# ---- design 1 ----
File: src/rtl/mc_control.sv
`default_nettype none
// ============================================================================
// Module  : mc_control
// Brief   : Multi-cycle RV32I-subset sequencer (Moore FSM). It shares one
//           memory port for fetch and load/store and traps on illegal
//           encodings or memory timeouts.
// Revision: 1.0 - initial release
// ============================================================================
module mc_control #(
  parameter int WAIT_MAX = 15
) (
  input  logic       clk,
  input  logic       reset,
  input  logic [6:0] opcode,
  input  logic [2:0] funct3,
  input  logic       funct7b5,
  input  logic       zero,
  input  logic       mem_ready,
  output logic       mem_req,
  output logic       mem_we,
  output logic       adr_src,
  output logic       ir_write,
  output logic       pc_write,
  output logic       reg_write,
  output logic [1:0] result_src,
  output logic [1:0] alu_src_a,
  output logic [1:0] alu_src_b,
  output logic [2:0] alu_ctrl,
  output logic       retire,
  output logic       trap,
  output logic       bus_err
);

  localparam logic [6:0] c_OP_LW = 7'b0000011;
  localparam logic [6:0] c_OP_SW = 7'b0100011;
  localparam logic [6:0] c_OP_R  = 7'b0110011;
  localparam logic [6:0] c_OP_I  = 7'b0010011;
  localparam logic [6:0] c_OP_BR = 7'b1100011;

  localparam logic [2:0] c_ALU_ADD = 3'b000;
  localparam logic [2:0] c_ALU_SUB = 3'b001;
  localparam logic [2:0] c_ALU_AND = 3'b010;
  localparam logic [2:0] c_ALU_OR  = 3'b011;
  localparam logic [2:0] c_ALU_SLT = 3'b101;

  localparam logic [7:0] c_WAIT_LAST = 8'(WAIT_MAX - 1);

  typedef enum logic [3:0] {
    S_FETCH, S_DECODE, S_MEMADR, S_MEMRD, S_MEMWB, S_MEMWR,
    S_EXECR, S_EXECI, S_ALUWB, S_BRANCH, S_TRAP
  } state_t;

  typedef struct packed {
    logic       mem_req;
    logic       mem_we;
    logic       adr_src;
    logic       reg_write;
    logic [1:0] result_src;
    logic [1:0] src_a;
    logic [1:0] src_b;
    logic [2:0] alu;
  } ctrl_t;

  function automatic logic [2:0] f_alu_op(input logic [2:0] f3, input logic sub);
    case (f3)
      3'b111:  return c_ALU_AND;
      3'b110:  return c_ALU_OR;
      3'b010:  return c_ALU_SLT;
      default: return sub ? c_ALU_SUB : c_ALU_ADD;
    endcase
  endfunction

  // Moore outputs of a state; registered from the next state so they are glitch-free.
  function automatic ctrl_t f_ctrl(input state_t s, input logic [2:0] f3, input logic f7);
    ctrl_t c;
    c = '0;
    case (s)
      S_FETCH:  begin c.mem_req = 1'b1; c.src_b = 2'b10; c.result_src = 2'b10; end
      S_DECODE: begin c.src_a = 2'b01; c.src_b = 2'b01; end
      S_MEMADR: begin c.src_a = 2'b10; c.src_b = 2'b01; end
      S_MEMRD:  begin c.mem_req = 1'b1; c.adr_src = 1'b1; end
      S_MEMWB:  begin c.result_src = 2'b01; c.reg_write = 1'b1; end
      S_MEMWR:  begin c.mem_req = 1'b1; c.mem_we = 1'b1; c.adr_src = 1'b1; end
      S_EXECR:  begin c.src_a = 2'b10; c.alu = f_alu_op(f3, f7); end
      S_EXECI:  begin c.src_a = 2'b10; c.src_b = 2'b01; c.alu = f_alu_op(f3, 1'b0); end
      S_ALUWB:  c.reg_write = 1'b1;
      S_BRANCH: begin c.src_a = 2'b10; c.alu = c_ALU_SUB; end
      default:  c = '0;
    endcase
    return c;
  endfunction

  state_t     r_state;
  state_t     w_next;
  ctrl_t      r_ctrl;
  logic [7:0] r_wait_cnt;
  logic       r_trap;
  logic       r_bus_err;
  logic       w_mem_state;
  logic       w_timeout;
  logic       w_alu_f3;
  logic       w_legal_r;
  logic       w_taken;
  logic       w_enter_mem;

  always_comb begin
    w_mem_state = (r_state == S_FETCH) || (r_state == S_MEMRD) || (r_state == S_MEMWR);
    // A ready arriving on the final allowed cycle completes the access normally.
    w_timeout   = w_mem_state && !mem_ready && (r_wait_cnt == c_WAIT_LAST);
    w_alu_f3    = (funct3 == 3'b000) || (funct3 == 3'b111) || (funct3 == 3'b110) ||
                  (funct3 == 3'b010);
    w_legal_r   = w_alu_f3 && (!funct7b5 || (funct3 == 3'b000));
    w_taken     = ((funct3 == 3'b000) && zero) || ((funct3 == 3'b001) && !zero);

    w_next = r_state;
    case (r_state)
      S_FETCH:  if (mem_ready) w_next = S_DECODE;
      S_DECODE: begin
        if ((opcode == c_OP_LW || opcode == c_OP_SW) && funct3 == 3'b010) w_next = S_MEMADR;
        else if (opcode == c_OP_R && w_legal_r)                           w_next = S_EXECR;
        else if (opcode == c_OP_I && w_alu_f3)                            w_next = S_EXECI;
        else if (opcode == c_OP_BR && funct3[2:1] == 2'b00)               w_next = S_BRANCH;
        else                                                              w_next = S_TRAP;
      end
      S_MEMADR: w_next = (opcode == c_OP_LW) ? S_MEMRD : S_MEMWR;
      S_MEMRD:  if (mem_ready) w_next = S_MEMWB;
      S_MEMWR:  if (mem_ready) w_next = S_FETCH;
      S_EXECR,
      S_EXECI:  w_next = S_ALUWB;
      S_MEMWB,
      S_ALUWB,
      S_BRANCH: w_next = S_FETCH;
      S_TRAP:   w_next = S_TRAP;
      default:  w_next = S_TRAP;
    endcase
    if (w_timeout) w_next = S_TRAP;

    w_enter_mem = (w_next != r_state) &&
                  ((w_next == S_FETCH) || (w_next == S_MEMRD) || (w_next == S_MEMWR));
  end

  always_ff @(posedge clk or posedge reset) begin
    if (reset) begin
      r_state    <= S_FETCH;
      r_ctrl     <= f_ctrl(S_FETCH, 3'b000, 1'b0);
      r_wait_cnt <= '0;
      r_trap     <= 1'b0;
      r_bus_err  <= 1'b0;
    end else begin
      r_state <= w_next;
      r_ctrl  <= f_ctrl(w_next, funct3, funct7b5);
      if (w_next == S_TRAP) r_trap    <= 1'b1;
      if (w_timeout)        r_bus_err <= 1'b1;
      if (w_enter_mem)
        r_wait_cnt <= '0;
      else if (w_mem_state && !mem_ready)
        r_wait_cnt <= r_wait_cnt + 8'd1;
    end
  end

  // Reset holds FETCH's select values, so the request strobe must be masked explicitly.
  assign mem_req    = r_ctrl.mem_req && !reset;
  assign mem_we     = r_ctrl.mem_we && !reset;
  assign adr_src    = r_ctrl.adr_src;
  assign reg_write  = r_ctrl.reg_write && !reset;
  assign result_src = r_ctrl.result_src;
  assign alu_src_a  = r_ctrl.src_a;
  assign alu_src_b  = r_ctrl.src_b;
  assign alu_ctrl   = r_ctrl.alu;
  assign trap       = r_trap;
  assign bus_err    = r_bus_err;

  assign ir_write = !reset && (r_state == S_FETCH) && mem_ready;
  assign pc_write = !reset && (((r_state == S_FETCH) && mem_ready) ||
                               ((r_state == S_BRANCH) && w_taken));
  assign retire   = !reset && ((r_state == S_MEMWB) || (r_state == S_ALUWB) ||
                               (r_state == S_BRANCH) || ((r_state == S_MEMWR) && mem_ready));

endmodule
`default_nettype wire
File: config.mk
export PLATFORM = sky130hd
export DESIGN_NAME = mc_control
export DESIGN_NICKNAME = d
export VERILOG_FILES = /design/src/rtl/mc_control.sv
export SDC_FILE = /design/constraint.sdc
export NUM_CORES = 1
export LEC_CHECK = 0
export CAP_MARGIN = 15
export CORE_ASPECT_RATIO = 1.2
export CORE_MARGIN = 1.5
export CORE_UTILIZATION = 50
export CTS_CLUSTER_DIAMETER = 100
export CTS_CLUSTER_SIZE = 25
export DETAILED_ROUTE_END_ITERATION = 10
export PLACE_DENSITY = 0.82
export SYNTH_ARGS = -nofsm -noshare
export SYNTH_HDL_FRONTEND = slang
export SYNTH_SLANG_ARGS = --single-unit
File: constraint.sdc
create_clock -name clk -period 4.5 [get_ports clk]
set_input_delay 0.45 -clock clk [delete_from_list [all_inputs] [get_ports clk]]
set_output_delay 0.45 -clock clk [all_outputs]
set_load 0.01 [all_outputs]
# ---- design 2 ----
`src/rtl/ps2_host_tx_pkg.sv`:
```
// Shared definitions for the PS/2 host-to-device transmitter: FSM states,
// timing multipliers (in sysclk_frequency units) and frame layout.
package ps2_host_tx_pkg;

   typedef enum logic [2:0] {
      ST_IDLE,
      ST_INHIBIT,
      ST_RTS,
      ST_WAIT_FIRST,
      ST_SHIFT,
      ST_ACK,
      ST_WAIT_IDLE,
      ST_ERR
   } tx_state_t;

   // sysclk_frequency is in 100 kHz units, so these give 120 us / 15 ms / 2 ms
   localparam int INHIBIT_MULT   = 12;
   localparam int FIRST_CLK_MULT = 1500;
   localparam int FRAME_MULT     = 200;

   // start + 8 data + parity + stop; the device ACK arrives on the 11th falling edge
   localparam int FRAME_BITS     = 11;
   localparam int LAST_DATA_EDGE = FRAME_BITS - 2;

   // Shift register image: {odd parity, data}, sent LSB first
   function automatic logic [8:0] frame_word(input logic [7:0] d);
      return {~^d, d};
   endfunction

endpackage

```
`src/rtl/ps2_host_tx_if.sv`:
```
// Command-side handshake of the PS/2 host transmitter.
// tx_req is accepted only while the block is idle (tx_busy low, no done/error pulse this cycle); no queueing.
interface ps2_host_tx_if;
   logic [7:0] tx_data;
   logic       tx_req;
   logic       tx_busy;
   logic       tx_done;
   logic       tx_error;

   modport master (output tx_data, output tx_req,
                   input  tx_busy, input tx_done, input tx_error);
   modport slave  (input  tx_data, input tx_req,
                   output tx_busy, output tx_done, output tx_error);
endinterface

```
`src/rtl/ps2_line_filter.sv`:
```
// Synchroniser plus stability filter for one PS/2 line, with a one-cycle
// strobe on each filtered falling edge. Shared with the receive path.
module ps2_line_filter #(
   parameter int filter_len = 8
) (
   input  logic clk,
   input  logic reset_in,
   input  logic line_in,
   output logic line_f,
   output logic fall
);

   localparam int CW = $clog2(filter_len + 1);
   localparam logic [CW-1:0] CNT_LAST = CW'(filter_len - 1);

   logic          sync1;
   logic          sync2;
   logic [CW-1:0] cnt;

   // Idle PS/2 lines float high, so reset to 1 to avoid a spurious edge
   always_ff @(posedge clk or negedge reset_in) begin
      if (!reset_in) begin
         sync1  <= 1'b1;
         sync2  <= 1'b1;
         line_f <= 1'b1;
         cnt    <= '0;
         fall   <= 1'b0;
      end else begin
         sync1 <= line_in;
         sync2 <= sync1;
         fall  <= 1'b0;
         if (sync2 == line_f) begin
            cnt <= '0;
         end else if (cnt == CNT_LAST) begin
            line_f <= sync2;
            cnt    <= '0;
            fall   <= line_f;
         end else begin
            cnt <= cnt + 1'b1;
         end
      end
   end

endmodule

```
`src/rtl/ps2_host_tx.sv`:
```
// PS/2 host-to-device transmitter: inhibit, request-to-send, bit shifting on
// device clock falling edges, odd parity and device ACK check.
module ps2_host_tx
   import ps2_host_tx_pkg::*;
#(
   parameter int sysclk_frequency = 1330,
   parameter int filter_len       = 8
) (
   input  logic               clk,
   input  logic               reset_in,
   ps2_host_tx_if.slave       tx,
   input  logic               ps2_clk_in,
   input  logic               ps2_dat_in,
   output logic               ps2_clk_oe,
   output logic               ps2_dat_oe,
   output tx_state_t          state_dbg
);

   localparam int INHIBIT_CYC = sysclk_frequency * INHIBIT_MULT;
   localparam int FIRST_CYC   = sysclk_frequency * FIRST_CLK_MULT;
   localparam int FRAME_CYC   = sysclk_frequency * FRAME_MULT;
   localparam int TW          = $clog2(FIRST_CYC + 1);

   localparam logic [TW-1:0] INHIBIT_LAST = TW'(INHIBIT_CYC - 1);
   localparam logic [TW-1:0] FIRST_LAST   = TW'(FIRST_CYC - 1);
   localparam logic [TW-1:0] FRAME_LAST   = TW'(FRAME_CYC - 1);

   logic rst_meta;
   logic rst_n;

   // Reset asserts asynchronously but is released on a clock edge
   always_ff @(posedge clk or negedge reset_in) begin
      if (!reset_in) begin
         rst_meta <= 1'b0;
         rst_n    <= 1'b0;
      end else begin
         rst_meta <= 1'b1;
         rst_n    <= rst_meta;
      end
   end

   logic clk_f, clk_fall;
   logic dat_f, dat_fall_unused;

   ps2_line_filter #(.filter_len(filter_len)) u_clk_filter (
      .clk      (clk),
      .reset_in (rst_n),
      .line_in  (ps2_clk_in),
      .line_f   (clk_f),
      .fall     (clk_fall)
   );

   ps2_line_filter #(.filter_len(filter_len)) u_dat_filter (
      .clk      (clk),
      .reset_in (rst_n),
      .line_in  (ps2_dat_in),
      .line_f   (dat_f),
      .fall     (dat_fall_unused)
   );

   tx_state_t     state_q, state_d;
   logic [TW-1:0] timer_q, timer_d;
   logic [3:0]    edge_q,  edge_d;
   logic [8:0]    shift_q, shift_d;
   logic          dat_oe_q, dat_oe_d;
   logic          frame_expired;

   always_ff @(posedge clk or negedge rst_n) begin
      if (!rst_n) begin
         state_q  <= ST_IDLE;
         timer_q  <= '0;
         edge_q   <= '0;
         shift_q  <= '0;
         dat_oe_q <= 1'b0;
      end else begin
         state_q  <= state_d;
         timer_q  <= timer_d;
         edge_q   <= edge_d;
         shift_q  <= shift_d;
         dat_oe_q <= dat_oe_d;
      end
   end

   assign frame_expired = (timer_q == FRAME_LAST);

   always_comb begin
      state_d  = state_q;
      timer_d  = timer_q + 1'b1;
      edge_d   = edge_q;
      shift_d  = shift_q;
      dat_oe_d = dat_oe_q;
      unique case (state_q)
         ST_IDLE: begin
            timer_d  = '0;
            edge_d   = '0;
            dat_oe_d = 1'b0;
            if (tx.tx_req) begin
               shift_d = frame_word(tx.tx_data);
               state_d = ST_INHIBIT;
            end
         end
         ST_INHIBIT: begin
            if (timer_q == INHIBIT_LAST) begin
               dat_oe_d = 1'b1;
               state_d  = ST_RTS;
            end
         end
         ST_RTS: begin
            timer_d = '0;
            state_d = ST_WAIT_FIRST;
         end
         ST_WAIT_FIRST: begin
            if (clk_fall) begin
               dat_oe_d = ~shift_q[0];
               shift_d  = shift_q >> 1;
               edge_d   = 4'd1;
               timer_d  = '0;
               state_d  = ST_SHIFT;
            end else if (timer_q == FIRST_LAST) begin
               dat_oe_d = 1'b0;
               state_d  = ST_ERR;
            end
         end
         ST_SHIFT: begin
            if (frame_expired) begin
               dat_oe_d = 1'b0;
               state_d  = ST_ERR;
            end else if (clk_fall) begin
               edge_d = edge_q + 1'b1;
               // Parity already on the line: this edge releases data as the stop bit
               if (edge_q == 4'(LAST_DATA_EDGE)) begin
                  dat_oe_d = 1'b0;
                  state_d  = ST_ACK;
               end else begin
                  dat_oe_d = ~shift_q[0];
                  shift_d  = shift_q >> 1;
               end
            end
         end
         ST_ACK: begin
            if (frame_expired) begin
               state_d = ST_ERR;
            end else if (clk_fall) begin
               edge_d  = edge_q + 1'b1;
               state_d = dat_f ? ST_ERR : ST_WAIT_IDLE;
            end
         end
         ST_WAIT_IDLE: begin
            if (frame_expired) begin
               state_d = ST_ERR;
            end else if (clk_f && dat_f) begin
               state_d = ST_IDLE;
            end
         end
         ST_ERR: begin
            dat_oe_d = 1'b0;
            state_d  = ST_IDLE;
         end
         default: begin
            dat_oe_d = 1'b0;
            state_d  = ST_IDLE;
         end
      endcase
   end

   assign ps2_clk_oe  = (state_q == ST_INHIBIT) || (state_q == ST_RTS);
   assign ps2_dat_oe  = dat_oe_q;
   assign tx.tx_busy  = (state_q != ST_IDLE);
   assign tx.tx_done  = (state_q == ST_WAIT_IDLE) && !frame_expired && clk_f && dat_f;
   assign tx.tx_error = (state_q == ST_ERR);
   assign state_dbg   = state_q;

endmodule

```
`src/flat_wrapper.sv`:
```
// flat-port wrapper written by rule: the top's interface ports become plain ports
module ps2_host_tx_flat import ps2_host_tx_pkg::*;
#(
   parameter int sysclk_frequency = 1330,
   parameter int filter_len       = 8
)
  (clk, reset_in, ps2_clk_in, ps2_dat_in, ps2_clk_oe, ps2_dat_oe, state_dbg, tx_tx_data, tx_tx_req, tx_tx_busy, tx_tx_done, tx_tx_error);
  ps2_host_tx_if tx_i ();
  input  logic clk;
  input  logic reset_in;
  input  logic ps2_clk_in;
  input  logic ps2_dat_in;
  output logic ps2_clk_oe;
  output logic ps2_dat_oe;
  output tx_state_t state_dbg;
  input wire logic [$bits(tx_i.tx_data)-1:0] tx_tx_data;
  input wire logic [$bits(tx_i.tx_req)-1:0] tx_tx_req;
  output wire logic [$bits(tx_i.tx_busy)-1:0] tx_tx_busy;
  output wire logic [$bits(tx_i.tx_done)-1:0] tx_tx_done;
  output wire logic [$bits(tx_i.tx_error)-1:0] tx_tx_error;
  assign tx_i.tx_data = tx_tx_data;
  assign tx_i.tx_req = tx_tx_req;
  assign tx_tx_busy = tx_i.tx_busy;
  assign tx_tx_done = tx_i.tx_done;
  assign tx_tx_error = tx_i.tx_error;
  ps2_host_tx #(.sysclk_frequency(sysclk_frequency), .filter_len(filter_len)) u_core (.clk(clk), .reset_in(reset_in), .tx(tx_i), .ps2_clk_in(ps2_clk_in), .ps2_dat_in(ps2_dat_in), .ps2_clk_oe(ps2_clk_oe), .ps2_dat_oe(ps2_dat_oe), .state_dbg(state_dbg));
endmodule
```
`config.mk`:
```
export PLATFORM = sky130hd
export DESIGN_NAME = ps2_host_tx_flat
export DESIGN_NICKNAME = d
export VERILOG_FILES = /design/src/rtl/ps2_host_tx_pkg.sv /design/src/rtl/ps2_host_tx_if.sv /design/src/rtl/ps2_line_filter.sv /design/src/rtl/ps2_host_tx.sv /design/src/flat_wrapper.sv
export SDC_FILE = /design/constraint.sdc
export NUM_CORES = 1
export LEC_CHECK = 0
export ABC_CLOCK_PERIOD_IN_PS = 1900
export CELL_PAD_IN_SITES_DETAIL_PLACEMENT = 0
export CELL_PAD_IN_SITES_GLOBAL_PLACEMENT = 2
export CORE_MARGIN = 2
export CORE_UTILIZATION = 34
export DETAILED_ROUTE_END_ITERATION = 8
export GPL_TIMING_DRIVEN = 0
export PLACE_DENSITY_LB_ADDON = 0.3
export SLEW_MARGIN = 20
export SYNTH_ARGS = -nofsm -noshare
export SYNTH_HDL_FRONTEND = slang
export SYNTH_HIERARCHICAL = 1
export SYNTH_SLANG_ARGS = --single-unit
export TNS_END_PERCENT = 100
```
`constraint.sdc`:
```
create_clock -name clk -period 1.9 [get_ports clk]
set_clock_uncertainty 0.1 [all_clocks]
set_input_delay 0.285 -clock clk [delete_from_list [all_inputs] [get_ports clk]]
set_output_delay 0.285 -clock clk [all_outputs]
set_load 0.005 [all_outputs]
```
# ---- design 3 ----
File: src/rtl/mux_nto1_rr.sv
//============================================================================
// Module   : mux_nto1_rr
// Purpose  : Registered N:1 channel multiplexer with valid/ready handshake on
//            every input and on the output. Two selection modes:
//              mode=0 : fixed select through sel
//              mode=1 : round-robin arbitration over the valid channels
//            Optional build macro MUXNTO1_TAG_EN adds a registered source
//            channel index output (out_ch) alongside out_data.
// Revision : 1.0 - initial release
//============================================================================
`default_nettype none

module mux_nto1_rr #(
    parameter int  WIDTH = 4,
    parameter int  NCH   = 4,
    localparam int SELW  = (NCH > 1) ? $clog2(NCH) : 1
) (
    input  logic                 clk,
    input  logic                 rst,
    input  logic                 mode,
    input  logic [SELW-1:0]      sel,
    input  logic [NCH*WIDTH-1:0] in_data,
    input  logic [NCH-1:0]       in_valid,
    output logic [NCH-1:0]       in_ready,
`ifdef MUXNTO1_TAG_EN
    output logic [SELW-1:0]      out_ch,
`endif
    output logic [WIDTH-1:0]     out_data,
    output logic                 out_valid,
    input  logic                 out_ready
);

    logic [WIDTH-1:0] r_out_data;
    logic             r_out_valid;
    logic [SELW-1:0]  r_rr_ptr;

    logic             w_load_en;
    logic             w_grant_valid;
    logic [SELW-1:0]  w_grant;
    logic             w_xfer;
    logic [WIDTH-1:0] w_gnt_data;

    // The output slot can take a new word when it is empty or being drained
    // this cycle, which keeps throughput at one word per clock.
    assign w_load_en = !r_out_valid || out_ready;

    // Grant selection: fixed index in mode 0, rotating priority in mode 1.
    always_comb begin
        w_grant_valid = 1'b0;
        w_grant       = '0;
        if (!mode) begin
            // Comparing against every legal index means sel >= NCH never grants.
            for (int i = 0; i < NCH; i++) begin
                if ((int'(sel) == i) && in_valid[i]) begin
                    w_grant_valid = 1'b1;
                    w_grant       = SELW'(i);
                end
            end
        end else begin
            // Walk the candidates from the farthest to the nearest so that the
            // first valid channel after the pointer is the one left standing.
            for (int k = NCH; k >= 1; k--) begin
                if (in_valid[(int'(r_rr_ptr) + k) % NCH]) begin
                    w_grant_valid = 1'b1;
                    w_grant       = SELW'((int'(r_rr_ptr) + k) % NCH);
                end
            end
        end
    end

    // One-hot ready toward the granted producer; held off while in reset.
    always_comb begin
        in_ready = '0;
        if (!rst && w_load_en && w_grant_valid) begin
            in_ready[w_grant] = 1'b1;
        end
    end

    // Ready is only ever raised on a valid channel, so any ready bit is a transfer.
    assign w_xfer     = |in_ready;
    assign w_gnt_data = in_data[int'(w_grant)*WIDTH +: WIDTH];

    // Output register and round-robin pointer; pointer only moves in mode 1.
    always_ff @(posedge clk or posedge rst) begin
        if (rst) begin
            r_out_data  <= '0;
            r_out_valid <= 1'b0;
            r_rr_ptr    <= SELW'(NCH - 1);
        end else begin
            if (w_xfer) begin
                r_out_data  <= w_gnt_data;
                r_out_valid <= 1'b1;
                if (mode) begin
                    r_rr_ptr <= w_grant;
                end
            end else if (out_ready) begin
                r_out_valid <= 1'b0;
            end
        end
    end

`ifdef MUXNTO1_TAG_EN
    logic [SELW-1:0] r_out_ch;

    // Source index travels with the data word and holds through stalls.
    always_ff @(posedge clk or posedge rst) begin
        if (rst) begin
            r_out_ch <= '0;
        end else if (w_xfer) begin
            r_out_ch <= w_grant;
        end
    end

    assign out_ch = r_out_ch;
`endif

    assign out_data  = r_out_data;
    assign out_valid = r_out_valid;

endmodule

`default_nettype wire

File: config.mk
export PLATFORM = sky130hd
export DESIGN_NAME = mux_nto1_rr
export DESIGN_NICKNAME = d
export VERILOG_FILES = /design/src/rtl/mux_nto1_rr.sv
export SDC_FILE = /design/constraint.sdc
export NUM_CORES = 1
export LEC_CHECK = 0
export CORE_UTILIZATION = 35
export CTS_BUF_LIST = sky130_fd_sc_hd__clkbuf_8
export DETAILED_ROUTE_END_ITERATION = 12
export GPL_TIMING_DRIVEN = 0
export PLACE_DENSITY = 0.76
export SLEW_MARGIN = 20
export SYNTH_ARGS = -nofsm -noshare
export SYNTH_HDL_FRONTEND = slang
export SYNTH_SLANG_ARGS = --single-unit
File: constraint.sdc
create_clock -name clk -period 2.8 [get_ports clk]
set_clock_uncertainty 0.05 [all_clocks]
set_input_delay 0.84 -clock clk [delete_from_list [all_inputs] [get_ports clk]]
set_output_delay 0.84 -clock clk [all_outputs]
set_load 0.005 [all_outputs]
**Design 1: I/O nets highlighted**

Drawn at 4 px/micron.
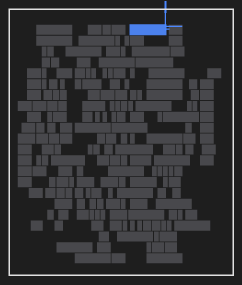
Blue shows `adr_src`, bits 1, direction output, edge top, end cells 1, wire 9.30 microns.
number of ports placed on the die boundary: 33
buffers added on ports: 32

**Design 1: ports around the boundary**

Drawn at 8 px/micron. Pins as bars across the die edge, other pins in gray.
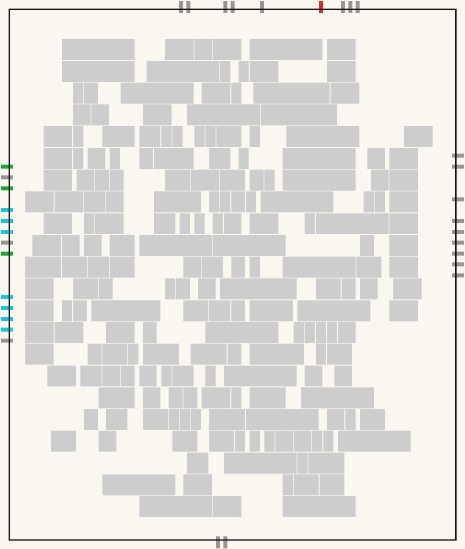
Green shows `funct3`, pins 3, direction input, edge left. Red shows `adr_src`, pins 1, direction output, edge top. Cyan shows `opcode`, pins 7, direction input, edge left.
die outline width: 55.6 microns
vertical extent of the die: 66.2 microns

==> results.json, design 1 <==
{
  "grt.met3_usage": 0.0196,
  "fin_crit_sh": 0.623,
  "critPathCaptureType": "primary output",
  "final_layout_top_logic_cell": "sky130_fd_sc_hd__clkdlybuf4s50_1",
  "fp.dieArea_sq_mm": 0.00368,
  "pre_cts_slack_ns": 1.59,
  "wl_met2_mm": 1.65,
  "clock_transition_at_the_registers_of_the_reported_paths_ns": 0.14,
  "met2_usage": 0.350,
  "routed_wirelength_mm": 3.27,
  "async_reset_ff_frac": 1.00,
  "layout.clock.cell_area_share": 0.0141,
  "clock_tree.htree_level_count": 1,
  "synth_largest_type_area_fraction": 0.361,
  "post-route-drc-count": 0,
  "mostFrequentLayoutCells": "sky130_fd_sc_hd__clkdlybuf4s50_1, sky130_fd_sc_hd__dfrtp_1, sky130_fd_sc_hd__nor2_1",
  "number_of_antenna_repair_diodes": 0,
  "ys_sh_xor": 0.0633,
  "p_int_mw": 0.290,
  "simple_gate_area_share_of_the_yosys_netlist": 0.282,
  "routability_congestion": 0.817,
  "comb_area_frac": 0.439,
  "p_clk_mw": 0.102,
  "root_buffer": "sky130_fd_sc_hd__clkbuf_4",
  "crit_required_ns": 4.05,
  "ff_count": 27,
  "rsz0062_at_grt": "false",
  "synth.top_cells.by_area": "sky130_fd_sc_hd__dfrtp_1, sky130_fd_sc_hd__dfstp_2, sky130_fd_sc_hd__nor2_1",
  "run_status": "finished clean",
  "most_used_dff_post_synth": "sky130_fd_sc_hd__dfrtp_1",
  "slowest_delay_ns": 0.59,
  "power.share.clock": 0.273,
  "power.combinational.total_mw": 0.0286,
  "muxShareOfSynthArea": 0.0120,
  "wire_length_of_the_first_global_routing_pass_mm": 5.66,
  "worst_slew_margin_relative_to_its_limit": 0.351,
  "synthDistinctLibCells": 56,
  "met1_length_mm": 1.41,
  "fraction_of_final_layout_cells_sized_beyond_drive_strength_1": 0.126,
  "area.combinational_sq_um": 858,
  "ys_seq_frac": 0.409,
  "crit_buf_inv": 2,
  "postSynthCellCount": 176,
  "maxCapViolations": 0,
  "synth-cells-yosys": 176,
  "worst_ep_arrival_time_ns": 2.35,
  "combinational_gate_count": 128,
  "whs_ns": 0.497,
  "final_cell_count_no_fill": 234,
  "path_common_cell": "sky130_fd_sc_hd__clkdlybuf4s50_1",
  "postSynthNetCount": 193,
  "dpl.hpwl_mm": 2.48,
  "finalInstanceArea_sq_mm": 0.00196,
  "cts.hold.buffers_added": 0,
  "yosysMostFrequentCell": "sky130_fd_sc_hd__dfrtp_1"
}
**Design 3: ports around the boundary**

Drawn at 12 px/micron. Pins as bars across the die edge, other pins in gray.
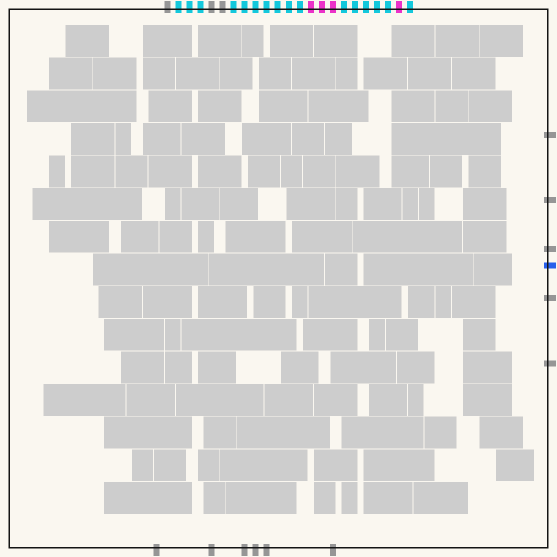
Magenta shows `in_ready`, pins 4, direction output, edge top. Blue shows `out_ready`, pins 1, direction input, edge right. Cyan shows `in_data`, pins 16, direction input, edge top.
All pins by edge: 23 top, 6 bottom, 6 right.
die outline width: 44.7 microns
vertical extent of the die: 44.7 microns

==> results.json, design 3 <==
{
  "timing.critical_path.fanout_max": 9,
  "synth.top_cells.by_area": "sky130_fd_sc_hd__dfrtp_1, sky130_fd_sc_hd__mux2i_1, sky130_fd_sc_hd__dfstp_2",
  "crit_required_ns": 1.91,
  "synth-compound-area-share": 0.292,
  "simple_gate_area_share_of_the_yosys_netlist": 0.168,
  "final_layout_top_logic_cell": "sky130_fd_sc_hd__clkdlybuf4s50_1",
  "worst_ir_drop_vdd_v": 0.000544,
  "whs_ns": 0.433,
  "failed_checks": "negative setup slack",
  "setup.worst_path.start": "in_valid[1]",
  "number_of_clock_sinks_seen_by_cts": 7,
  "p_int_mw": 0.469,
  "synth_largest_type_area_fraction": 0.196,
  "power_leader": "combinational logic",
  "grtUsageTotal": 0.223,
  "ys_sh_xor": 0,
  "final.signal_buffer_count": 55,
  "synthToLayoutAreaGrowth_pct": 107,
  "mostFrequentLayoutCells": "sky130_fd_sc_hd__clkdlybuf4s50_1, sky130_fd_sc_hd__buf_4, sky130_fd_sc_hd__mux2i_1",
  "run_status": "complete, but fails checks",
  "drt_pass1_iterations": 6,
  "hold_path_depth": 2,
  "setup-violations-final": 4,
  "area.combinational_sq_um": 531,
  "crit_buf_inv": 4,
  "cp_depth": 8,
  "total_met3_wirelength_after_detailed_routing_microns": 59,
  "seqAreaFraction": 0.134,
  "fp_util": 0.370,
  "wl_met2_mm": 1.24,
  "post-route-worst-setup-slack_ns": -0.162,
  "combinational_gate_count": 51,
  "regToRegEndpoint": "out_data[0]$_DFFE_PP0P_"
}
**Design 2: placement view**

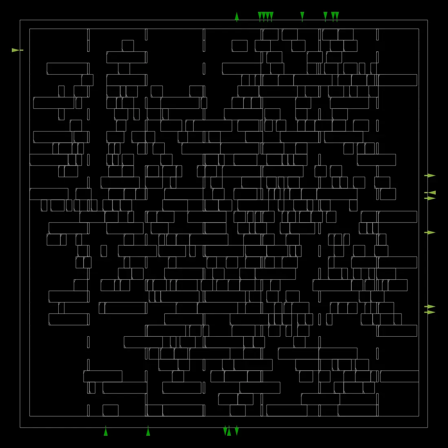
num rows: 34
flop share of the area: 0.352
sequential cell count: 55

**Design 2: cells by drive strength**

Drawn at 4 px/micron.
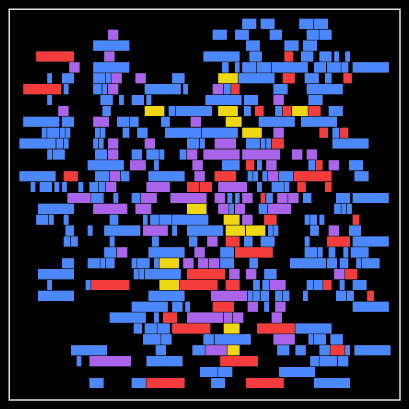
Purple shows x3 and x4, cells 66, share 18%, most used buf_4. Red shows x2, cells 42, share 11%, most used nand2_2. Yellow shows x6 and larger, cells 14, share 3.8%, most used clkbuf_8. Blue shows x1 and smaller, cells 247, share 67%, most used dfrtp_1.
buffer count excluding the clock tree in the final layout: 71
Finished Cell Area: 0.00397 sq mm
Final Worst Setup Slack: -0.449 ns
synthesis-to-finish area growth: 33.9%

==> results.json, design 2 <==
{
  "grt_remaining_overflow": 0,
  "drt_pass1_iterations": 4,
  "run_status": "complete, but fails checks",
  "cts.hold.buffers_added": 0,
  "share_of_power_burned_in_combinational_logic": 0.524,
  "hold_path.class": "input port to asynchronous set/reset pin",
  "failed_checks": "negative setup slack",
  "clock_tree_from_tritoncts": "built",
  "critPathCaptureType": "register",
  "power.share.clock": 0.139,
  "fmax_ghz": 0.426,
  "routed_wirelength_mm": 7.28,
  "utilization": 0.461,
  "p_seq_frac": 0.337,
  "regToRegEndpoint": "u_core/ps2_dat_oe$_DFFE_PN0P_",
  "synthesis.area_per_instance_sq_um": 9.84,
  "cp_depth": 6,
  "grt_pass1_vias": 2489,
  "pre_cts_slack_ns": -0.584,
  "power.switching_mw": 2.05,
  "grt-busiest-layer": "met2",
  "maxCapViolations": 0,
  "critical-path-top-delay-family": "simple AND/OR/NAND/NOR gates",
  "worst_skew_pair.late_latency_ns": 0.31,
  "cts_resized": 47,
  "combinational_gate_count": 225,
  "comb_area_frac": 0.426,
  "slowest_delay_ns": 0.53,
  "hold_viol": 0,
  "wire_length_of_the_first_global_routing_pass_mm": 12.3,
  "p_sw_frac": 0.387,
  "total_met3_wirelength_after_detailed_routing_microns": 170,
  "num-nonclk-inverters": 10,
  "power.combinational.total_mw": 2.77,
  "routability_congestion": 0.736,
  "clock_transition_at_the_registers_of_the_reported_paths_ns": 0.10,
  "fill_cells": 833,
  "fp.dieArea_sq_mm": 0.00947,
  "cts_buffer_depth": 2,
  "post-route-worst-setup-slack_ns": -0.449,
  "setup-violations-final": 18
}

# ---- design 4 ----
**Design 4: I/O nets highlighted**

Drawn at 2 px/micron.
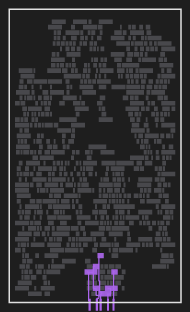

--- config.mk ---
export PLATFORM = sky130hd
export DESIGN_NAME = pipeline_hazard_ctrl_flat
export DESIGN_NICKNAME = d
export VERILOG_FILES = /design/src/rtl/pipeline_hazard_ctrl_if.sv /design/src/rtl/pipeline_hazard_ctrl.sv /design/src/flat_wrapper.sv
export SDC_FILE = /design/constraint.sdc
export NUM_CORES = 1
export LEC_CHECK = 0
export CAP_MARGIN = 40
export CORE_ASPECT_RATIO = 1.75
export CORE_MARGIN = 2
export CORE_UTILIZATION = 50
export CTS_CLUSTER_DIAMETER = 120
export DETAILED_ROUTE_END_ITERATION = 8
export DONT_BUFFER_PORTS = 1
export PLACE_DENSITY = 0.74
export SLEW_MARGIN = 20
export SYNTH_ARGS = -nofsm -noshare
export SYNTH_HDL_FRONTEND = slang
export SYNTH_SLANG_ARGS = --single-unit
export TNS_END_PERCENT = 10
--- constraint.sdc ---
create_clock -name clk -period 5.5 [get_ports clk]
set_clock_uncertainty 0.1 [all_clocks]
set_input_delay 1.1 -clock clk [delete_from_list [all_inputs] [get_ports clk]]
set_output_delay 1.1 -clock clk [all_outputs]
set_load 0.05 [all_outputs]
--- src/rtl/pipeline_hazard_ctrl_if.sv ---
// pipeline_hazard_ctrl_if: hazard inputs and stage controls between the pipeline and the hazard controller
interface pipeline_hazard_ctrl_if #(parameter int CNT_W = 32);
    logic [4:0] rs1_IF2ID, rs2_IF2ID;
    logic use_rs1_ID, use_rs2_ID;
    logic is_branch_ID, branch_taken_ID;
    logic [4:0] rd_ID2EXE, rd_EXE2MEM;
    logic Reg_W_En_ID2EXE, Reg_W_En_EXE2MEM;
    logic Mem_R_En_ID2EXE, Mem_R_En_EXE2MEM;
    logic dmem_req_EXE2MEM, dmem_ready;
    logic pc_we, IF2ID_we, ID2EXE_we, EXE2MEM_we, MEM2WB_we;
    logic IF2ID_flush, ID2EXE_bubble, MEM2WB_bubble;
    logic mem_timeout;
    logic [CNT_W-1:0] stall_cycles, flush_count, memwait_cycles;
    modport master (
        input rs1_IF2ID, rs2_IF2ID, use_rs1_ID, use_rs2_ID, is_branch_ID, branch_taken_ID,
        input rd_ID2EXE, rd_EXE2MEM, Reg_W_En_ID2EXE, Reg_W_En_EXE2MEM,
        input Mem_R_En_ID2EXE, Mem_R_En_EXE2MEM, dmem_req_EXE2MEM, dmem_ready,
        output pc_we, IF2ID_we, ID2EXE_we, EXE2MEM_we, MEM2WB_we,
        output IF2ID_flush, ID2EXE_bubble, MEM2WB_bubble,
        output mem_timeout, stall_cycles, flush_count, memwait_cycles
    );
    modport slave (
        output rs1_IF2ID, rs2_IF2ID, use_rs1_ID, use_rs2_ID, is_branch_ID, branch_taken_ID,
        output rd_ID2EXE, rd_EXE2MEM, Reg_W_En_ID2EXE, Reg_W_En_EXE2MEM,
        output Mem_R_En_ID2EXE, Mem_R_En_EXE2MEM, dmem_req_EXE2MEM, dmem_ready,
        input pc_we, IF2ID_we, ID2EXE_we, EXE2MEM_we, MEM2WB_we,
        input IF2ID_flush, ID2EXE_bubble, MEM2WB_bubble,
        input mem_timeout, stall_cycles, flush_count, memwait_cycles
    );
endinterface

--- src/rtl/pipeline_hazard_ctrl.sv ---
// pipeline_hazard_ctrl: stall/flush sequencer for the five-stage pipeline with perf counters
module pipeline_hazard_ctrl #(
    parameter int TIMEOUT = 255,
    parameter int CNT_W = 32
) (
    input logic clk,
    input logic reset,
    pipeline_hazard_ctrl_if.master bus
);
    localparam int WW = $clog2(TIMEOUT + 1);
    typedef enum logic {RUN, MEM_WAIT} state_t;
    state_t state, state_n;
    logic m1, m2, hit_e, hit_m, load_use, br_haz, id_stall, frz, stl, fl;
    logic timeout_q;
    logic [WW-1:0] wait_cnt, wait_base, wait_inc;
    logic [CNT_W-1:0] stall_q, flush_q, memwait_q;
    always_comb begin
        m1 = bus.use_rs1_ID & (bus.rs1_IF2ID != 5'd0);
        m2 = bus.use_rs2_ID & (bus.rs2_IF2ID != 5'd0);
        hit_e = bus.Reg_W_En_ID2EXE & (m1 & (bus.rd_ID2EXE == bus.rs1_IF2ID) | m2 & (bus.rd_ID2EXE == bus.rs2_IF2ID));
        hit_m = bus.Reg_W_En_EXE2MEM & (m1 & (bus.rd_EXE2MEM == bus.rs1_IF2ID) | m2 & (bus.rd_EXE2MEM == bus.rs2_IF2ID));
        load_use = bus.Mem_R_En_ID2EXE & hit_e;
        // ALU producers reach ID through forwarding; only loads stall a branch
        br_haz = bus.is_branch_ID & (hit_e & bus.Mem_R_En_ID2EXE | hit_m & bus.Mem_R_En_EXE2MEM);
        id_stall = load_use | br_haz;
        // once timed out the pipeline stays frozen until reset
        frz = timeout_q | ~bus.dmem_ready & (state == MEM_WAIT | bus.dmem_req_EXE2MEM);
        stl = ~frz & id_stall;
        fl = ~frz & ~id_stall & bus.is_branch_ID & bus.branch_taken_ID;
    end
    always_ff @(posedge clk)
        state <= reset ? RUN : state_n;
    always_comb
        state_n = frz ? MEM_WAIT : RUN;
    always_comb begin
        bus.pc_we = ~reset & ~frz & ~id_stall;
        bus.IF2ID_we = ~reset & ~frz & ~id_stall;
        bus.ID2EXE_we = ~reset & ~frz;
        bus.EXE2MEM_we = ~reset & ~frz;
        bus.MEM2WB_we = ~reset;
        bus.IF2ID_flush = reset | fl;
        bus.ID2EXE_bubble = reset | stl;
        bus.MEM2WB_bubble = reset | frz;
    end
    // wait run restarts from zero on every entry into the freeze
    always_comb begin
        wait_base = state == RUN ? '0 : wait_cnt;
        wait_inc = wait_base == WW'(TIMEOUT) ? wait_base : wait_base + WW'(1);
    end
    always_ff @(posedge clk) begin
        if (reset) begin
            wait_cnt <= '0;
            timeout_q <= 1'b0;
            stall_q <= '0;
            flush_q <= '0;
            memwait_q <= '0;
        end else begin
            wait_cnt <= frz ? wait_inc : '0;
            timeout_q <= timeout_q | frz & (wait_inc == WW'(TIMEOUT));
            stall_q <= stl & ~&stall_q ? stall_q + CNT_W'(1) : stall_q;
            flush_q <= fl & ~&flush_q ? flush_q + CNT_W'(1) : flush_q;
            memwait_q <= frz & ~&memwait_q ? memwait_q + CNT_W'(1) : memwait_q;
        end
    end
    assign bus.mem_timeout = timeout_q;
    assign bus.stall_cycles = stall_q;
    assign bus.flush_count = flush_q;
    assign bus.memwait_cycles = memwait_q;
endmodule

--- src/flat_wrapper.sv ---
// flat-port wrapper written by rule: the top's interface ports become plain ports
module pipeline_hazard_ctrl_flat 
#(
    parameter int TIMEOUT = 255,
    parameter int CNT_W = 32
)
  (clk, reset, bus_rs1_IF2ID, bus_rs2_IF2ID, bus_use_rs1_ID, bus_use_rs2_ID, bus_is_branch_ID, bus_branch_taken_ID, bus_rd_ID2EXE, bus_rd_EXE2MEM, bus_Reg_W_En_ID2EXE, bus_Reg_W_En_EXE2MEM, bus_Mem_R_En_ID2EXE, bus_Mem_R_En_EXE2MEM, bus_dmem_req_EXE2MEM, bus_dmem_ready, bus_pc_we, bus_IF2ID_we, bus_ID2EXE_we, bus_EXE2MEM_we, bus_MEM2WB_we, bus_IF2ID_flush, bus_ID2EXE_bubble, bus_MEM2WB_bubble, bus_mem_timeout, bus_stall_cycles, bus_flush_count, bus_memwait_cycles);
  pipeline_hazard_ctrl_if #(.CNT_W(CNT_W)) bus_i ();
  input logic clk;
  input logic reset;
  input wire logic [$bits(bus_i.rs1_IF2ID)-1:0] bus_rs1_IF2ID;
  input wire logic [$bits(bus_i.rs2_IF2ID)-1:0] bus_rs2_IF2ID;
  input wire logic [$bits(bus_i.use_rs1_ID)-1:0] bus_use_rs1_ID;
  input wire logic [$bits(bus_i.use_rs2_ID)-1:0] bus_use_rs2_ID;
  input wire logic [$bits(bus_i.is_branch_ID)-1:0] bus_is_branch_ID;
  input wire logic [$bits(bus_i.branch_taken_ID)-1:0] bus_branch_taken_ID;
  input wire logic [$bits(bus_i.rd_ID2EXE)-1:0] bus_rd_ID2EXE;
  input wire logic [$bits(bus_i.rd_EXE2MEM)-1:0] bus_rd_EXE2MEM;
  input wire logic [$bits(bus_i.Reg_W_En_ID2EXE)-1:0] bus_Reg_W_En_ID2EXE;
  input wire logic [$bits(bus_i.Reg_W_En_EXE2MEM)-1:0] bus_Reg_W_En_EXE2MEM;
  input wire logic [$bits(bus_i.Mem_R_En_ID2EXE)-1:0] bus_Mem_R_En_ID2EXE;
  input wire logic [$bits(bus_i.Mem_R_En_EXE2MEM)-1:0] bus_Mem_R_En_EXE2MEM;
  input wire logic [$bits(bus_i.dmem_req_EXE2MEM)-1:0] bus_dmem_req_EXE2MEM;
  input wire logic [$bits(bus_i.dmem_ready)-1:0] bus_dmem_ready;
  output wire logic [$bits(bus_i.pc_we)-1:0] bus_pc_we;
  output wire logic [$bits(bus_i.IF2ID_we)-1:0] bus_IF2ID_we;
  output wire logic [$bits(bus_i.ID2EXE_we)-1:0] bus_ID2EXE_we;
  output wire logic [$bits(bus_i.EXE2MEM_we)-1:0] bus_EXE2MEM_we;
  output wire logic [$bits(bus_i.MEM2WB_we)-1:0] bus_MEM2WB_we;
  output wire logic [$bits(bus_i.IF2ID_flush)-1:0] bus_IF2ID_flush;
  output wire logic [$bits(bus_i.ID2EXE_bubble)-1:0] bus_ID2EXE_bubble;
  output wire logic [$bits(bus_i.MEM2WB_bubble)-1:0] bus_MEM2WB_bubble;
  output wire logic [$bits(bus_i.mem_timeout)-1:0] bus_mem_timeout;
  output wire logic [$bits(bus_i.stall_cycles)-1:0] bus_stall_cycles;
  output wire logic [$bits(bus_i.flush_count)-1:0] bus_flush_count;
  output wire logic [$bits(bus_i.memwait_cycles)-1:0] bus_memwait_cycles;
  assign bus_i.rs1_IF2ID = bus_rs1_IF2ID;
  assign bus_i.rs2_IF2ID = bus_rs2_IF2ID;
  assign bus_i.use_rs1_ID = bus_use_rs1_ID;
  assign bus_i.use_rs2_ID = bus_use_rs2_ID;
  assign bus_i.is_branch_ID = bus_is_branch_ID;
  assign bus_i.branch_taken_ID = bus_branch_taken_ID;
  assign bus_i.rd_ID2EXE = bus_rd_ID2EXE;
  assign bus_i.rd_EXE2MEM = bus_rd_EXE2MEM;
  assign bus_i.Reg_W_En_ID2EXE = bus_Reg_W_En_ID2EXE;
  assign bus_i.Reg_W_En_EXE2MEM = bus_Reg_W_En_EXE2MEM;
  assign bus_i.Mem_R_En_ID2EXE = bus_Mem_R_En_ID2EXE;
  assign bus_i.Mem_R_En_EXE2MEM = bus_Mem_R_En_EXE2MEM;
  assign bus_i.dmem_req_EXE2MEM = bus_dmem_req_EXE2MEM;
  assign bus_i.dmem_ready = bus_dmem_ready;
  assign bus_pc_we = bus_i.pc_we;
  assign bus_IF2ID_we = bus_i.IF2ID_we;
  assign bus_ID2EXE_we = bus_i.ID2EXE_we;
  assign bus_EXE2MEM_we = bus_i.EXE2MEM_we;
  assign bus_MEM2WB_we = bus_i.MEM2WB_we;
  assign bus_IF2ID_flush = bus_i.IF2ID_flush;
  assign bus_ID2EXE_bubble = bus_i.ID2EXE_bubble;
  assign bus_MEM2WB_bubble = bus_i.MEM2WB_bubble;
  assign bus_mem_timeout = bus_i.mem_timeout;
  assign bus_stall_cycles = bus_i.stall_cycles;
  assign bus_flush_count = bus_i.flush_count;
  assign bus_memwait_cycles = bus_i.memwait_cycles;
  pipeline_hazard_ctrl #(.TIMEOUT(TIMEOUT), .CNT_W(CNT_W)) u_core (.clk(clk), .reset(reset), .bus(bus_i));
endmodule
# ---- design 5 ----
[src/rtl/ex_mem_skid_reg.sv]
// EX/MEM pipeline stage register: valid/ready handshake with a 2-entry skid buffer,
// synchronous flush, control gating on empty, and saturating stall/flush counters.
module ex_mem_skid_reg #(
    parameter int XLEN    = 64,
    parameter int RADDR_W = 5,
    parameter int FUNC_W  = 4,
    parameter int CNT_W   = 16
) (
    input  logic               clk,
    input  logic               reset_n,
    input  logic               flush,

    input  logic               in_valid,
    output logic               in_ready,
    input  logic [XLEN-1:0]    in_addsum,
    input  logic [XLEN-1:0]    in_alu_res,
    input  logic               in_zero,
    input  logic               in_is_greater,
    input  logic [XLEN-1:0]    in_rd2,
    input  logic [RADDR_W-1:0] in_rd,
    input  logic               in_regwrite,
    input  logic               in_memtoreg,
    input  logic               in_branch,
    input  logic               in_memread,
    input  logic               in_memwrite,
    input  logic [FUNC_W-1:0]  in_func,
    input  logic [XLEN-1:0]    in_write_data,

    output logic               out_valid,
    input  logic               out_ready,
    output logic [XLEN-1:0]    out_addsum,
    output logic [XLEN-1:0]    out_alu_res,
    output logic               out_zero,
    output logic               out_is_greater,
    output logic [XLEN-1:0]    out_rd2,
    output logic [RADDR_W-1:0] out_rd,
    output logic               out_regwrite,
    output logic               out_memtoreg,
    output logic               out_branch,
    output logic               out_memread,
    output logic               out_memwrite,
    output logic [FUNC_W-1:0]  out_func,
    output logic [XLEN-1:0]    out_write_data,

    output logic [CNT_W-1:0]   stall_cnt,
    output logic [CNT_W-1:0]   flush_cnt
);

    typedef struct packed {
        logic [XLEN-1:0]    addsum;
        logic [XLEN-1:0]    alu_res;
        logic               zero;
        logic               is_greater;
        logic [XLEN-1:0]    rd2;
        logic [RADDR_W-1:0] rd;
        logic               regwrite;
        logic               memtoreg;
        logic               branch;
        logic               memread;
        logic               memwrite;
        logic [FUNC_W-1:0]  func;
        logic [XLEN-1:0]    write_data;
    } payload_t;

    localparam logic [CNT_W-1:0] CNT_MAX = '1;

    payload_t in_pl;
    payload_t main_q, main_d;
    payload_t skid_q, skid_d;
    logic     main_valid_q, main_valid_d;
    logic     skid_valid_q, skid_valid_d;

    logic [CNT_W-1:0] stall_cnt_q, stall_cnt_d;
    logic [CNT_W-1:0] flush_cnt_q, flush_cnt_d;

    logic accept;
    logic fire;
    logic stalled;

    assign in_pl = '{
        addsum:     in_addsum,
        alu_res:    in_alu_res,
        zero:       in_zero,
        is_greater: in_is_greater,
        rd2:        in_rd2,
        rd:         in_rd,
        regwrite:   in_regwrite,
        memtoreg:   in_memtoreg,
        branch:     in_branch,
        memread:    in_memread,
        memwrite:   in_memwrite,
        func:       in_func,
        write_data: in_write_data
    };

    // in_ready depends only on the skid flag, so out_ready never reaches it combinationally.
    assign in_ready = ~skid_valid_q;
    assign accept   = in_valid & ~skid_valid_q;
    assign fire     = main_valid_q & out_ready;
    assign stalled  = main_valid_q & ~out_ready;

    always_comb begin
        // NOTE: every target gets a default first so no path through this block infers a latch.
        main_d       = main_q;
        skid_d       = skid_q;
        main_valid_d = main_valid_q;
        skid_valid_d = skid_valid_q;

        if (flush) begin
            main_d       = '0;
            skid_d       = '0;
            main_valid_d = 1'b0;
            skid_valid_d = 1'b0;
        end else if (!main_valid_q || fire) begin
            // Main slot is free (or being vacated): oldest entry moves in first.
            if (skid_valid_q) begin
                main_d       = skid_q;
                main_valid_d = 1'b1;
                skid_valid_d = 1'b0;
            end else if (accept) begin
                main_d       = in_pl;
                main_valid_d = 1'b1;
            end else begin
                main_valid_d = 1'b0;
            end
        end else if (accept) begin
            skid_d       = in_pl;
            skid_valid_d = 1'b1;
        end
    end

    always_comb begin
        stall_cnt_d = stall_cnt_q;
        flush_cnt_d = flush_cnt_q;

        if (stalled && !flush && (stall_cnt_q != CNT_MAX)) begin
            stall_cnt_d = stall_cnt_q + CNT_W'(1);
        end

        if (flush && (main_valid_q || skid_valid_q) && (flush_cnt_q != CNT_MAX)) begin
            flush_cnt_d = flush_cnt_q + CNT_W'(1);
        end
    end

    always_ff @(posedge clk) begin
        // NOTE: payload flops are reset too, so out_* read as zero straight after reset.
        if (!reset_n) begin
            main_q       <= '0;
            skid_q       <= '0;
            main_valid_q <= 1'b0;
            skid_valid_q <= 1'b0;
            stall_cnt_q  <= '0;
            flush_cnt_q  <= '0;
        end else begin
            // NOTE: non-blocking assignments keep every flop updating from pre-edge values.
            main_q       <= main_d;
            skid_q       <= skid_d;
            main_valid_q <= main_valid_d;
            skid_valid_q <= skid_valid_d;
            stall_cnt_q  <= stall_cnt_d;
            flush_cnt_q  <= flush_cnt_d;
        end
    end

    assign out_valid      = main_valid_q;
    assign out_addsum     = main_q.addsum;
    assign out_alu_res    = main_q.alu_res;
    assign out_zero       = main_q.zero;
    assign out_is_greater = main_q.is_greater;
    assign out_rd2        = main_q.rd2;
    assign out_rd         = main_q.rd;
    assign out_func       = main_q.func;
    assign out_write_data = main_q.write_data;

    // Control gated with valid so an empty stage never writes the register file or memory.
    assign out_regwrite   = main_q.regwrite & main_valid_q;
    assign out_memtoreg   = main_q.memtoreg & main_valid_q;
    assign out_branch     = main_q.branch   & main_valid_q;
    assign out_memread    = main_q.memread  & main_valid_q;
    assign out_memwrite   = main_q.memwrite & main_valid_q;

    assign stall_cnt = stall_cnt_q;
    assign flush_cnt = flush_cnt_q;

endmodule

[config.mk]
export PLATFORM = sky130hd
export DESIGN_NAME = ex_mem_skid_reg
export DESIGN_NICKNAME = d
export VERILOG_FILES = /design/src/rtl/ex_mem_skid_reg.sv
export SDC_FILE = /design/constraint.sdc
export NUM_CORES = 1
export LEC_CHECK = 0
export CAP_MARGIN = 20
export CORE_MARGIN = 2
export CORE_UTILIZATION = 50
export DETAILED_ROUTE_END_ITERATION = 10
export MAX_ROUTING_LAYER = met4
export PLACE_DENSITY = 0.81
export SLEW_MARGIN = 0
export SYNTH_ARGS = -nofsm -noshare
export SYNTH_HDL_FRONTEND = slang
export SYNTH_SLANG_ARGS = --single-unit
[constraint.sdc]
create_clock -name clk -period 2.3 [get_ports clk]
set_clock_uncertainty 0.1 [all_clocks]
set_input_delay 0.575 -clock clk [delete_from_list [all_inputs] [get_ports clk]]
set_output_delay 0.575 -clock clk [all_outputs]
set_load 0.02 [all_outputs]
# ---- design 6 ----
===== src/rtl/apb_cmd_master.sv =====
// apb_cmd_master: turns a valid/ready command port into one APB3 SETUP/ACCESS transfer at a time.
// Optional ACCESS wait timeout is compiled in with `define APB_TIMEOUT_EN.
module apb_cmd_master #(
    parameter int ADDR_W  = 4,
    parameter int DATA_W  = 32,
    parameter int TIMEOUT = 16
) (
    input  logic              clk,
    input  logic              rstn,
    input  logic              cmd_valid,
    output logic              cmd_ready,
    input  logic              cmd_write,
    input  logic [ADDR_W-1:0] cmd_addr,
    input  logic [DATA_W-1:0] cmd_wdata,
    output logic              rsp_valid,
    output logic [DATA_W-1:0] rsp_rdata,
    output logic              rsp_err,
    output logic              PSEL,
    output logic              PENABLE,
    output logic              PWRITE,
    output logic [ADDR_W-1:0] PADDR,
    output logic [DATA_W-1:0] PWDATA,
    input  logic [DATA_W-1:0] PRDATA,
    input  logic              PREADY
);

    typedef enum logic [1:0] {
        S_IDLE   = 2'd0,
        S_SETUP  = 2'd1,
        S_ACCESS = 2'd2
    } state_t;

    state_t            r_state;
    logic              r_cmd_ready;
    logic              r_psel;
    logic              r_penable;
    logic              r_pwrite;
    logic [ADDR_W-1:0] r_paddr;
    logic [DATA_W-1:0] r_pwdata;
    logic              r_rsp_valid;
    logic [DATA_W-1:0] r_rsp_rdata;

`ifdef APB_TIMEOUT_EN
    localparam int               CNT_W    = (TIMEOUT > 2) ? $clog2(TIMEOUT) : 1;
    localparam logic [CNT_W-1:0] CNT_LAST = CNT_W'(TIMEOUT - 1);

    logic [CNT_W-1:0] r_wait_cnt;
    logic             r_rsp_err;
    logic             w_timeout;

    assign w_timeout = (r_wait_cnt == CNT_LAST);
    assign rsp_err   = r_rsp_err;
`else
    assign rsp_err   = 1'b0;
`endif

    // cmd_ready is its own register so it stays low for the first cycle after reset release
    always_ff @(posedge clk or negedge rstn) begin
        if (!rstn) begin
            r_state     <= S_IDLE;
            r_cmd_ready <= 1'b0;
            r_psel      <= 1'b0;
            r_penable   <= 1'b0;
            r_pwrite    <= 1'b0;
            r_paddr     <= '0;
            r_pwdata    <= '0;
            r_rsp_valid <= 1'b0;
            r_rsp_rdata <= '0;
`ifdef APB_TIMEOUT_EN
            r_wait_cnt  <= '0;
            r_rsp_err   <= 1'b0;
`endif
        end else begin
            r_rsp_valid <= 1'b0;
            case (r_state)
                S_IDLE: begin
                    if (cmd_valid && r_cmd_ready) begin
                        r_state     <= S_SETUP;
                        r_cmd_ready <= 1'b0;
                        r_psel      <= 1'b1;
                        r_penable   <= 1'b0;
                        r_pwrite    <= cmd_write;
                        r_paddr     <= cmd_addr;
                        r_pwdata    <= cmd_wdata;
                    end else begin
                        r_cmd_ready <= 1'b1;
                    end
                end
                S_SETUP: begin
                    r_state    <= S_ACCESS;
                    r_penable  <= 1'b1;
`ifdef APB_TIMEOUT_EN
                    r_wait_cnt <= '0;
`endif
                end
                S_ACCESS: begin
                    if (PREADY) begin
                        r_state     <= S_IDLE;
                        r_psel      <= 1'b0;
                        r_penable   <= 1'b0;
                        r_cmd_ready <= 1'b1;
                        r_rsp_valid <= 1'b1;
                        if (!r_pwrite) begin
                            r_rsp_rdata <= PRDATA;
                        end
`ifdef APB_TIMEOUT_EN
                        r_rsp_err   <= 1'b0;
`endif
                    end
`ifdef APB_TIMEOUT_EN
                    // PREADY in the last allowed cycle takes priority over the abort
                    else if (w_timeout) begin
                        r_state     <= S_IDLE;
                        r_psel      <= 1'b0;
                        r_penable   <= 1'b0;
                        r_cmd_ready <= 1'b1;
                        r_rsp_valid <= 1'b1;
                        r_rsp_rdata <= '0;
                        r_rsp_err   <= 1'b1;
                    end else begin
                        r_wait_cnt  <= r_wait_cnt + 1'b1;
                    end
`endif
                end
                default: begin
                    r_state     <= S_IDLE;
                    r_psel      <= 1'b0;
                    r_penable   <= 1'b0;
                    r_cmd_ready <= 1'b1;
                end
            endcase
        end
    end

    assign cmd_ready = r_cmd_ready;
    assign PSEL      = r_psel;
    assign PENABLE   = r_penable;
    assign PWRITE    = r_pwrite;
    assign PADDR     = r_paddr;
    assign PWDATA    = r_pwdata;
    assign rsp_valid = r_rsp_valid;
    assign rsp_rdata = r_rsp_rdata;

endmodule


===== config.mk =====
export PLATFORM = sky130hd
export DESIGN_NAME = apb_cmd_master
export DESIGN_NICKNAME = d
export VERILOG_FILES = /design/src/rtl/apb_cmd_master.sv
export SDC_FILE = /design/constraint.sdc
export NUM_CORES = 1
export LEC_CHECK = 0
export ABC_CLOCK_PERIOD_IN_PS = 4300
export CAP_MARGIN = 20
export CORE_MARGIN = 4
export CORE_UTILIZATION = 27
export CTS_BUF_LIST = sky130_fd_sc_hd__clkbuf_2
export CTS_CLUSTER_SIZE = 8
export DETAILED_ROUTE_END_ITERATION = 16
export SETUP_SLACK_MARGIN = 0.02
export SLEW_MARGIN = 15
export SYNTH_ARGS = -nofsm -noshare
export SYNTH_HDL_FRONTEND = slang
export SYNTH_SLANG_ARGS = --single-unit

===== constraint.sdc =====
create_clock -name clk -period 4.3 [get_ports clk]
set_clock_uncertainty 0.05 [all_clocks]
set_input_delay 0.645 -clock clk [delete_from_list [all_inputs] [get_ports clk]]
set_output_delay 0.645 -clock clk [all_outputs]
set_load 0.02 [all_outputs]

# ---- design 7 ----
## src/rtl/bus_arb_pkg.sv

```systemverilog
// bus_arb_pkg: shared state encoding and default parameters for the bus master arbiter
package bus_arb_pkg;
    localparam int N_MASTERS_DEF      = 4;
    localparam int ADDR_W_DEF         = 16;
    localparam int DATA_W_DEF         = 32;
    localparam int TIMEOUT_CYCLES_DEF = 64;
    typedef enum logic [3:0] {
        S_IDLE = 4'b0001,
        S_ADDR = 4'b0010,
        S_WAIT = 4'b0100,
        S_DONE = 4'b1000
    } state_t;
endpackage

```

## src/rtl/bus_rr_pick.sv

```systemverilog
// bus_rr_pick: combinational round-robin search starting at pointer p
// Ports: req (requests), p (search start) -> win (one-hot winner), idx (winner index)
module bus_rr_pick #(
    parameter int N  = 4,
    parameter int IW = $clog2(N)
) (
    input  logic [N-1:0]  req,
    input  logic [IW-1:0] p,
    output logic [N-1:0]  win,
    output logic [IW-1:0] idx
);
    int j;
    always_comb begin
        win = '0;
        idx = '0;
        j   = 0;
        for (int k = 0; k < N; k++) begin
            j = int'(p) + k;
            j = (j >= N) ? j - N : j;
            if (win == '0 && req[j]) begin
                win[j] = 1'b1;
                idx    = IW'(j);
            end
        end
    end
endmodule

```

## src/rtl/bus_master_arbiter.sv

```systemverilog
// bus_master_arbiter: round-robin arbiter driving a latched-address system bus (IDLE/ADDR/WAIT/DONE)
// Ports: req/we/addr/wdata per master in; grant/done/rdata/err back to masters;
//        bus_ale_en/bus_read_en/bus_write_en/bus_addr/bus_wdata out, bus_rdata/bus_ready in.
// Option: define ARB_TIMEOUT_EN to add a WAIT watchdog that aborts with err after TIMEOUT_CYCLES.
module bus_master_arbiter import bus_arb_pkg::*; #(
    parameter int N_MASTERS      = N_MASTERS_DEF,
    parameter int ADDR_W         = ADDR_W_DEF,
    parameter int DATA_W         = DATA_W_DEF,
    parameter int TIMEOUT_CYCLES = TIMEOUT_CYCLES_DEF
) (
    input  logic                        clk,
    input  logic                        rst,
    input  logic [N_MASTERS-1:0]        req,
    input  logic [N_MASTERS-1:0]        we,
    input  logic [N_MASTERS*ADDR_W-1:0] addr,
    input  logic [N_MASTERS*DATA_W-1:0] wdata,
    output logic [N_MASTERS-1:0]        grant,
    output logic [N_MASTERS-1:0]        done,
    output logic [DATA_W-1:0]           rdata,
    output logic                        err,
    output logic                        bus_ale_en,
    output logic                        bus_read_en,
    output logic                        bus_write_en,
    output logic [ADDR_W-1:0]           bus_addr,
    output logic [DATA_W-1:0]           bus_wdata,
    input  logic [DATA_W-1:0]           bus_rdata,
    input  logic                        bus_ready
);
    localparam int IW = $clog2(N_MASTERS);
    state_t                state_q, state_d;
    logic [IW-1:0]         p_q, p_d, win_idx;
    logic [N_MASTERS-1:0]  win, grant_q, grant_d, done_q, done_d;
    logic                  seen_low_q, seen_low_d, we_q, we_d;
    logic                  ale_q, ale_d, rd_q, rd_d, wr_q, wr_d;
    logic [ADDR_W-1:0]     bus_addr_q, bus_addr_d;
    logic [DATA_W-1:0]     bus_wdata_q, bus_wdata_d, rdata_q, rdata_d;
    logic                  finish, abort;
    bus_rr_pick #(.N(N_MASTERS)) u_pick (.req(req), .p(p_q), .win(win), .idx(win_idx));
`ifdef ARB_TIMEOUT_EN
    localparam int CW = $clog2(TIMEOUT_CYCLES);
    logic [CW-1:0] cnt_q, cnt_d;
    logic          err_q;
    assign abort = state_q == S_WAIT && !finish && cnt_q == CW'(TIMEOUT_CYCLES - 1);
    assign cnt_d = (state_q == S_WAIT) ? cnt_q + 1'b1 : '0;
    assign err   = err_q;
    always_ff @(posedge clk) begin
        cnt_q <= rst ? '0 : cnt_d;
        err_q <= rst ? 1'b0 : abort;
    end
`else
    assign abort = 1'b0;
    assign err   = 1'b0;
`endif
    // A completion needs a low->high bus_ready handshake seen inside WAIT.
    assign finish = state_q == S_WAIT && bus_ready && seen_low_q;
    always_comb begin
        state_d     = state_q;
        p_d         = p_q;
        grant_d     = grant_q;
        done_d      = '0;
        seen_low_d  = seen_low_q;
        we_d        = we_q;
        ale_d       = 1'b0;
        rd_d        = rd_q;
        wr_d        = wr_q;
        bus_addr_d  = bus_addr_q;
        bus_wdata_d = bus_wdata_q;
        rdata_d     = rdata_q;
        unique case (state_q)
            S_IDLE: if (|req && bus_ready) begin
                state_d     = S_ADDR;
                grant_d     = win;
                we_d        = we[win_idx];
                ale_d       = 1'b1;
                rd_d        = ~we[win_idx];
                wr_d        = we[win_idx];
                bus_addr_d  = addr[int'(win_idx)*ADDR_W +: ADDR_W];
                bus_wdata_d = wdata[int'(win_idx)*DATA_W +: DATA_W];
                p_d         = (int'(win_idx) == N_MASTERS - 1) ? '0 : win_idx + 1'b1;
            end
            S_ADDR: begin
                state_d    = S_WAIT;
                seen_low_d = 1'b0;
            end
            S_WAIT: begin
                seen_low_d = seen_low_q | ~bus_ready;
                if (finish || abort) begin
                    state_d    = S_DONE;
                    done_d     = grant_q;
                    rd_d       = 1'b0;
                    wr_d       = 1'b0;
                    seen_low_d = 1'b0;
                    rdata_d    = abort ? '0 : (we_q ? rdata_q : bus_rdata);
                end
            end
            S_DONE: begin
                state_d = S_IDLE;
                grant_d = '0;
            end
            default: state_d = S_IDLE;
        endcase
    end
    always_ff @(posedge clk) begin
        if (rst) begin
            state_q     <= S_IDLE;
            p_q         <= '0;
            grant_q     <= '0;
            done_q      <= '0;
            seen_low_q  <= 1'b0;
            we_q        <= 1'b0;
            ale_q       <= 1'b0;
            rd_q        <= 1'b0;
            wr_q        <= 1'b0;
            bus_addr_q  <= '0;
            bus_wdata_q <= '0;
            rdata_q     <= '0;
        end else begin
            state_q     <= state_d;
            p_q         <= p_d;
            grant_q     <= grant_d;
            done_q      <= done_d;
            seen_low_q  <= seen_low_d;
            we_q        <= we_d;
            ale_q       <= ale_d;
            rd_q        <= rd_d;
            wr_q        <= wr_d;
            bus_addr_q  <= bus_addr_d;
            bus_wdata_q <= bus_wdata_d;
            rdata_q     <= rdata_d;
        end
    end
    assign grant        = grant_q;
    assign done         = done_q;
    assign rdata        = rdata_q;
    assign bus_ale_en   = ale_q;
    assign bus_read_en  = rd_q;
    assign bus_write_en = wr_q;
    assign bus_addr     = bus_addr_q;
    assign bus_wdata    = bus_wdata_q;
endmodule

```

## config.mk

```make
export PLATFORM = sky130hd
export DESIGN_NAME = bus_master_arbiter
export DESIGN_NICKNAME = d
export VERILOG_FILES = /design/src/rtl/bus_arb_pkg.sv /design/src/rtl/bus_rr_pick.sv /design/src/rtl/bus_master_arbiter.sv
export SDC_FILE = /design/constraint.sdc
export NUM_CORES = 1
export LEC_CHECK = 0
export ABC_CLOCK_PERIOD_IN_PS = 7400
export CAP_MARGIN = 15
export CELL_PAD_IN_SITES_DETAIL_PLACEMENT = 1
export CELL_PAD_IN_SITES_GLOBAL_PLACEMENT = 2
export CORE_MARGIN = 5
export CORE_UTILIZATION = 26
export DETAILED_ROUTE_END_ITERATION = 6
export PLACE_DENSITY_LB_ADDON = 0.2
export SLEW_MARGIN = 20
export SYNTH_ARGS = -nofsm -noshare
export SYNTH_HDL_FRONTEND = slang
export SYNTH_SLANG_ARGS = --single-unit
```

## constraint.sdc

```tcl
create_clock -name clk -period 7.4 [get_ports clk]
set_input_delay 1.11 -clock clk [delete_from_list [all_inputs] [get_ports clk]]
set_output_delay 1.11 -clock clk [all_outputs]
set_load 0.05 [all_outputs]
```

**Design 6: placement view**

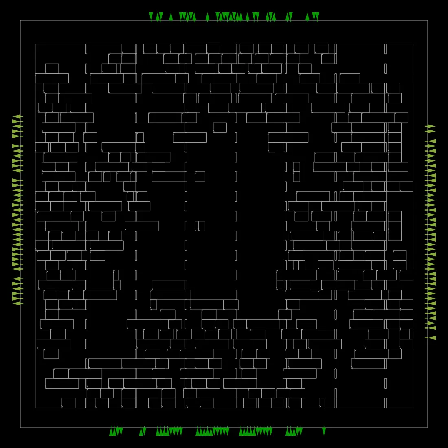
placeable core area: 0.0105 sq mm
sequential cell count: 74
num rows: 37
final core area utilization: 0.441
number of filler cells placed in the layout: 963

**Design 6: ports around the boundary**

Drawn at 4 px/micron. Pins as bars across the die edge, other pins in gray.
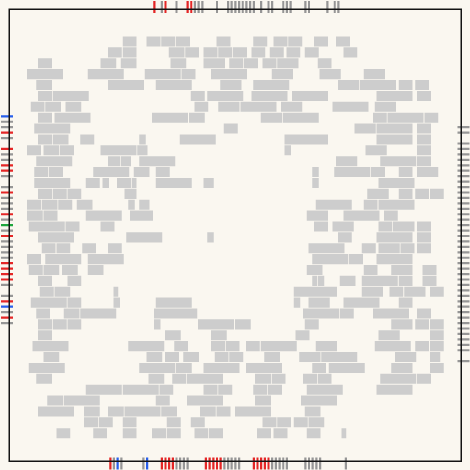
Blue shows `PADDR`, pins 4, direction output, edge 2 left, 2 bottom. Red shows `cmd_wdata`, pins 32, direction input, edge 15 bottom, 13 left, 4 top. Green shows `cmd_valid`, pins 1, direction input, edge left.
die outline width: 113 microns
vertical extent of the die: 113 microns
buffers added on ports: 145

==> results.json, design 6 <==
{
  "run_status": "finished clean",
  "p_seq_frac": 0.347,
  "setup.worst_path.start": "r_state[1]$_DFFE_PN0P_",
  "cellLeakagePower_nw": 1.93,
  "final_cell_count_no_fill": 453,
  "final_layout_top_logic_cell": "sky130_fd_sc_hd__clkdlybuf4s50_1",
  "buf_share": 0.314,
  "top_signal_layer_used": "met4",
  "layout.clock.cell_area_share": 0.0335,
  "timing.reg2reg.setup_slack_ns": 2.45,
  "synth-compound-area-share": 0.00296,
  "yosys_chip_area_sq_mm": 0.00295,
  "hold_viol": 0,
  "seqAreaFraction": 0.400,
  "power.combinational.total_mw": 1.83,
  "worst_ep_arrival_time_ns": 1.62,
  "area.combinational_sq_um": 997,
  "comb_area_frac": 0.215,
  "power.share.clock": 0.137,
  "post_dp_cell_area_sq_mm": 0.00448,
  "met1_resource_use_gr": 0.130,
  "grt.met3_usage": 0.0561,
  "num_io_pins": 147,
  "cts_buffer_depth": 2,
  "tritoncts.num_buffers": 9,
  "root_buffer": "sky130_fd_sc_hd__clkbuf_2",
  "totalPowerFinal_mw": 3.55,
  "worst_slew_margin_relative_to_its_limit": 0.381,
  "setup-violations-final": 0,
  "drt-initial-drc-count": 18,
  "mappedNetlistArea_sq_mm": 0.00295,
  "area_occupied_by_registers_sq_mm": 0.00185,
  "finalInstanceArea_sq_mm": 0.00463,
  "share_of_power_burned_in_combinational_logic": 0.516,
  "synthToLayoutAreaGrowth_pct": 56.8,
  "synth.cellmix.adderShare": 0,
  "drtAntennaViolNets": 0,
  "num-nonclk-inverters": 0,
  "pre_cts_slack_ns": 1.70,
  "ys_sh_xor": 0,
  "regToRegEndpoint": "rsp_rdata[0]$_DFFE_PN0P_",
  "p_int_mw": 2.34,
  "total_met3_wirelength_after_detailed_routing_microns": 653,
  "vias": 1875
}
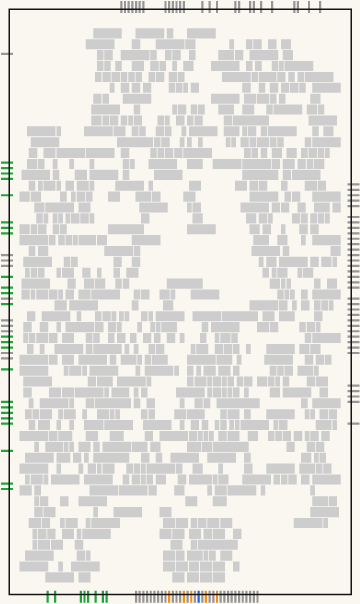
**Above:** design 4 (ports around the boundary).
Drawn at 4 px/micron. Pins as bars across the die edge, other pins in gray.
Green shows `bus_memwait_cycles`, pins 32, direction output, edge 24 left, 8 bottom. Blue shows `bus_Reg_W_En_ID2EXE`, pins 1, direction input, edge bottom. Orange shows `bus_rd_ID2EXE`, pins 5, direction input, edge bottom.
vertical extent of the die: 146 microns
buffers added on ports: 0

**Design 4: selected gate families**

Drawn at 4 px/micron.
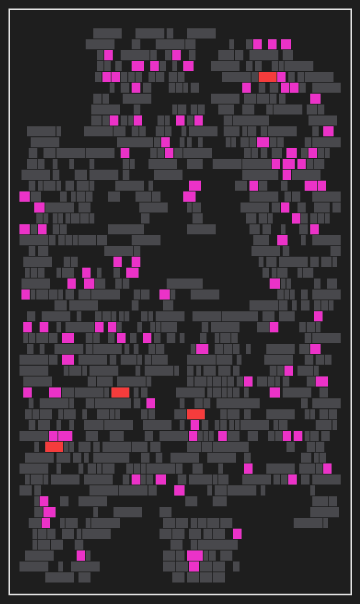
Red shows fa/ha/maj cells, cells 4, most used ha_1. Magenta shows and/or cells, cells 92, most used or3_1, where spread over the die.
final cell count without fillers: 836
logic gate fraction of the total cell area: 0.558

## Picture notes: 'I/O nets highlighted' of design 4
Purple shows `bus_rd_ID2EXE`, bits 5, direction input, edge bottom, end cells 10, wire 90.0 microns.
number of ports placed on the die boundary: 137

==> results.json, design 4 <==
{
  "post-route-worst-setup-slack_ns": 1.23,
  "setup.worst_path.class": "input port to primary output",
  "wl_met2_mm": 8.22,
  "nNetsFinal": 735,
  "run_status": "finished clean",
  "synth.top_cells.by_area": "sky130_fd_sc_hd__dfxtp_1, sky130_fd_sc_hd__nand4_1, sky130_fd_sc_hd__nor2_1",
  "period_minus_slack_ns": 4.27,
  "initial_antenna_violation_count": 0,
  "num-nonclk-inverters": 15,
  "postSynthNetCount": 756,
  "setup.worst_path.start_class": "input port",
  "largestClassByArea": "multi-input combinational cells",
  "edf_count": 0,
  "critical-path-top-delay-family": "simple AND/OR/NAND/NOR gates",
  "p_int_mw": 1.16,
  "slowest_delay_ns": 0.50,
  "totalPowerFinal_mw": 1.51,
  "combinational_gate_count": 560,
  "pre_cts_slack_ns": 1.21,
  "mostFrequentLayoutCells": "sky130_fd_sc_hd__dfxtp_1, sky130_fd_sc_hd__nor2_1, sky130_fd_sc_hd__nand2_1"
}
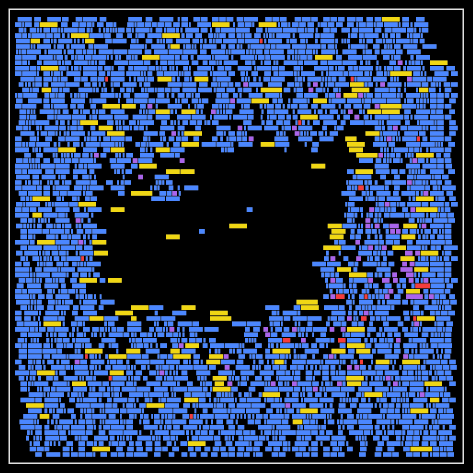
**Above:** design 5 (cells by drive strength).
Drawn at 2 px/micron.
Red shows x2, cells 18, share 0.56%, most used clkinv_2. Yellow shows x6 and larger, cells 128, share 4.0%, most used clkbuf_16. Blue shows x1 and smaller, cells 2965, share 93%, most used dfxtp_1. Purple shows x3 and x4, cells 94, share 2.9%, most used buf_4.
Finished Cell Area: 0.0321 sq mm
Final Worst Setup Slack: 0.0264 ns
synthesis-to-finish area growth: 30.0%
buffer count excluding the clock tree in the final layout: 715

**Design 5: selected gate families**

Drawn at 2 px/micron.
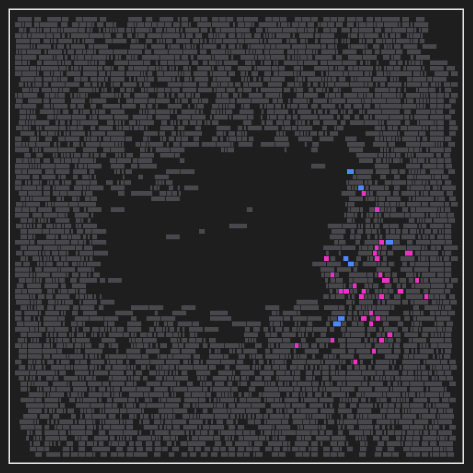
Blue shows non-inverting ao/oa cells, cells 7, where right middle. Magenta shows and/or cells, cells 30, most used or4_1.
logic gate fraction of the total cell area: 0.320
commonest non-fill, non-tap cell in the layout: sky130_fd_sc_hd__dfxtp_1
final cell count without fillers: 3879

==> results.json, design 5 <==
{
  "top_logic_kind": "AND-OR/OR-AND gates",
  "share_of_power_burned_in_combinational_logic": 0.108,
  "ys_sh_xor": 0.000354,
  "setup.worst_path.start": "out_addsum[37]$_SDFFE_PP0P_",
  "grt_pass1_vias": 20800,
  "number_of_clock_tree_buffers_in_the_layout": 79,
  "registers.top_by_ff_count": "skid_q",
  "top_signal_layer_used": "met4",
  "combinational_gate_count": 1802,
  "rr_worst_depth": 6,
  "rsz0062_at_grt": "false",
  "buf_share": 0.229,
  "n_tap_cell": 664,
  "yosys-top-cells-count": "sky130_fd_sc_hd__dfxtp_1, sky130_fd_sc_hd__nand2_1, sky130_fd_sc_hd__a21oi_1",
  "post_dp_cell_area_sq_mm": 0.0301,
  "maximum_number_of_pins_on_one_net_before_global_route_repair": 104,
  "p_int_mw": 17.4,
  "async_reset_ff_frac": 0,
  "num_io_pins": 583,
  "mappedNetlistArea_sq_mm": 0.0247,
  "run_status": "finished clean",
  "regToRegEndpoint": "stall_cnt[10]$_SDFFE_PN0P_",
  "buffers_added_on_ports": 582,
  "ys_seq_frac": 0.468,
  "vias": 21200,
  "worst_skew_pair.late_latency_ns": 0.60,
  "postSynthCellCount": 2874,
  "pwr_density_cell_mw_per_mm2": 710,
  "slowest_delay_ns": 0.67,
  "muxShareOfSynthArea": 0.113,
  "fin_crit_sh": 0.989,
  "wire_per_inst_microns": 18.2,
  "power.switching_mw": 5.38,
  "hold_path_depth": 2,
  "synthesis.area_per_instance_sq_um": 8.60,
  "yosys_chip_area_sq_mm": 0.0247,
  "postSynthNetCount": 3153,
  "period_minus_slack_ns": 2.27,
  "largestClassByArea": "registers",
  "critical-path-top-delay-family": "buffers and inverters",
  "synth.top_cells.by_area": "sky130_fd_sc_hd__dfxtp_1, sky130_fd_sc_hd__mux2i_1, sky130_fd_sc_hd__nand2_1",
  "tritoncts.num_buffers": 57,
  "timing.hold.worst_endpoint": "skid_q[122]$_SDFFE_PP0P_",
  "timing.rr.start": "out_valid$_SDFFE_PP0N_",
  "timing.critical_path.fanout_max": 2,
  "whs_ns": 0.352,
  "met2_usage": 0.449
}
**Design 7: placement view**

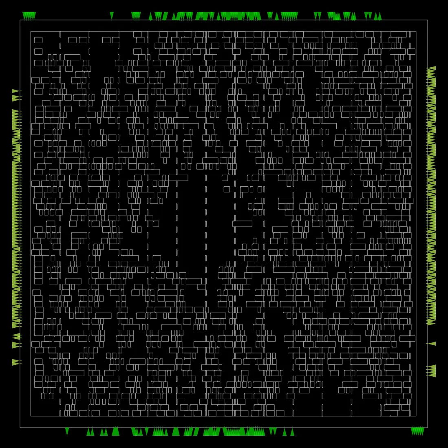
flop share of the area: 0.160
number of filler cells placed in the layout: 4046

==> results.json, design 7 <==
{
  "run_status": "finished clean",
  "largestClassByArea": "multi-input combinational cells",
  "pwr_density_cell_mw_per_mm2": 452,
  "power.share.clock": 0.087,
  "routability_congestion": 0.811,
  "hold_path.class": "register to register",
  "clock_transition_at_the_registers_of_the_reported_paths_ns": 0.08,
  "rsz0062_at_grt": "false",
  "worst_ir_drop_vdd_v": 0.000393,
  "number_of_clock_tree_buffers_in_the_layout": 9,
  "cpMaxStageDelayCell": "sky130_fd_sc_hd__dfxtp_4",
  "crit_buf_inv": 3,
  "met2_usage": 0.365,
  "maxSlewViolCount": 0,
  "layout.clock.cell_area_share": 0.0223,
  "fmax_ghz": 0.159,
  "area_occupied_by_registers_sq_mm": 0.00199,
  "holdCritStartpoint": "rdata[13]$_SDFFE_PP0P_",
  "crit_chain": "clkinv_2 -> ha_1 -> or4_1 -> a21boi_4 -> nand2_1 -> a21o_4 -> o21ai_4 -> buf_4 -> buf_4 -> o221a_2 -> o221ai_1 -> a311oi_1",
  "synth.cellmix.adderShare": 0.0115,
  "slowest_delay_ns": 1.03,
  "root_buffer": "sky130_fd_sc_hd__clkbuf_16",
  "wl_met2_mm": 19.8,
  "cts.hold.buffers_added": 0,
  "placed_cells": 1892,
  "yosysMostFrequentCell": "sky130_fd_sc_hd__a21oi_1",
  "maxCapViolations": 0,
  "setup.worst_path.class": "register to register",
  "number_of_clock_sinks_seen_by_cts": 99,
  "core_sq_mm": 0.0333,
  "grt_pass1_vias": 10900,
  "yosys-top-cells-count": "sky130_fd_sc_hd__a21oi_1, sky130_fd_sc_hd__nor2_1, sky130_fd_sc_hd__inv_1",
  "synthesis.area_per_instance_sq_um": 7.04,
  "fp.dieArea_sq_mm": 0.0373,
  "setup-violations-final": 0,
  "async_reset_ff_frac": 0,
  "wire_length_of_the_first_global_routing_pass_mm": 63.1,
  "share_of_power_burned_in_combinational_logic": 0.777,
  "critical-path-top-delay-family": "buffers and inverters",
  "power_leader": "combinational logic",
  "cp_depth": 12,
  "whs_ns": 0.453,
  "dpl.hpwl_mm": 27.9,
  "utilization": 0.374,
  "most_used_dff_post_synth": "sky130_fd_sc_hd__dfxtp_1",
  "clock_tree.htree_level_count": 3,
  "synth.top_cells.by_area": "sky130_fd_sc_hd__dfxtp_1, sky130_fd_sc_hd__a21oi_1, sky130_fd_sc_hd__o221a_2",
  "simple_gate_area_share_of_the_yosys_netlist": 0.119,
  "nNetsFinal": 1699,
  "buf_share": 0.277,
  "worst-slew-pin-transition_ns": 1.10,
  "grtUsageTotal": 0.214,
  "wire_per_inst_microns": 21.8
}

==> screenshots <==
I/O nets highlighted.
Plate I
Drawn at 1.5 px/micron.
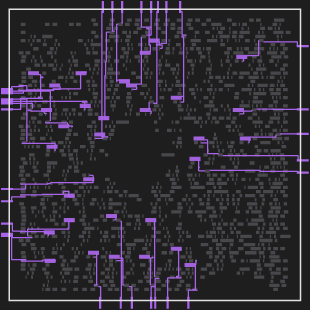
Plate II
Drawn at 2 px/micron.
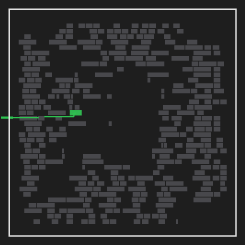
Plate III
Drawn at 1 px/micron.
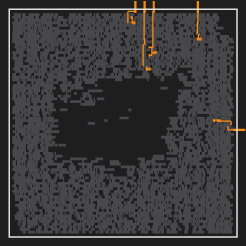
The one with the fewest cells is Plate II.
The one with the smallest die is Plate II.
design 7: Plate I
design 6: Plate II
design 5: Plate III

Key to Plate III:
Orange shows `in_rd`, bits 5, direction input, edge 4 top, 1 right, end cells 10, wire 206 microns.


# ---- design 8 ----
**Design 8: ports around the boundary**

Pins as bars across the die edge, other pins in gray.
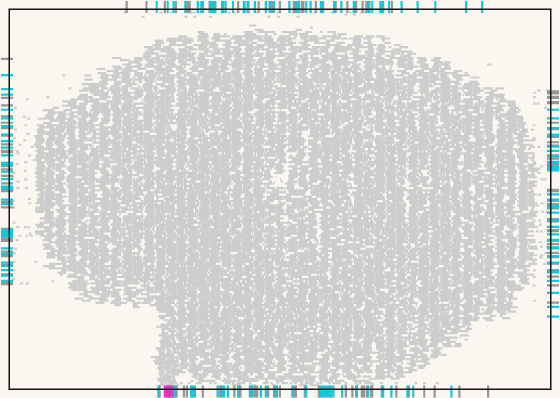

--- src/rtl/uop_pkg.sv ---
// Shared micro-op encoding for the decode -> rename path.
// A uop_insn is 144 bits: opcode, pc, immediate, register specifiers and flags.
package uop_pkg;

   localparam int INSTR_Q_DEPTH = 32;
   localparam int INSTR_Q_WIDTH = 5;

   typedef enum logic [7:0] {
      UOP_NOP   = 8'h00,
      UOP_ADD   = 8'h01,
      UOP_SUB   = 8'h02,
      UOP_AND   = 8'h03,
      UOP_OR    = 8'h04,
      UOP_XOR   = 8'h05,
      UOP_SHL   = 8'h06,
      UOP_SHR   = 8'h07,
      UOP_LOAD  = 8'h08,
      UOP_STORE = 8'h09,
      UOP_BR    = 8'h0A,
      UOP_JMP   = 8'h0B,
      UOP_CSR   = 8'h0C,
      UOP_FENCE = 8'h0D,
      UOP_HLT   = 8'hFF
   } uop_opcode_e;

   typedef struct packed {
      uop_opcode_e uopcode;
      logic [63:0] pc;
      logic [31:0] imm;
      logic [7:0]  rd;
      logic [7:0]  rs1;
      logic [7:0]  rs2;
      logic [15:0] flags;
   } uop_insn;

endpackage

--- src/rtl/uop_instr_queue_if.sv ---
// Handshake bundle between the decoder (master) and the uop queue (slave),
// plus the dispatch-side handshake and queue status.
interface uop_instr_queue_if #(
   parameter int PTR_W = uop_pkg::INSTR_Q_WIDTH
);

   logic             flush_in;
   logic             enq_valid_in;
   uop_pkg::uop_insn enq_uop_in;
   logic             enq_ready_out;
   logic             deq_valid_out;
   uop_pkg::uop_insn deq_uop_out;
   logic             deq_ready_in;
   logic [PTR_W:0]   count_out;
   logic             almost_full_out;
   logic             halt_pending_out;

   modport master (
      output flush_in, enq_valid_in, enq_uop_in, deq_ready_in,
      input  enq_ready_out, deq_valid_out, deq_uop_out,
             count_out, almost_full_out, halt_pending_out
   );

   modport slave (
      input  flush_in, enq_valid_in, enq_uop_in, deq_ready_in,
      output enq_ready_out, deq_valid_out, deq_uop_out,
             count_out, almost_full_out, halt_pending_out
   );

endinterface

--- src/rtl/uop_instr_queue.sv ---
// First-word fall-through circular queue of decoded uops with pipeline flush
// and a halt latch that stops enqueue once a UOP_HLT has been accepted.
module uop_instr_queue
   import uop_pkg::*;
#(
   parameter int DEPTH        = INSTR_Q_DEPTH,
   parameter int PTR_W        = INSTR_Q_WIDTH,
   parameter int AFULL_THRESH = 28
) (
   input logic              clk_in,
   input logic              rst_in,
   uop_instr_queue_if.slave q_if
);

   localparam logic [PTR_W:0] AFULL_CNT = AFULL_THRESH[PTR_W:0];
   localparam logic [PTR_W:0] DEPTH_CNT = DEPTH[PTR_W:0];
   localparam logic [PTR_W:0] PTR_ONE   = {{PTR_W{1'b0}}, 1'b1};

   logic [PTR_W:0] wr_ptr_q, wr_ptr_d;
   logic [PTR_W:0] rd_ptr_q, rd_ptr_d;
   logic           halt_q,   halt_d;
   uop_insn        mem_q [DEPTH];

   logic           empty;
   logic           full;
   logic           enq_ready;
   logic           enq_fire;
   logic           deq_fire;
   logic           is_hlt;
   logic [PTR_W:0] count;

   // Wrap bit (MSB) distinguishes full from empty when the indices match.
   always_comb begin
      empty     = (wr_ptr_q == rd_ptr_q);
      full      = (wr_ptr_q[PTR_W-1:0] == rd_ptr_q[PTR_W-1:0]) &&
                  (wr_ptr_q[PTR_W] != rd_ptr_q[PTR_W]);
      count     = wr_ptr_q - rd_ptr_q;
      enq_ready = !full && !halt_q;
      is_hlt    = (q_if.enq_uop_in.uopcode == UOP_HLT);
      enq_fire  = q_if.enq_valid_in && enq_ready && !q_if.flush_in;
      deq_fire  = !empty && q_if.deq_ready_in && !q_if.flush_in;
   end

   always_comb begin
      // NOTE: every next-state signal gets its hold value first so no path leaves it unassigned (no latch).
      wr_ptr_d = wr_ptr_q;
      rd_ptr_d = rd_ptr_q;
      halt_d   = halt_q;
      if (q_if.flush_in) begin
         rd_ptr_d = wr_ptr_q;
         halt_d   = 1'b0;
      end else begin
         if (enq_fire) begin
            wr_ptr_d = wr_ptr_q + PTR_ONE;
            if (is_hlt) begin
               halt_d = 1'b1;
            end
         end
         if (deq_fire) begin
            rd_ptr_d = rd_ptr_q + PTR_ONE;
         end
      end
   end

   always_ff @(posedge clk_in) begin
      // NOTE: non-blocking assignments so every flop samples the pre-edge values of its peers.
      if (rst_in) begin
         wr_ptr_q <= '0;
         rd_ptr_q <= '0;
         halt_q   <= 1'b0;
      end else begin
         wr_ptr_q <= wr_ptr_d;
         rd_ptr_q <= rd_ptr_d;
         halt_q   <= halt_d;
      end
   end

   // NOTE: storage is not reset; empty pointers already mask stale contents, and a resettable array costs a mux per bit.
   always_ff @(posedge clk_in) begin
      if (enq_fire && !rst_in) begin
         mem_q[wr_ptr_q[PTR_W-1:0]] <= q_if.enq_uop_in;
      end
   end

   assign q_if.enq_ready_out    = enq_ready;
   assign q_if.deq_valid_out    = !empty;
   assign q_if.deq_uop_out      = mem_q[rd_ptr_q[PTR_W-1:0]];
   assign q_if.count_out        = count;
   assign q_if.almost_full_out  = (count >= AFULL_CNT);
   assign q_if.halt_pending_out = halt_q;

   a_count_bound : assert property (@(posedge clk_in) disable iff (rst_in)
      count <= DEPTH_CNT);

   a_no_enq_when_full : assert property (@(posedge clk_in) disable iff (rst_in)
      full |-> !enq_fire);

endmodule

--- src/flat_wrapper.sv ---
// flat-port wrapper written by rule: the top's interface ports become plain ports
module uop_instr_queue_flat import uop_pkg::*;
#(
   parameter int DEPTH        = INSTR_Q_DEPTH,
   parameter int PTR_W        = INSTR_Q_WIDTH,
   parameter int AFULL_THRESH = 28
)
  (clk_in, rst_in, q_if_flush_in, q_if_enq_valid_in, q_if_enq_uop_in, q_if_deq_ready_in, q_if_enq_ready_out, q_if_deq_valid_out, q_if_deq_uop_out, q_if_count_out, q_if_almost_full_out, q_if_halt_pending_out);
  uop_instr_queue_if #(.PTR_W(PTR_W)) q_if_i ();
  input logic clk_in;
  input logic rst_in;
  input wire logic [$bits(q_if_i.flush_in)-1:0] q_if_flush_in;
  input wire logic [$bits(q_if_i.enq_valid_in)-1:0] q_if_enq_valid_in;
  input wire logic [$bits(q_if_i.enq_uop_in)-1:0] q_if_enq_uop_in;
  input wire logic [$bits(q_if_i.deq_ready_in)-1:0] q_if_deq_ready_in;
  output wire logic [$bits(q_if_i.enq_ready_out)-1:0] q_if_enq_ready_out;
  output wire logic [$bits(q_if_i.deq_valid_out)-1:0] q_if_deq_valid_out;
  output wire logic [$bits(q_if_i.deq_uop_out)-1:0] q_if_deq_uop_out;
  output wire logic [$bits(q_if_i.count_out)-1:0] q_if_count_out;
  output wire logic [$bits(q_if_i.almost_full_out)-1:0] q_if_almost_full_out;
  output wire logic [$bits(q_if_i.halt_pending_out)-1:0] q_if_halt_pending_out;
  assign q_if_i.flush_in = q_if_flush_in;
  assign q_if_i.enq_valid_in = q_if_enq_valid_in;
  assign q_if_i.enq_uop_in = q_if_enq_uop_in;
  assign q_if_i.deq_ready_in = q_if_deq_ready_in;
  assign q_if_enq_ready_out = q_if_i.enq_ready_out;
  assign q_if_deq_valid_out = q_if_i.deq_valid_out;
  assign q_if_deq_uop_out = q_if_i.deq_uop_out;
  assign q_if_count_out = q_if_i.count_out;
  assign q_if_almost_full_out = q_if_i.almost_full_out;
  assign q_if_halt_pending_out = q_if_i.halt_pending_out;
  uop_instr_queue #(.DEPTH(DEPTH), .PTR_W(PTR_W), .AFULL_THRESH(AFULL_THRESH)) u_core (.clk_in(clk_in), .rst_in(rst_in), .q_if(q_if_i));
endmodule
--- config.mk ---
export PLATFORM = sky130hd
export DESIGN_NAME = uop_instr_queue_flat
export DESIGN_NICKNAME = d
export VERILOG_FILES = /design/src/rtl/uop_pkg.sv /design/src/rtl/uop_instr_queue_if.sv /design/src/rtl/uop_instr_queue.sv /design/src/flat_wrapper.sv
export SDC_FILE = /design/constraint.sdc
export NUM_CORES = 2
export LEC_CHECK = 0
export CAP_MARGIN = 20
export CORE_ASPECT_RATIO = 0.7
export CORE_UTILIZATION = 55
export CTS_CLUSTER_DIAMETER = 150
export CTS_CLUSTER_SIZE = 24
export DETAILED_ROUTE_END_ITERATION = 10
export GPL_TIMING_DRIVEN = 0
export PLACE_DENSITY = 0.84
export SYNTH_ARGS = -nofsm -noshare
export SYNTH_HDL_FRONTEND = slang
export SYNTH_MEMORY_MAX_BITS = 65536
export SYNTH_SLANG_ARGS = --single-unit
--- constraint.sdc ---
create_clock -name clk_in -period 8 [get_ports clk_in]
set_clock_uncertainty 0.15 [all_clocks]
set_input_delay 1.2 -clock clk_in [delete_from_list [all_inputs] [get_ports clk_in]]
set_output_delay 1.2 -clock clk_in [all_outputs]
set_load 0.01 [all_outputs]
# ---- design 9 ----
`config.mk`:
```
export PLATFORM = sky130hd
export DESIGN_NAME = conv2d_stream
export DESIGN_NICKNAME = d
export VERILOG_FILES = /design/src/rtl/conv2d_stream.sv
export SDC_FILE = /design/constraint.sdc
export NUM_CORES = 2
export LEC_CHECK = 0
export CORE_AREA = 2 2 379 381
export DETAILED_ROUTE_END_ITERATION = 12
export DIE_AREA = 0 0 381 383
export DONT_BUFFER_PORTS = 1
export HOLD_SLACK_MARGIN = 0.12
export PLACE_DENSITY_LB_ADDON = 0.2
export SETUP_SLACK_MARGIN = 0.1
export SLEW_MARGIN = 0
export SYNTH_ARGS = -nofsm -noshare
export SYNTH_HDL_FRONTEND = slang
export SYNTH_SLANG_ARGS = --single-unit
```
`constraint.sdc`:
```
create_clock -name clk -period 9.9 [get_ports clk]
set_clock_uncertainty 0.05 [all_clocks]
set_input_delay 1.485 -clock clk [delete_from_list [all_inputs] [get_ports clk]]
set_output_delay 1.485 -clock clk [all_outputs]
set_load 0.1 [all_outputs]
```
`src/rtl/conv2d_stream.sv`:
```
// conv2d_stream: buffers one IMG_H x IMG_W frame, then streams its 3x3 convolution with a runtime-writable kernel.
// Latency: first result 2 cycles after the frame is fully loaded, then one result per cycle.
// Backpressure: din_rdy is high only while loading; dout_vld & !dout_rdy freezes both pipeline stages and the scan.
//
// Ports:
//   clk, rst                 clock, synchronous active-high reset
//   in_st                    frame start pulse, honoured only in IDLE
//   din, din_vld, din_rdy    raster-order pixel stream into the frame buffer
//   k_wr, k_addr, k_data     kernel coefficient write (index 0..8, row-major), IDLE/LOAD only
//   dout, dout_vld, dout_rdy result stream
//   out_st                   marks the first result of a frame
//   frame_done               one-cycle pulse after the last result transfers
//
// Optional: define CONV_PAD_EN for zero-padded "same" mode (IMG_H x IMG_W results).
module conv2d_stream #(
   parameter int DATA_W = 8,
   parameter int COEF_W = 8,
   parameter int IMG_W  = 8,
   parameter int IMG_H  = 8,
   parameter int SHIFT  = 0,
   parameter int OUT_W  = 16
) (
   input  logic              clk,
   input  logic              rst,
   input  logic              in_st,
   input  logic [DATA_W-1:0] din,
   input  logic              din_vld,
   output logic              din_rdy,
   input  logic              k_wr,
   input  logic [3:0]        k_addr,
   input  logic [COEF_W-1:0] k_data,
   output logic [OUT_W-1:0]  dout,
   output logic              dout_vld,
   input  logic              dout_rdy,
   output logic              out_st,
   output logic              frame_done
);

   localparam int NPIX = IMG_W * IMG_H;
   localparam int AW   = (NPIX > 1) ? $clog2(NPIX) : 1;
`ifdef CONV_PAD_EN
   localparam int R_LAST = IMG_H - 1;
   localparam int C_LAST = IMG_W - 1;
`else
   localparam int R_LAST = IMG_H - 3;
   localparam int C_LAST = IMG_W - 3;
`endif
   localparam int NOUT  = (R_LAST + 1) * (C_LAST + 1);
   localparam int RW    = $clog2(IMG_H + 1);
   localparam int CW    = $clog2(IMG_W + 1);
   localparam int OCW   = $clog2(NOUT + 1);
   localparam int PW    = DATA_W + COEF_W;
   localparam int SUM_W = PW + 4;
   localparam int CMP_W = (SUM_W > OUT_W) ? SUM_W : OUT_W;
   localparam logic [CMP_W-1:0] SAT_MAX = CMP_W'({OUT_W{1'b1}});
   localparam int KDEF [9] = '{8, 16, 8, 16, 32, 16, 8, 16, 8};

   typedef enum logic [1:0] {S_IDLE, S_LOAD, S_CONV} state_t;

   state_t              state;
   logic [DATA_W-1:0]   mem  [NPIX];
   logic [COEF_W-1:0]   kern [9];
   logic [AW-1:0]       ld_cnt;
   logic [RW-1:0]       r;
   logic [CW-1:0]       c;
   logic                iss_done;   // every window of the frame has entered stage 1
   logic [OCW-1:0]      out_cnt;

   logic [PW-1:0]       prod [9];
   logic                s1_vld;
   logic                s1_first;

   logic [DATA_W-1:0]   tap [9];
   logic [SUM_W-1:0]    sum;
   logic [CMP_W-1:0]    shifted;
   logic [OUT_W-1:0]    sat_val;
   logic                advance;
   int                  rr;
   int                  cc;

   // The whole pipeline moves unless a valid result is waiting on downstream.
   assign advance = !(dout_vld && !dout_rdy);

   // Window taps for the current scan position.
   always_comb begin
      rr = 0;
      cc = 0;
      for (int k = 0; k < 9; k++) tap[k] = '0;
      for (int i = 0; i < 3; i++) begin
         for (int j = 0; j < 3; j++) begin
`ifdef CONV_PAD_EN
            rr = int'(r) + i - 1;
            cc = int'(c) + j - 1;
            if (rr >= 0 && rr < IMG_H && cc >= 0 && cc < IMG_W)
               tap[i*3+j] = mem[AW'(rr * IMG_W + cc)];
            else
               tap[i*3+j] = '0;
`else
            rr = int'(r) + i;
            cc = int'(c) + j;
            tap[i*3+j] = mem[AW'(rr * IMG_W + cc)];
`endif
         end
      end
   end

   // Stage 2 datapath: sum, scale, saturate.
   always_comb begin
      sum = '0;
      for (int k = 0; k < 9; k++) sum = sum + SUM_W'(prod[k]);
      shifted = CMP_W'(sum >> SHIFT);
      sat_val = (shifted > SAT_MAX) ? SAT_MAX[OUT_W-1:0] : shifted[OUT_W-1:0];
   end

   always_ff @(posedge clk) begin
      if (rst) begin
         state      <= S_IDLE;
         din_rdy    <= 1'b0;
         dout_vld   <= 1'b0;
         out_st     <= 1'b0;
         frame_done <= 1'b0;
         dout       <= '0;
         ld_cnt     <= '0;
         r          <= '0;
         c          <= '0;
         iss_done   <= 1'b0;
         out_cnt    <= '0;
         s1_vld     <= 1'b0;
         s1_first   <= 1'b0;
         for (int k = 0; k < 9; k++) begin
            kern[k] <= COEF_W'(KDEF[k]);
            prod[k] <= '0;
         end
      end else begin
         frame_done <= 1'b0;

         // Kernel is frozen during CONV so a frame sees one coefficient set.
         if (k_wr && state != S_CONV && k_addr < 4'd9)
            kern[k_addr] <= k_data;

         case (state)
            S_IDLE: begin
               // frame_done high means we just left CONV; that cycle's in_st is not a new start.
               if (in_st && !frame_done) begin
                  state   <= S_LOAD;
                  din_rdy <= 1'b1;
                  ld_cnt  <= '0;
               end
            end

            S_LOAD: begin
               if (din_vld && din_rdy) begin
                  mem[ld_cnt] <= din;
                  if (ld_cnt == AW'(NPIX - 1)) begin
                     din_rdy  <= 1'b0;
                     state    <= S_CONV;
                     r        <= '0;
                     c        <= '0;
                     iss_done <= 1'b0;
                     out_cnt  <= '0;
                  end else begin
                     ld_cnt <= ld_cnt + 1'b1;
                  end
               end
            end

            S_CONV: begin
               if (advance) begin
                  // Stage 1: issue the next window, if any remain.
                  s1_vld <= !iss_done;
                  if (!iss_done) begin
                     for (int k = 0; k < 9; k++)
                        prod[k] <= PW'(tap[k]) * PW'(kern[k]);
                     s1_first <= (r == '0) && (c == '0);
                     if (c == CW'(C_LAST)) begin
                        c <= '0;
                        if (r == RW'(R_LAST)) iss_done <= 1'b1;
                        else                  r <= r + 1'b1;
                     end else begin
                        c <= c + 1'b1;
                     end
                  end
                  // Stage 2: register the result.
                  dout_vld <= s1_vld;
                  out_st   <= s1_vld && s1_first;
                  if (s1_vld) dout <= sat_val;
               end

               if (dout_vld && dout_rdy) begin
                  if (out_cnt == OCW'(NOUT - 1)) begin
                     frame_done <= 1'b1;
                     state      <= S_IDLE;
                  end else begin
                     out_cnt <= out_cnt + 1'b1;
                  end
               end
            end

            default: state <= S_IDLE;
         endcase
      end
   end

endmodule

```
# ---- design 10 ----
`src/rtl/connect_four_vga.sv`:
```
// connect_four_vga: 640x480@60 VGA renderer for a 7x6 Connect Four board.
// Pixel tick every CLK_DIV clocks; two-stage pixel pipeline (decode, colour);
// sync delayed to match. Inputs are snapshotted once per frame at (0,480).
// Optional feature: define CURSOR_BLINK_EN to blink the cursor every 32 frames.
module connect_four_vga #(
    parameter int CLK_DIV = 4
) (
    input  logic        Clk,
    input  logic        Reset_n,
    input  logic [41:0] board,
    input  logic [41:0] colors,
    input  logic [2:0]  selected_col,
    input  logic        player,
    input  logic        game_over,
    input  logic [1:0]  winner,
    output logic        hsync,
    output logic        vsync,
    output logic [3:0]  vga_r,
    output logic [3:0]  vga_g,
    output logic [3:0]  vga_b
);

    localparam int DIV_W = (CLK_DIV > 1) ? $clog2(CLK_DIV) : 1;

    localparam logic [9:0] H_LAST   = 10'd799;
    localparam logic [9:0] V_LAST   = 10'd524;
    localparam logic [9:0] H_ACTIVE = 10'd640;
    localparam logic [9:0] V_ACTIVE = 10'd480;
    localparam logic [9:0] H_SYNC_S = 10'd656;
    localparam logic [9:0] H_SYNC_E = 10'd751;
    localparam logic [9:0] V_SYNC_S = 10'd490;
    localparam logic [9:0] V_SYNC_E = 10'd491;

    localparam logic [11:0] C_BLACK  = 12'h000;
    localparam logic [11:0] C_RED    = 12'hF00;
    localparam logic [11:0] C_YELLOW = 12'hFF0;
    localparam logic [11:0] C_BLUE   = 12'h00F;
    localparam logic [11:0] C_WHITE  = 12'hFFF;

    // ---------------- pixel tick ----------------
    logic [DIV_W-1:0] r_div;
    logic             w_tick;

    assign w_tick = (r_div == DIV_W'(CLK_DIV - 1));

    // Free-running divider producing one tick every CLK_DIV clocks
    always_ff @(posedge Clk or negedge Reset_n) begin
        if (!Reset_n)    r_div <= '0;
        else if (w_tick) r_div <= '0;
        else             r_div <= r_div + 1'b1;
    end

    // ---------------- raster counters ----------------
    logic [9:0] r_hcount;
    logic [9:0] r_vcount;
    logic       w_snap_tick;

    // hcount 0..799, vcount 0..524 stepping on hcount wrap
    always_ff @(posedge Clk or negedge Reset_n) begin
        if (!Reset_n) begin
            r_hcount <= '0;
            r_vcount <= '0;
        end else if (w_tick) begin
            if (r_hcount == H_LAST) begin
                r_hcount <= '0;
                r_vcount <= (r_vcount == V_LAST) ? 10'd0 : r_vcount + 10'd1;
            end else begin
                r_hcount <= r_hcount + 10'd1;
            end
        end
    end

    // Start of vertical blanking: the only place game state is sampled
    assign w_snap_tick = w_tick && (r_hcount == 10'd0) && (r_vcount == V_ACTIVE);

    // ---------------- frame snapshot ----------------
    logic [41:0] r_sn_board;
    logic [41:0] r_sn_colors;
    logic [2:0]  r_sn_sel;
    logic        r_sn_player;
    logic        r_sn_over;
    logic [1:0]  r_sn_winner;

    // Latch game state once per frame so a frame never mixes two states
    always_ff @(posedge Clk or negedge Reset_n) begin
        if (!Reset_n) begin
            r_sn_board  <= '0;
            r_sn_colors <= '0;
            r_sn_sel    <= '0;
            r_sn_player <= 1'b0;
            r_sn_over   <= 1'b0;
            r_sn_winner <= '0;
        end else if (w_snap_tick) begin
            r_sn_board  <= board;
            r_sn_colors <= colors;
            r_sn_sel    <= selected_col;
            r_sn_player <= player;
            r_sn_over   <= game_over;
            r_sn_winner <= winner;
        end
    end

    logic w_cur_vis;

`ifdef CURSOR_BLINK_EN
    logic [5:0] r_frame;

    // Frame counter; top bit gates the cursor (32 frames on, 32 off)
    always_ff @(posedge Clk or negedge Reset_n) begin
        if (!Reset_n)         r_frame <= '0;
        else if (w_snap_tick) r_frame <= r_frame + 6'd1;
    end

    assign w_cur_vis = ~r_frame[5];
`else
    assign w_cur_vis = 1'b1;
`endif

    // ---------------- stage 1: cell / offset decode ----------------
    logic [9:0] w_bx;
    logic [9:0] w_by;
    logic [9:0] w_cy;
    logic       w_in_x;
    logic       w_in_y;
    logic       w_in_cy;
    logic [5:0] w_dy;

    // Offsets wrap when below the region start, so one unsigned compare
    // covers both bounds.
    assign w_bx    = r_hcount - 10'd96;
    assign w_by    = r_vcount - 10'd80;
    assign w_cy    = r_vcount - 10'd16;
    assign w_in_x  = (w_bx < 10'd448);
    assign w_in_y  = (w_by < 10'd384);
    assign w_in_cy = (w_cy < 10'd48);
    // Cursor band is 48 lines tall; shift by 8 to centre the disc in it
    assign w_dy    = w_in_cy ? (w_cy[5:0] + 6'd8) : w_by[5:0];

    logic       r_s1_active;
    logic       r_s1_board;
    logic       r_s1_cursor;
    logic       r_s1_banner;
    logic [2:0] r_s1_col;
    logic [2:0] r_s1_row;
    logic [5:0] r_s1_dx;
    logic [5:0] r_s1_dy;

    // Register the decoded cell position and in-cell offsets
    always_ff @(posedge Clk or negedge Reset_n) begin
        if (!Reset_n) begin
            r_s1_active <= 1'b0;
            r_s1_board  <= 1'b0;
            r_s1_cursor <= 1'b0;
            r_s1_banner <= 1'b0;
            r_s1_col    <= '0;
            r_s1_row    <= '0;
            r_s1_dx     <= '0;
            r_s1_dy     <= '0;
        end else if (w_tick) begin
            r_s1_active <= (r_hcount < H_ACTIVE) && (r_vcount < V_ACTIVE);
            r_s1_board  <= w_in_x && w_in_y;
            r_s1_cursor <= w_in_x && w_in_cy;
            r_s1_banner <= (r_vcount < 10'd16);
            r_s1_col    <= w_bx[8:6];
            r_s1_row    <= 3'd5 - w_by[8:6];
            r_s1_dx     <= w_bx[5:0];
            r_s1_dy     <= w_dy;
        end
    end

    // ---------------- stage 2: colour select ----------------
    logic [5:0]  w_adx;
    logic [5:0]  w_ady;
    logic [11:0] w_dist;
    logic        w_hit;
    logic [5:0]  w_idx;
    logic        w_cursor_on;
    logic [11:0] w_banner_c;
    logic [11:0] w_pix;

    assign w_adx  = r_s1_dx[5] ? {1'b0, r_s1_dx[4:0]} : (6'd32 - r_s1_dx);
    assign w_ady  = r_s1_dy[5] ? {1'b0, r_s1_dy[4:0]} : (6'd32 - r_s1_dy);
    assign w_dist = ({6'd0, w_adx} * {6'd0, w_adx}) + ({6'd0, w_ady} * {6'd0, w_ady});
    assign w_hit  = (w_dist < 12'd784);
    assign w_idx  = ({3'd0, r_s1_row} * 6'd7) + {3'd0, r_s1_col};

    assign w_cursor_on = r_s1_cursor && !r_sn_over && w_cur_vis &&
                         (r_sn_sel <= 3'd6) && (r_s1_col == r_sn_sel) && w_hit;

    // Winner code 11 is not a legal result; show it like a draw
    always_comb begin
        w_banner_c = C_WHITE;
        case (r_sn_winner)
            2'b01:   w_banner_c = C_RED;
            2'b10:   w_banner_c = C_YELLOW;
            default: w_banner_c = C_WHITE;
        endcase
    end

    // Priority: blanking, banner, cursor, board disc/frame, background
    always_comb begin
        w_pix = C_BLACK;
        if (!r_s1_active) begin
            w_pix = C_BLACK;
        end else if (r_s1_banner && r_sn_over) begin
            w_pix = w_banner_c;
        end else if (w_cursor_on) begin
            w_pix = r_sn_player ? C_YELLOW : C_RED;
        end else if (r_s1_board) begin
            if (!w_hit)                 w_pix = C_BLUE;
            else if (!r_sn_board[w_idx]) w_pix = C_BLACK;
            else if (r_sn_colors[w_idx]) w_pix = C_YELLOW;
            else                        w_pix = C_RED;
        end
    end

    // ---------------- output registers ----------------
    logic [11:0] r_rgb;
    logic [1:0]  r_hs_pipe;
    logic [1:0]  r_vs_pipe;
    logic        w_hs_raw;
    logic        w_vs_raw;

    assign w_hs_raw = !((r_hcount >= H_SYNC_S) && (r_hcount <= H_SYNC_E));
    assign w_vs_raw = !((r_vcount >= V_SYNC_S) && (r_vcount <= V_SYNC_E));

    // Sync runs through the same two tick stages as the pixel data
    always_ff @(posedge Clk or negedge Reset_n) begin
        if (!Reset_n) begin
            r_rgb     <= C_BLACK;
            r_hs_pipe <= 2'b11;
            r_vs_pipe <= 2'b11;
        end else if (w_tick) begin
            r_rgb     <= w_pix;
            r_hs_pipe <= {r_hs_pipe[0], w_hs_raw};
            r_vs_pipe <= {r_vs_pipe[0], w_vs_raw};
        end
    end

    assign hsync = r_hs_pipe[1];
    assign vsync = r_vs_pipe[1];
    assign vga_r = r_rgb[11:8];
    assign vga_g = r_rgb[7:4];
    assign vga_b = r_rgb[3:0];

endmodule

```
`config.mk`:
```
export PLATFORM = sky130hd
export DESIGN_NAME = connect_four_vga
export DESIGN_NICKNAME = d
export VERILOG_FILES = /design/src/rtl/connect_four_vga.sv
export SDC_FILE = /design/constraint.sdc
export NUM_CORES = 1
export LEC_CHECK = 0
export CAP_MARGIN = 20
export CORE_UTILIZATION = 59
export CTS_BUF_LIST = sky130_fd_sc_hd__clkbuf_4
export CTS_CLUSTER_DIAMETER = 80
export DETAILED_ROUTE_END_ITERATION = 8
export PLACE_DENSITY = 0.88
export SYNTH_ARGS = -nofsm -noshare
export SYNTH_HDL_FRONTEND = slang
export SYNTH_SLANG_ARGS = --single-unit
```
`constraint.sdc`:
```
create_clock -name Clk -period 8.4 [get_ports Clk]
set_clock_uncertainty 0.05 [all_clocks]
set_input_delay 1.68 -clock Clk [delete_from_list [all_inputs] [get_ports Clk]]
set_output_delay 1.68 -clock Clk [all_outputs]
set_load 0.01 [all_outputs]
```
# ---- design 11 ----
[src/rtl/hex_pair_entry_if.sv]
// Switch/key inputs and two-digit display outputs of the hex pair entry block.
interface hex_pair_entry_if;
  logic [3:0] sw;
  logic       key_n;
  logic       clr;
  logic [3:0] num1;
  logic [3:0] num2;
  logic       next_sel;
  logic       full;
  logic       pair_valid;

  modport master (
    output sw, key_n, clr,
    input  num1, num2, next_sel, full, pair_valid
  );

  modport slave (
    input  sw, key_n, clr,
    output num1, num2, next_sel, full, pair_valid
  );
endinterface

[src/rtl/hex_pair_entry.sv]
// Debounced pushbutton entry of two hex digits from slide switches.
// The key is synchronized, debounced, and each accepted press loads the next digit.
module hex_pair_entry #(
  parameter int unsigned DEBOUNCE_CYCLES = 250000
) (
  input  logic                    clk,
  input  logic                    rst,
  hex_pair_entry_if.slave         bus
);

  localparam int unsigned CNT_W = $clog2(DEBOUNCE_CYCLES);
  localparam logic [CNT_W-1:0] CNT_MAX = CNT_W'(DEBOUNCE_CYCLES - 1);

  typedef enum logic [1:0] {
    WAIT_A = 2'd0,
    WAIT_B = 2'd1,
    FULL   = 2'd2
  } state_e;

  logic             s1_q, s2_q;
  logic             stable_q, stable_d;
  logic [CNT_W-1:0] cnt_q, cnt_d;
  logic             press_c;

  state_e           state_q, state_d;
  logic [3:0]       num1_q, num1_d;
  logic [3:0]       num2_q, num2_d;
  logic             next_sel_q, next_sel_d;
  logic             full_q, full_d;
  logic             pair_valid_q, pair_valid_d;

  // A level change is accepted only after DEBOUNCE_CYCLES consecutive differing samples.
  always_comb begin
    stable_d = stable_q;
    cnt_d    = cnt_q;
    press_c  = 1'b0;
    if (s2_q == stable_q) begin
      cnt_d = '0;
    end else if (cnt_q == CNT_MAX) begin
      stable_d = s2_q;
      cnt_d    = '0;
      press_c  = ~s2_q;
    end else begin
      cnt_d = cnt_q + CNT_W'(1);
    end
  end

  // Digit sequencing; clr overrides a coincident press but leaves the debouncer alone.
  always_comb begin
    state_d      = state_q;
    num1_d       = num1_q;
    num2_d       = num2_q;
    pair_valid_d = 1'b0;
    if (bus.clr) begin
      state_d = WAIT_A;
      num1_d  = 4'h0;
      num2_d  = 4'h0;
    end else if (press_c) begin
      unique case (state_q)
        WAIT_A: begin
          num1_d  = bus.sw;
          state_d = WAIT_B;
        end
        WAIT_B: begin
          num2_d       = bus.sw;
          state_d      = FULL;
          pair_valid_d = 1'b1;
        end
        FULL: begin
          num1_d  = bus.sw;
          num2_d  = 4'h0;
          state_d = WAIT_B;
        end
        default: begin
          state_d = WAIT_A;
        end
      endcase
    end
    next_sel_d = (state_d == WAIT_B);
    full_d     = (state_d == FULL);
  end

  always_ff @(posedge clk or negedge rst) begin
    if (!rst) begin
      s1_q         <= 1'b1;
      s2_q         <= 1'b1;
      stable_q     <= 1'b1;
      cnt_q        <= '0;
      state_q      <= WAIT_A;
      num1_q       <= 4'h0;
      num2_q       <= 4'h0;
      next_sel_q   <= 1'b0;
      full_q       <= 1'b0;
      pair_valid_q <= 1'b0;
    end else begin
      s1_q         <= bus.key_n;
      s2_q         <= s1_q;
      stable_q     <= stable_d;
      cnt_q        <= cnt_d;
      state_q      <= state_d;
      num1_q       <= num1_d;
      num2_q       <= num2_d;
      next_sel_q   <= next_sel_d;
      full_q       <= full_d;
      pair_valid_q <= pair_valid_d;
    end
  end

  assign bus.num1       = num1_q;
  assign bus.num2       = num2_q;
  assign bus.next_sel   = next_sel_q;
  assign bus.full       = full_q;
  assign bus.pair_valid = pair_valid_q;

endmodule

[src/flat_wrapper.sv]
// flat-port wrapper written by rule: the top's interface ports become plain ports
module hex_pair_entry_flat 
#(
  parameter int unsigned DEBOUNCE_CYCLES = 250000
)
  (clk, rst, bus_sw, bus_key_n, bus_clr, bus_num1, bus_num2, bus_next_sel, bus_full, bus_pair_valid);
  hex_pair_entry_if bus_i ();
  input  logic clk;
  input  logic rst;
  input wire logic [$bits(bus_i.sw)-1:0] bus_sw;
  input wire logic [$bits(bus_i.key_n)-1:0] bus_key_n;
  input wire logic [$bits(bus_i.clr)-1:0] bus_clr;
  output wire logic [$bits(bus_i.num1)-1:0] bus_num1;
  output wire logic [$bits(bus_i.num2)-1:0] bus_num2;
  output wire logic [$bits(bus_i.next_sel)-1:0] bus_next_sel;
  output wire logic [$bits(bus_i.full)-1:0] bus_full;
  output wire logic [$bits(bus_i.pair_valid)-1:0] bus_pair_valid;
  assign bus_i.sw = bus_sw;
  assign bus_i.key_n = bus_key_n;
  assign bus_i.clr = bus_clr;
  assign bus_num1 = bus_i.num1;
  assign bus_num2 = bus_i.num2;
  assign bus_next_sel = bus_i.next_sel;
  assign bus_full = bus_i.full;
  assign bus_pair_valid = bus_i.pair_valid;
  hex_pair_entry #(.DEBOUNCE_CYCLES(DEBOUNCE_CYCLES)) u_core (.clk(clk), .rst(rst), .bus(bus_i));
endmodule
[config.mk]
export PLATFORM = sky130hd
export DESIGN_NAME = hex_pair_entry_flat
export DESIGN_NICKNAME = d
export VERILOG_FILES = /design/src/rtl/hex_pair_entry_if.sv /design/src/rtl/hex_pair_entry.sv /design/src/flat_wrapper.sv
export SDC_FILE = /design/constraint.sdc
export NUM_CORES = 1
export LEC_CHECK = 0
export CORE_MARGIN = 4
export CORE_UTILIZATION = 45
export CTS_BUF_LIST = sky130_fd_sc_hd__clkbuf_8
export DETAILED_ROUTE_END_ITERATION = 16
export HOLD_SLACK_MARGIN = 0.08
export PLACE_DENSITY = 0.66
export SLEW_MARGIN = 10
export SYNTH_ARGS = -nofsm -noshare
export SYNTH_HDL_FRONTEND = slang
export SYNTH_SLANG_ARGS = --single-unit
[constraint.sdc]
create_clock -name clk -period 2.3 [get_ports clk]
set_clock_uncertainty 0.15 [all_clocks]
set_input_delay 0.69 -clock clk [delete_from_list [all_inputs] [get_ports clk]]
set_output_delay 0.69 -clock clk [all_outputs]
set_load 0.05 [all_outputs]
**Design 8: placement view**

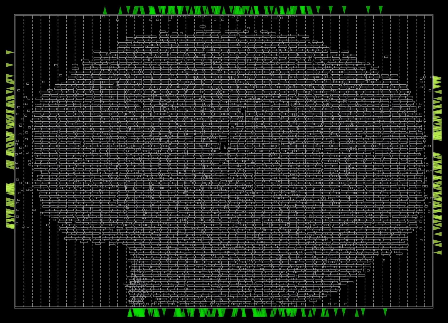
num rows: 173
placeable core area: 0.318 sq mm
final cell count without fillers: 13400
flop share of the area: 0.707
final core area utilization: 0.618

About 'ports around the boundary' of design 8:
Cyan shows `q_if_enq_uop_in`, pins 144, direction input, edge 42 top, 40 bottom, 32 right, 30 left. Red shows `q_if_almost_full_out`, pins 1, direction output, edge bottom. Magenta shows `q_if_count_out`, pins 6, direction output, edge bottom.
All pins by edge: 94 bottom, 81 top, 68 right, 60 left.
vertical extent of the die: 475 microns
buffers added on ports: 302
die outline width: 678 microns

==> results.json, design 8 <==
{
  "synth-compound-area-share": 0.0380,
  "drt_pass1_iterations": 7,
  "timing.reg2reg.setup_slack_ns": 3.61,
  "synthToLayoutAreaGrowth_pct": 11.6,
  "post-route-drc-count": 0,
  "crit_required_ns": 6.65,
  "routability_congestion": 0.842,
  "number_of_clock_tree_buffers_in_the_layout": 241,
  "met1_length_mm": 168,
  "cpMaxStageDelayCell": "sky130_fd_sc_hd__buf_2",
  "run_status": "finished clean",
  "fmax_ghz": 0.139,
  "tritoncts.num_buffers": 220,
  "ys_seq_frac": 0.789,
  "yosysWarnings": 0,
  "powerSeq_mw": 26.7,
  "final_layout_top_logic_cell": "sky130_fd_sc_hd__edfxtp_1",
  "crit_chain": "buf_2 -> and3_1 -> buf_2 -> buf_2 -> buf_1 -> a22oi_1 -> nand4_1 -> clkdlybuf4s50_1",
  "met2_usage": 0.443,
  "edf_count": 4608,
  "slowest_delay_ns": 0.94,
  "critical-path-top-delay-family": "buffers and inverters",
  "synth-cells-yosys": 8304,
  "power.switching_mw": 9.28,
  "fraction_of_final_layout_cells_sized_beyond_drive_strength_1": 0.162,
  "area_occupied_by_registers_sq_mm": 0.139,
  "comb_area_frac": 0.176,
  "share_of_power_burned_in_combinational_logic": 0.079,
  "root_buffer": "sky130_fd_sc_hd__clkbuf_16",
  "total_met3_wirelength_after_detailed_routing_mm": 73.6
}
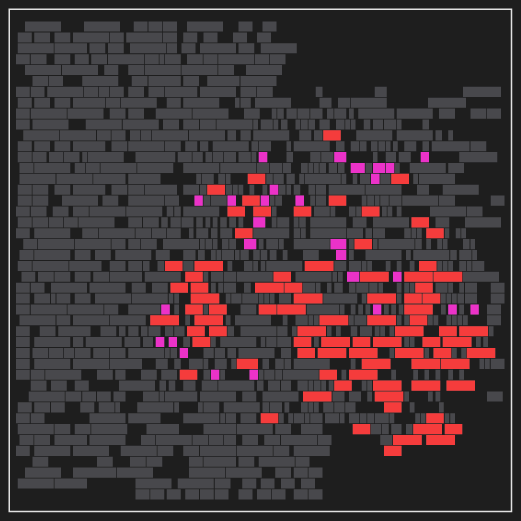
**Above:** design 10 (selected gate families).
Drawn at 4 px/micron.
Magenta shows and/or cells, cells 27, most used and3_1. Red shows fa/ha/maj cells, cells 84, most used ha_1.
logic gate fraction of the total cell area: 0.465
final cell count without fillers: 1080
commonest non-fill, non-tap cell in the layout: sky130_fd_sc_hd__dfrtp_1

==> results.json, design 10 <==
{
  "crit_buf_inv": 4,
  "top_signal_layer_used": "met4",
  "timing.reg2reg.setup_slack_ns": 1.70,
  "run_status": "finished clean",
  "crit_required_ns": 8.84,
  "fp.dieArea_sq_mm": 0.0157,
  "met1_resource_use_gr": 0.317,
  "p_clk_mw": 0.424,
  "worst_ir_drop_vdd_v": 0.000107,
  "post-route-drc-count": 0,
  "num-nonclk-inverters": 96,
  "powerSeq_mw": 0.721,
  "vias": 6185,
  "wire_length_of_the_first_global_routing_pass_mm": 30.8,
  "p_seq_frac": 0.561,
  "cellLeakagePower_nw": 4.58,
  "tritoncts.num_buffers": 17,
  "regToRegEndpoint": "r_rgb[7]$_DFFE_PN0P_",
  "ff_count": 142,
  "core_sq_mm": 0.0146,
  "post_dp_cell_area_sq_mm": 0.0101,
  "root_buffer": "sky130_fd_sc_hd__clkbuf_4",
  "finalInstanceArea_sq_mm": 0.0104,
  "cts_resized": 0,
  "routed_wirelength_mm": 18.2,
  "placed_cells": 1046,
  "top_logic_kind": "multiplexers",
  "synth-compound-area-share": 0.0639,
  "buffers_added_on_ports": 106,
  "whs_ns": 0.410,
  "nNetsFinal": 1059
}
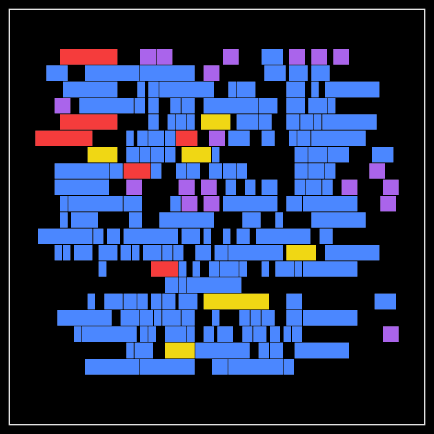
**Above:** design 11 (cells by drive strength).
Drawn at 6 px/micron.
Purple shows x3 and x4, cells 19, share 9.6%, most used buf_4. Yellow shows x6 and larger, cells 6, share 3.0%, most used clkbuf_8. Blue shows x1 and smaller, cells 167, share 84%, most used dfrtp_1. Red shows x2, cells 6, share 3.0%, most used dfstp_2.
Final Worst Setup Slack: 0.284 ns
synthesis-to-finish area growth: 20.5%
buffer count excluding the clock tree in the final layout: 25

**Design 11: selected gate families**

Drawn at 6 px/micron.
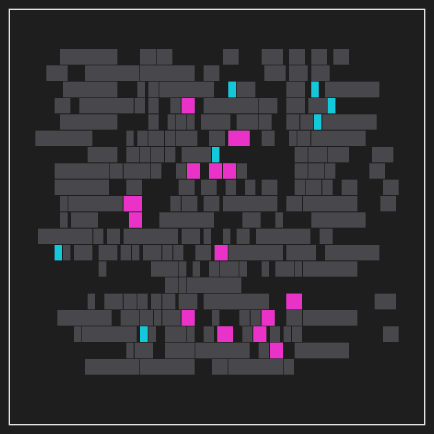
Magenta shows and/or cells, cells 14, most used and3_1. Cyan shows inv cells, cells 7, most used inv_1.
final cell count without fillers: 244
commonest non-fill, non-tap cell in the layout: sky130_fd_sc_hd__dfrtp_1
logic gate fraction of the total cell area: 0.378

==> results.json, design 11 <==
{
  "run_status": "finished clean",
  "num-nonclk-inverters": 7,
  "worst-slew-pin-transition_ns": 0.431,
  "core_sq_mm": 0.00347,
  "setup-violations-final": 0,
  "cts_buffer_depth": 2,
  "timing.critical_path.fanout_max": 7,
  "setup.worst_path.start": "u_core.cnt_q[8]$_DFF_PN0_",
  "period_minus_slack_ns": 2.02,
  "worst_slew_margin_relative_to_its_limit": 0.712,
  "fill_cells": 328,
  "powerSeq_mw": 0.611,
  "postSynthNetCount": 182,
  "largest_register_ffs": 18,
  "totalPowerFinal_mw": 1.19,
  "layout.clock.cell_area_share": 0.0546,
  "openroad.warnings": 26,
  "ff_count": 34,
  "power.combinational.total_mw": 0.0473,
  "crit_buf_inv": 0,
  "wire_length_of_the_first_global_routing_pass_mm": 5.83,
  "post-route-drc-count": 0,
  "detail_route.vias_per_cell": 5.70,
  "power_leader": "sequential cells",
  "fin_crit_sh": 0.876,
  "worst_setup_path_endpoint": "u_core.bus.num2[3]$_DFFE_PN0P_",
  "grtUsageTotal": 0.167,
  "synth.ff_latch_count": 34,
  "cts_resized": 0,
  "vias": 1391,
  "regToRegEndpoint": "u_core.bus.num2[3]$_DFFE_PN0P_",
  "die_x_microns": 69.0,
  "p_seq_frac": 0.514,
  "cts.hold.buffers_added": 0,
  "critical-path-top-delay-family": "simple AND/OR/NAND/NOR gates",
  "area.combinational_sq_um": 763,
  "post_dp_cell_area_sq_mm": 0.00190,
  "maxSlewViolCount": 0,
  "cellLeakagePower_nw": 0.825,
  "p_clk_mw": 0.532,
  "setup.worst_path.start_class": "register",
  "most_used_dff_post_synth": "sky130_fd_sc_hd__dfrtp_1",
  "rr_worst_depth": 4,
  "number_of_clock_sinks_seen_by_cts": 34,
  "power.switching_mw": 0.246,
  "synth_largest_type_area_fraction": 0.463,
  "rsz0062_at_grt": "false",
  "area_occupied_by_registers_sq_um": 855,
  "timing.hold.worst_endpoint": "u_core.s2_q$_DFF_PN1_",
  "routability_congestion": 0.875,
  "share_of_power_burned_in_combinational_logic": 0.040,
  "worst_ep_arrival_time_ns": 2.00,
  "p_sw_frac": 0.207,
  "mappedNetlistArea_sq_mm": 0.00167,
  "synthesis.area_per_instance_sq_um": 9.68
}
**Design 9: placement view**

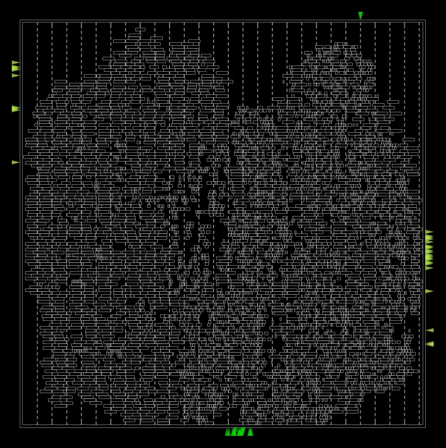
placeable core area: 0.142 sq mm
flop share of the area: 0.332
num rows: 139
final cell count without fillers: 6923

==> results.json, design 9 <==
{
  "fp.dieArea_sq_mm": 0.146,
  "worst_ep_arrival_time_ns": 9.01,
  "ys_sh_xor": 0.0157,
  "synth.cellmix.adderShare": 0.211,
  "p_seq_frac": 0.381,
  "mostFrequentLayoutCells": "sky130_fd_sc_hd__edfxtp_1, sky130_fd_sc_hd__inv_1, sky130_fd_sc_hd__mux4_2",
  "detail_route.vias_per_cell": 5.89,
  "fraction_of_final_layout_cells_sized_beyond_drive_strength_1": 0.169,
  "power.switching_mw": 3.03,
  "placed_cells": 6745,
  "initial_antenna_violation_count": 7,
  "worst_slew_margin_relative_to_its_limit": 0.134,
  "number_of_clock_sinks_seen_by_cts": 773,
  "fp.dieH_microns": 383,
  "buf_share": 0.00776,
  "routability_congestion": 0.955,
  "die_x_microns": 381,
  "p_sw_frac": 0.314,
  "cts_buffer_depth": 3,
  "synth.top_cells.by_area": "sky130_fd_sc_hd__edfxtp_1, sky130_fd_sc_hd__mux4_2, sky130_fd_sc_hd__fa_1",
  "slowest_delay_ns": 1.04,
  "buffers_added_on_ports": 0,
  "num_io_pins": 46,
  "area.combinational_sq_mm": 0.0374,
  "comb_area_frac": 0.544,
  "timing.critical_path.fanout_max": 68,
  "p_int_mw": 6.62,
  "number_of_antenna_repair_diodes": 12,
  "dpl.hpwl_mm": 148,
  "maximum_number_of_pins_on_one_net_before_global_route_repair": 130,
  "met2_usage": 0.429,
  "cp_depth": 19,
  "combinational_gate_count": 3329,
  "synthDistinctLibCells": 61,
  "run_status": "finished clean",
  "fill_cells": 12700,
  "postCtsSetupBuffers": 0,
  "wire_per_inst_microns": 27.9,
  "most_used_dff_post_synth": "sky130_fd_sc_hd__edfxtp_1",
  "finalInstanceArea_sq_mm": 0.0687,
  "total_met3_wirelength_after_detailed_routing_mm": 14.4,
  "power.share.clock": 0.353,
  "worst_skew_pair.late_latency_ns": 0.74,
  "synthesis.area_per_instance_sq_um": 12.7,
  "drt_pass1_iterations": 5,
  "timing.rr.start": "c[0]$_SDFFE_PP0P_"
}

==> gallery <==
I/O nets highlighted.
picture 1
Drawn at 4 px/micron.
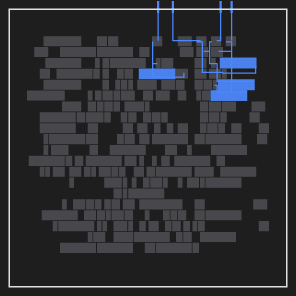
picture 2
Drawn at 1 px/micron.
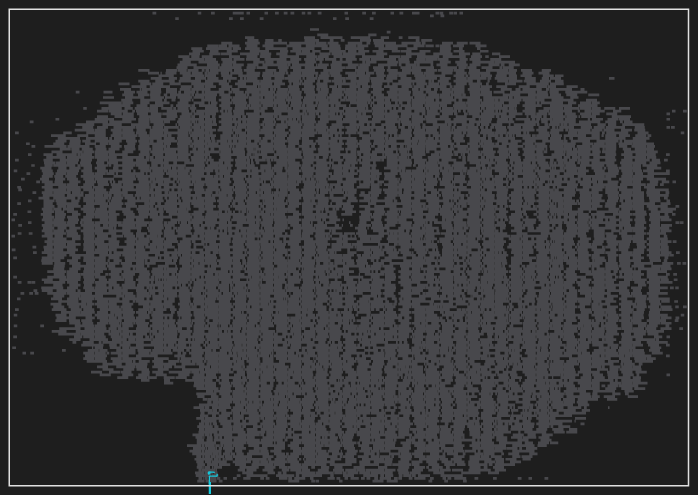
picture 3
Drawn at 2 px/micron.
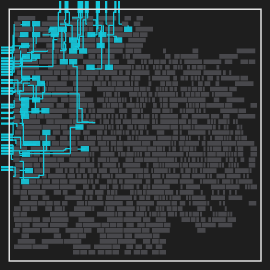
picture 4
Drawn at 1 px/micron.
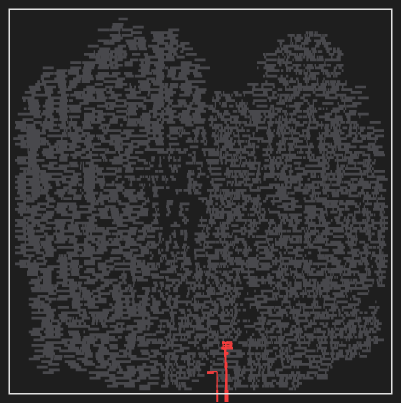
design 11: picture 1
design 10: picture 3
design 8: picture 2
design 9: picture 4
The one with the smallest die is picture 1.
The one with the fewest cells is picture 1.

Key to picture 2:
Cyan shows `q_if_almost_full_out`, bits 1, direction output, edge bottom, end cells 1, wire 28.5 microns.



==> screenshots <==
Placement view.
shot_01.png
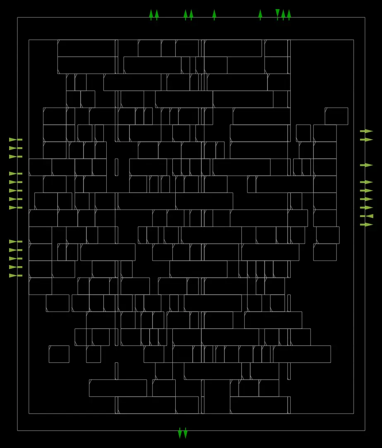
shot_02.png
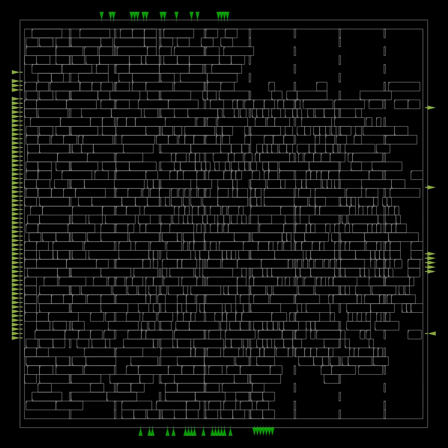
shot_03.png
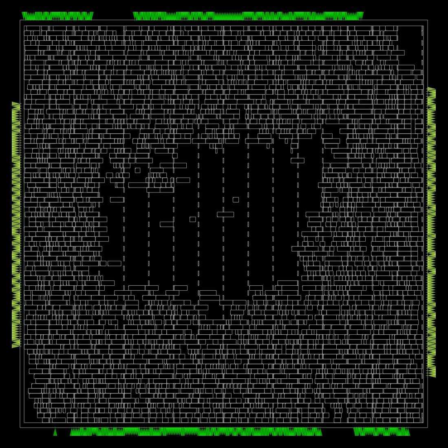
shot_04.png
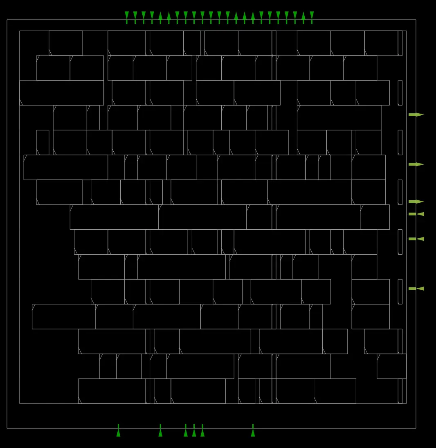
shot_05.png
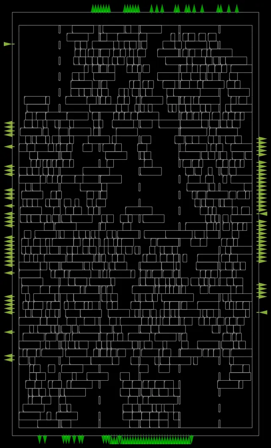
Of these, fewest sequential cells: shot_04.png
Design 10 is shot_02.png.
Design 3 is shot_04.png.
Design 5 is shot_03.png.
Design 4 is shot_05.png.
Design 1 is shot_01.png.


==> gallery <==
Selected gate families.
(a)
Drawn at 12 px/micron.
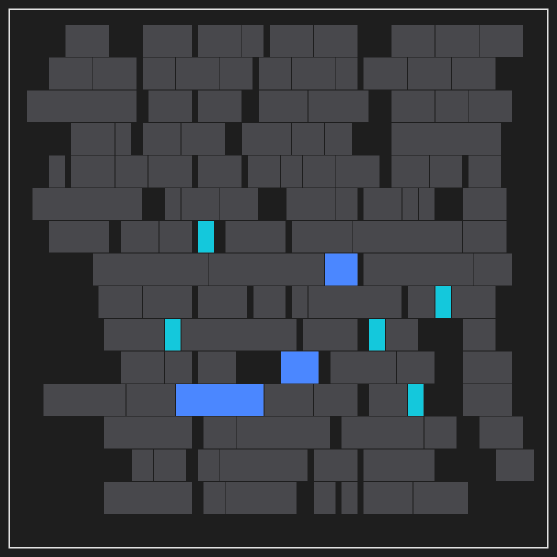
(b)
Drawn at 4 px/micron.
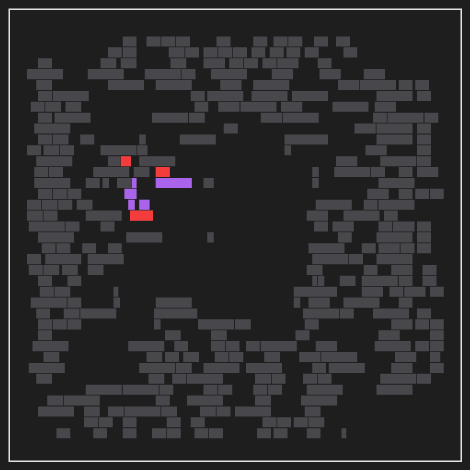
(c)
Drawn at 8 px/micron.
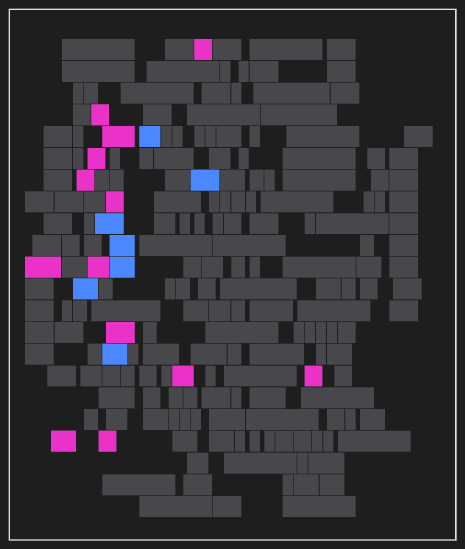
(d)
Drawn at 4 px/micron.
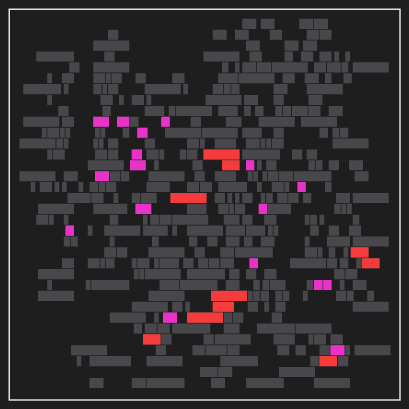
(e)
Drawn at 2 px/micron.
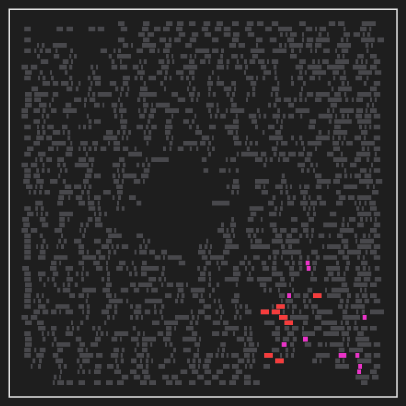
(d): design 2
(b): design 6
(c): design 1
(a): design 3
(e): design 7

Key to (d):
Magenta shows and/or cells, cells 17, most used or2_2. Red shows fa/ha/maj cells, cells 10, most used ha_1.

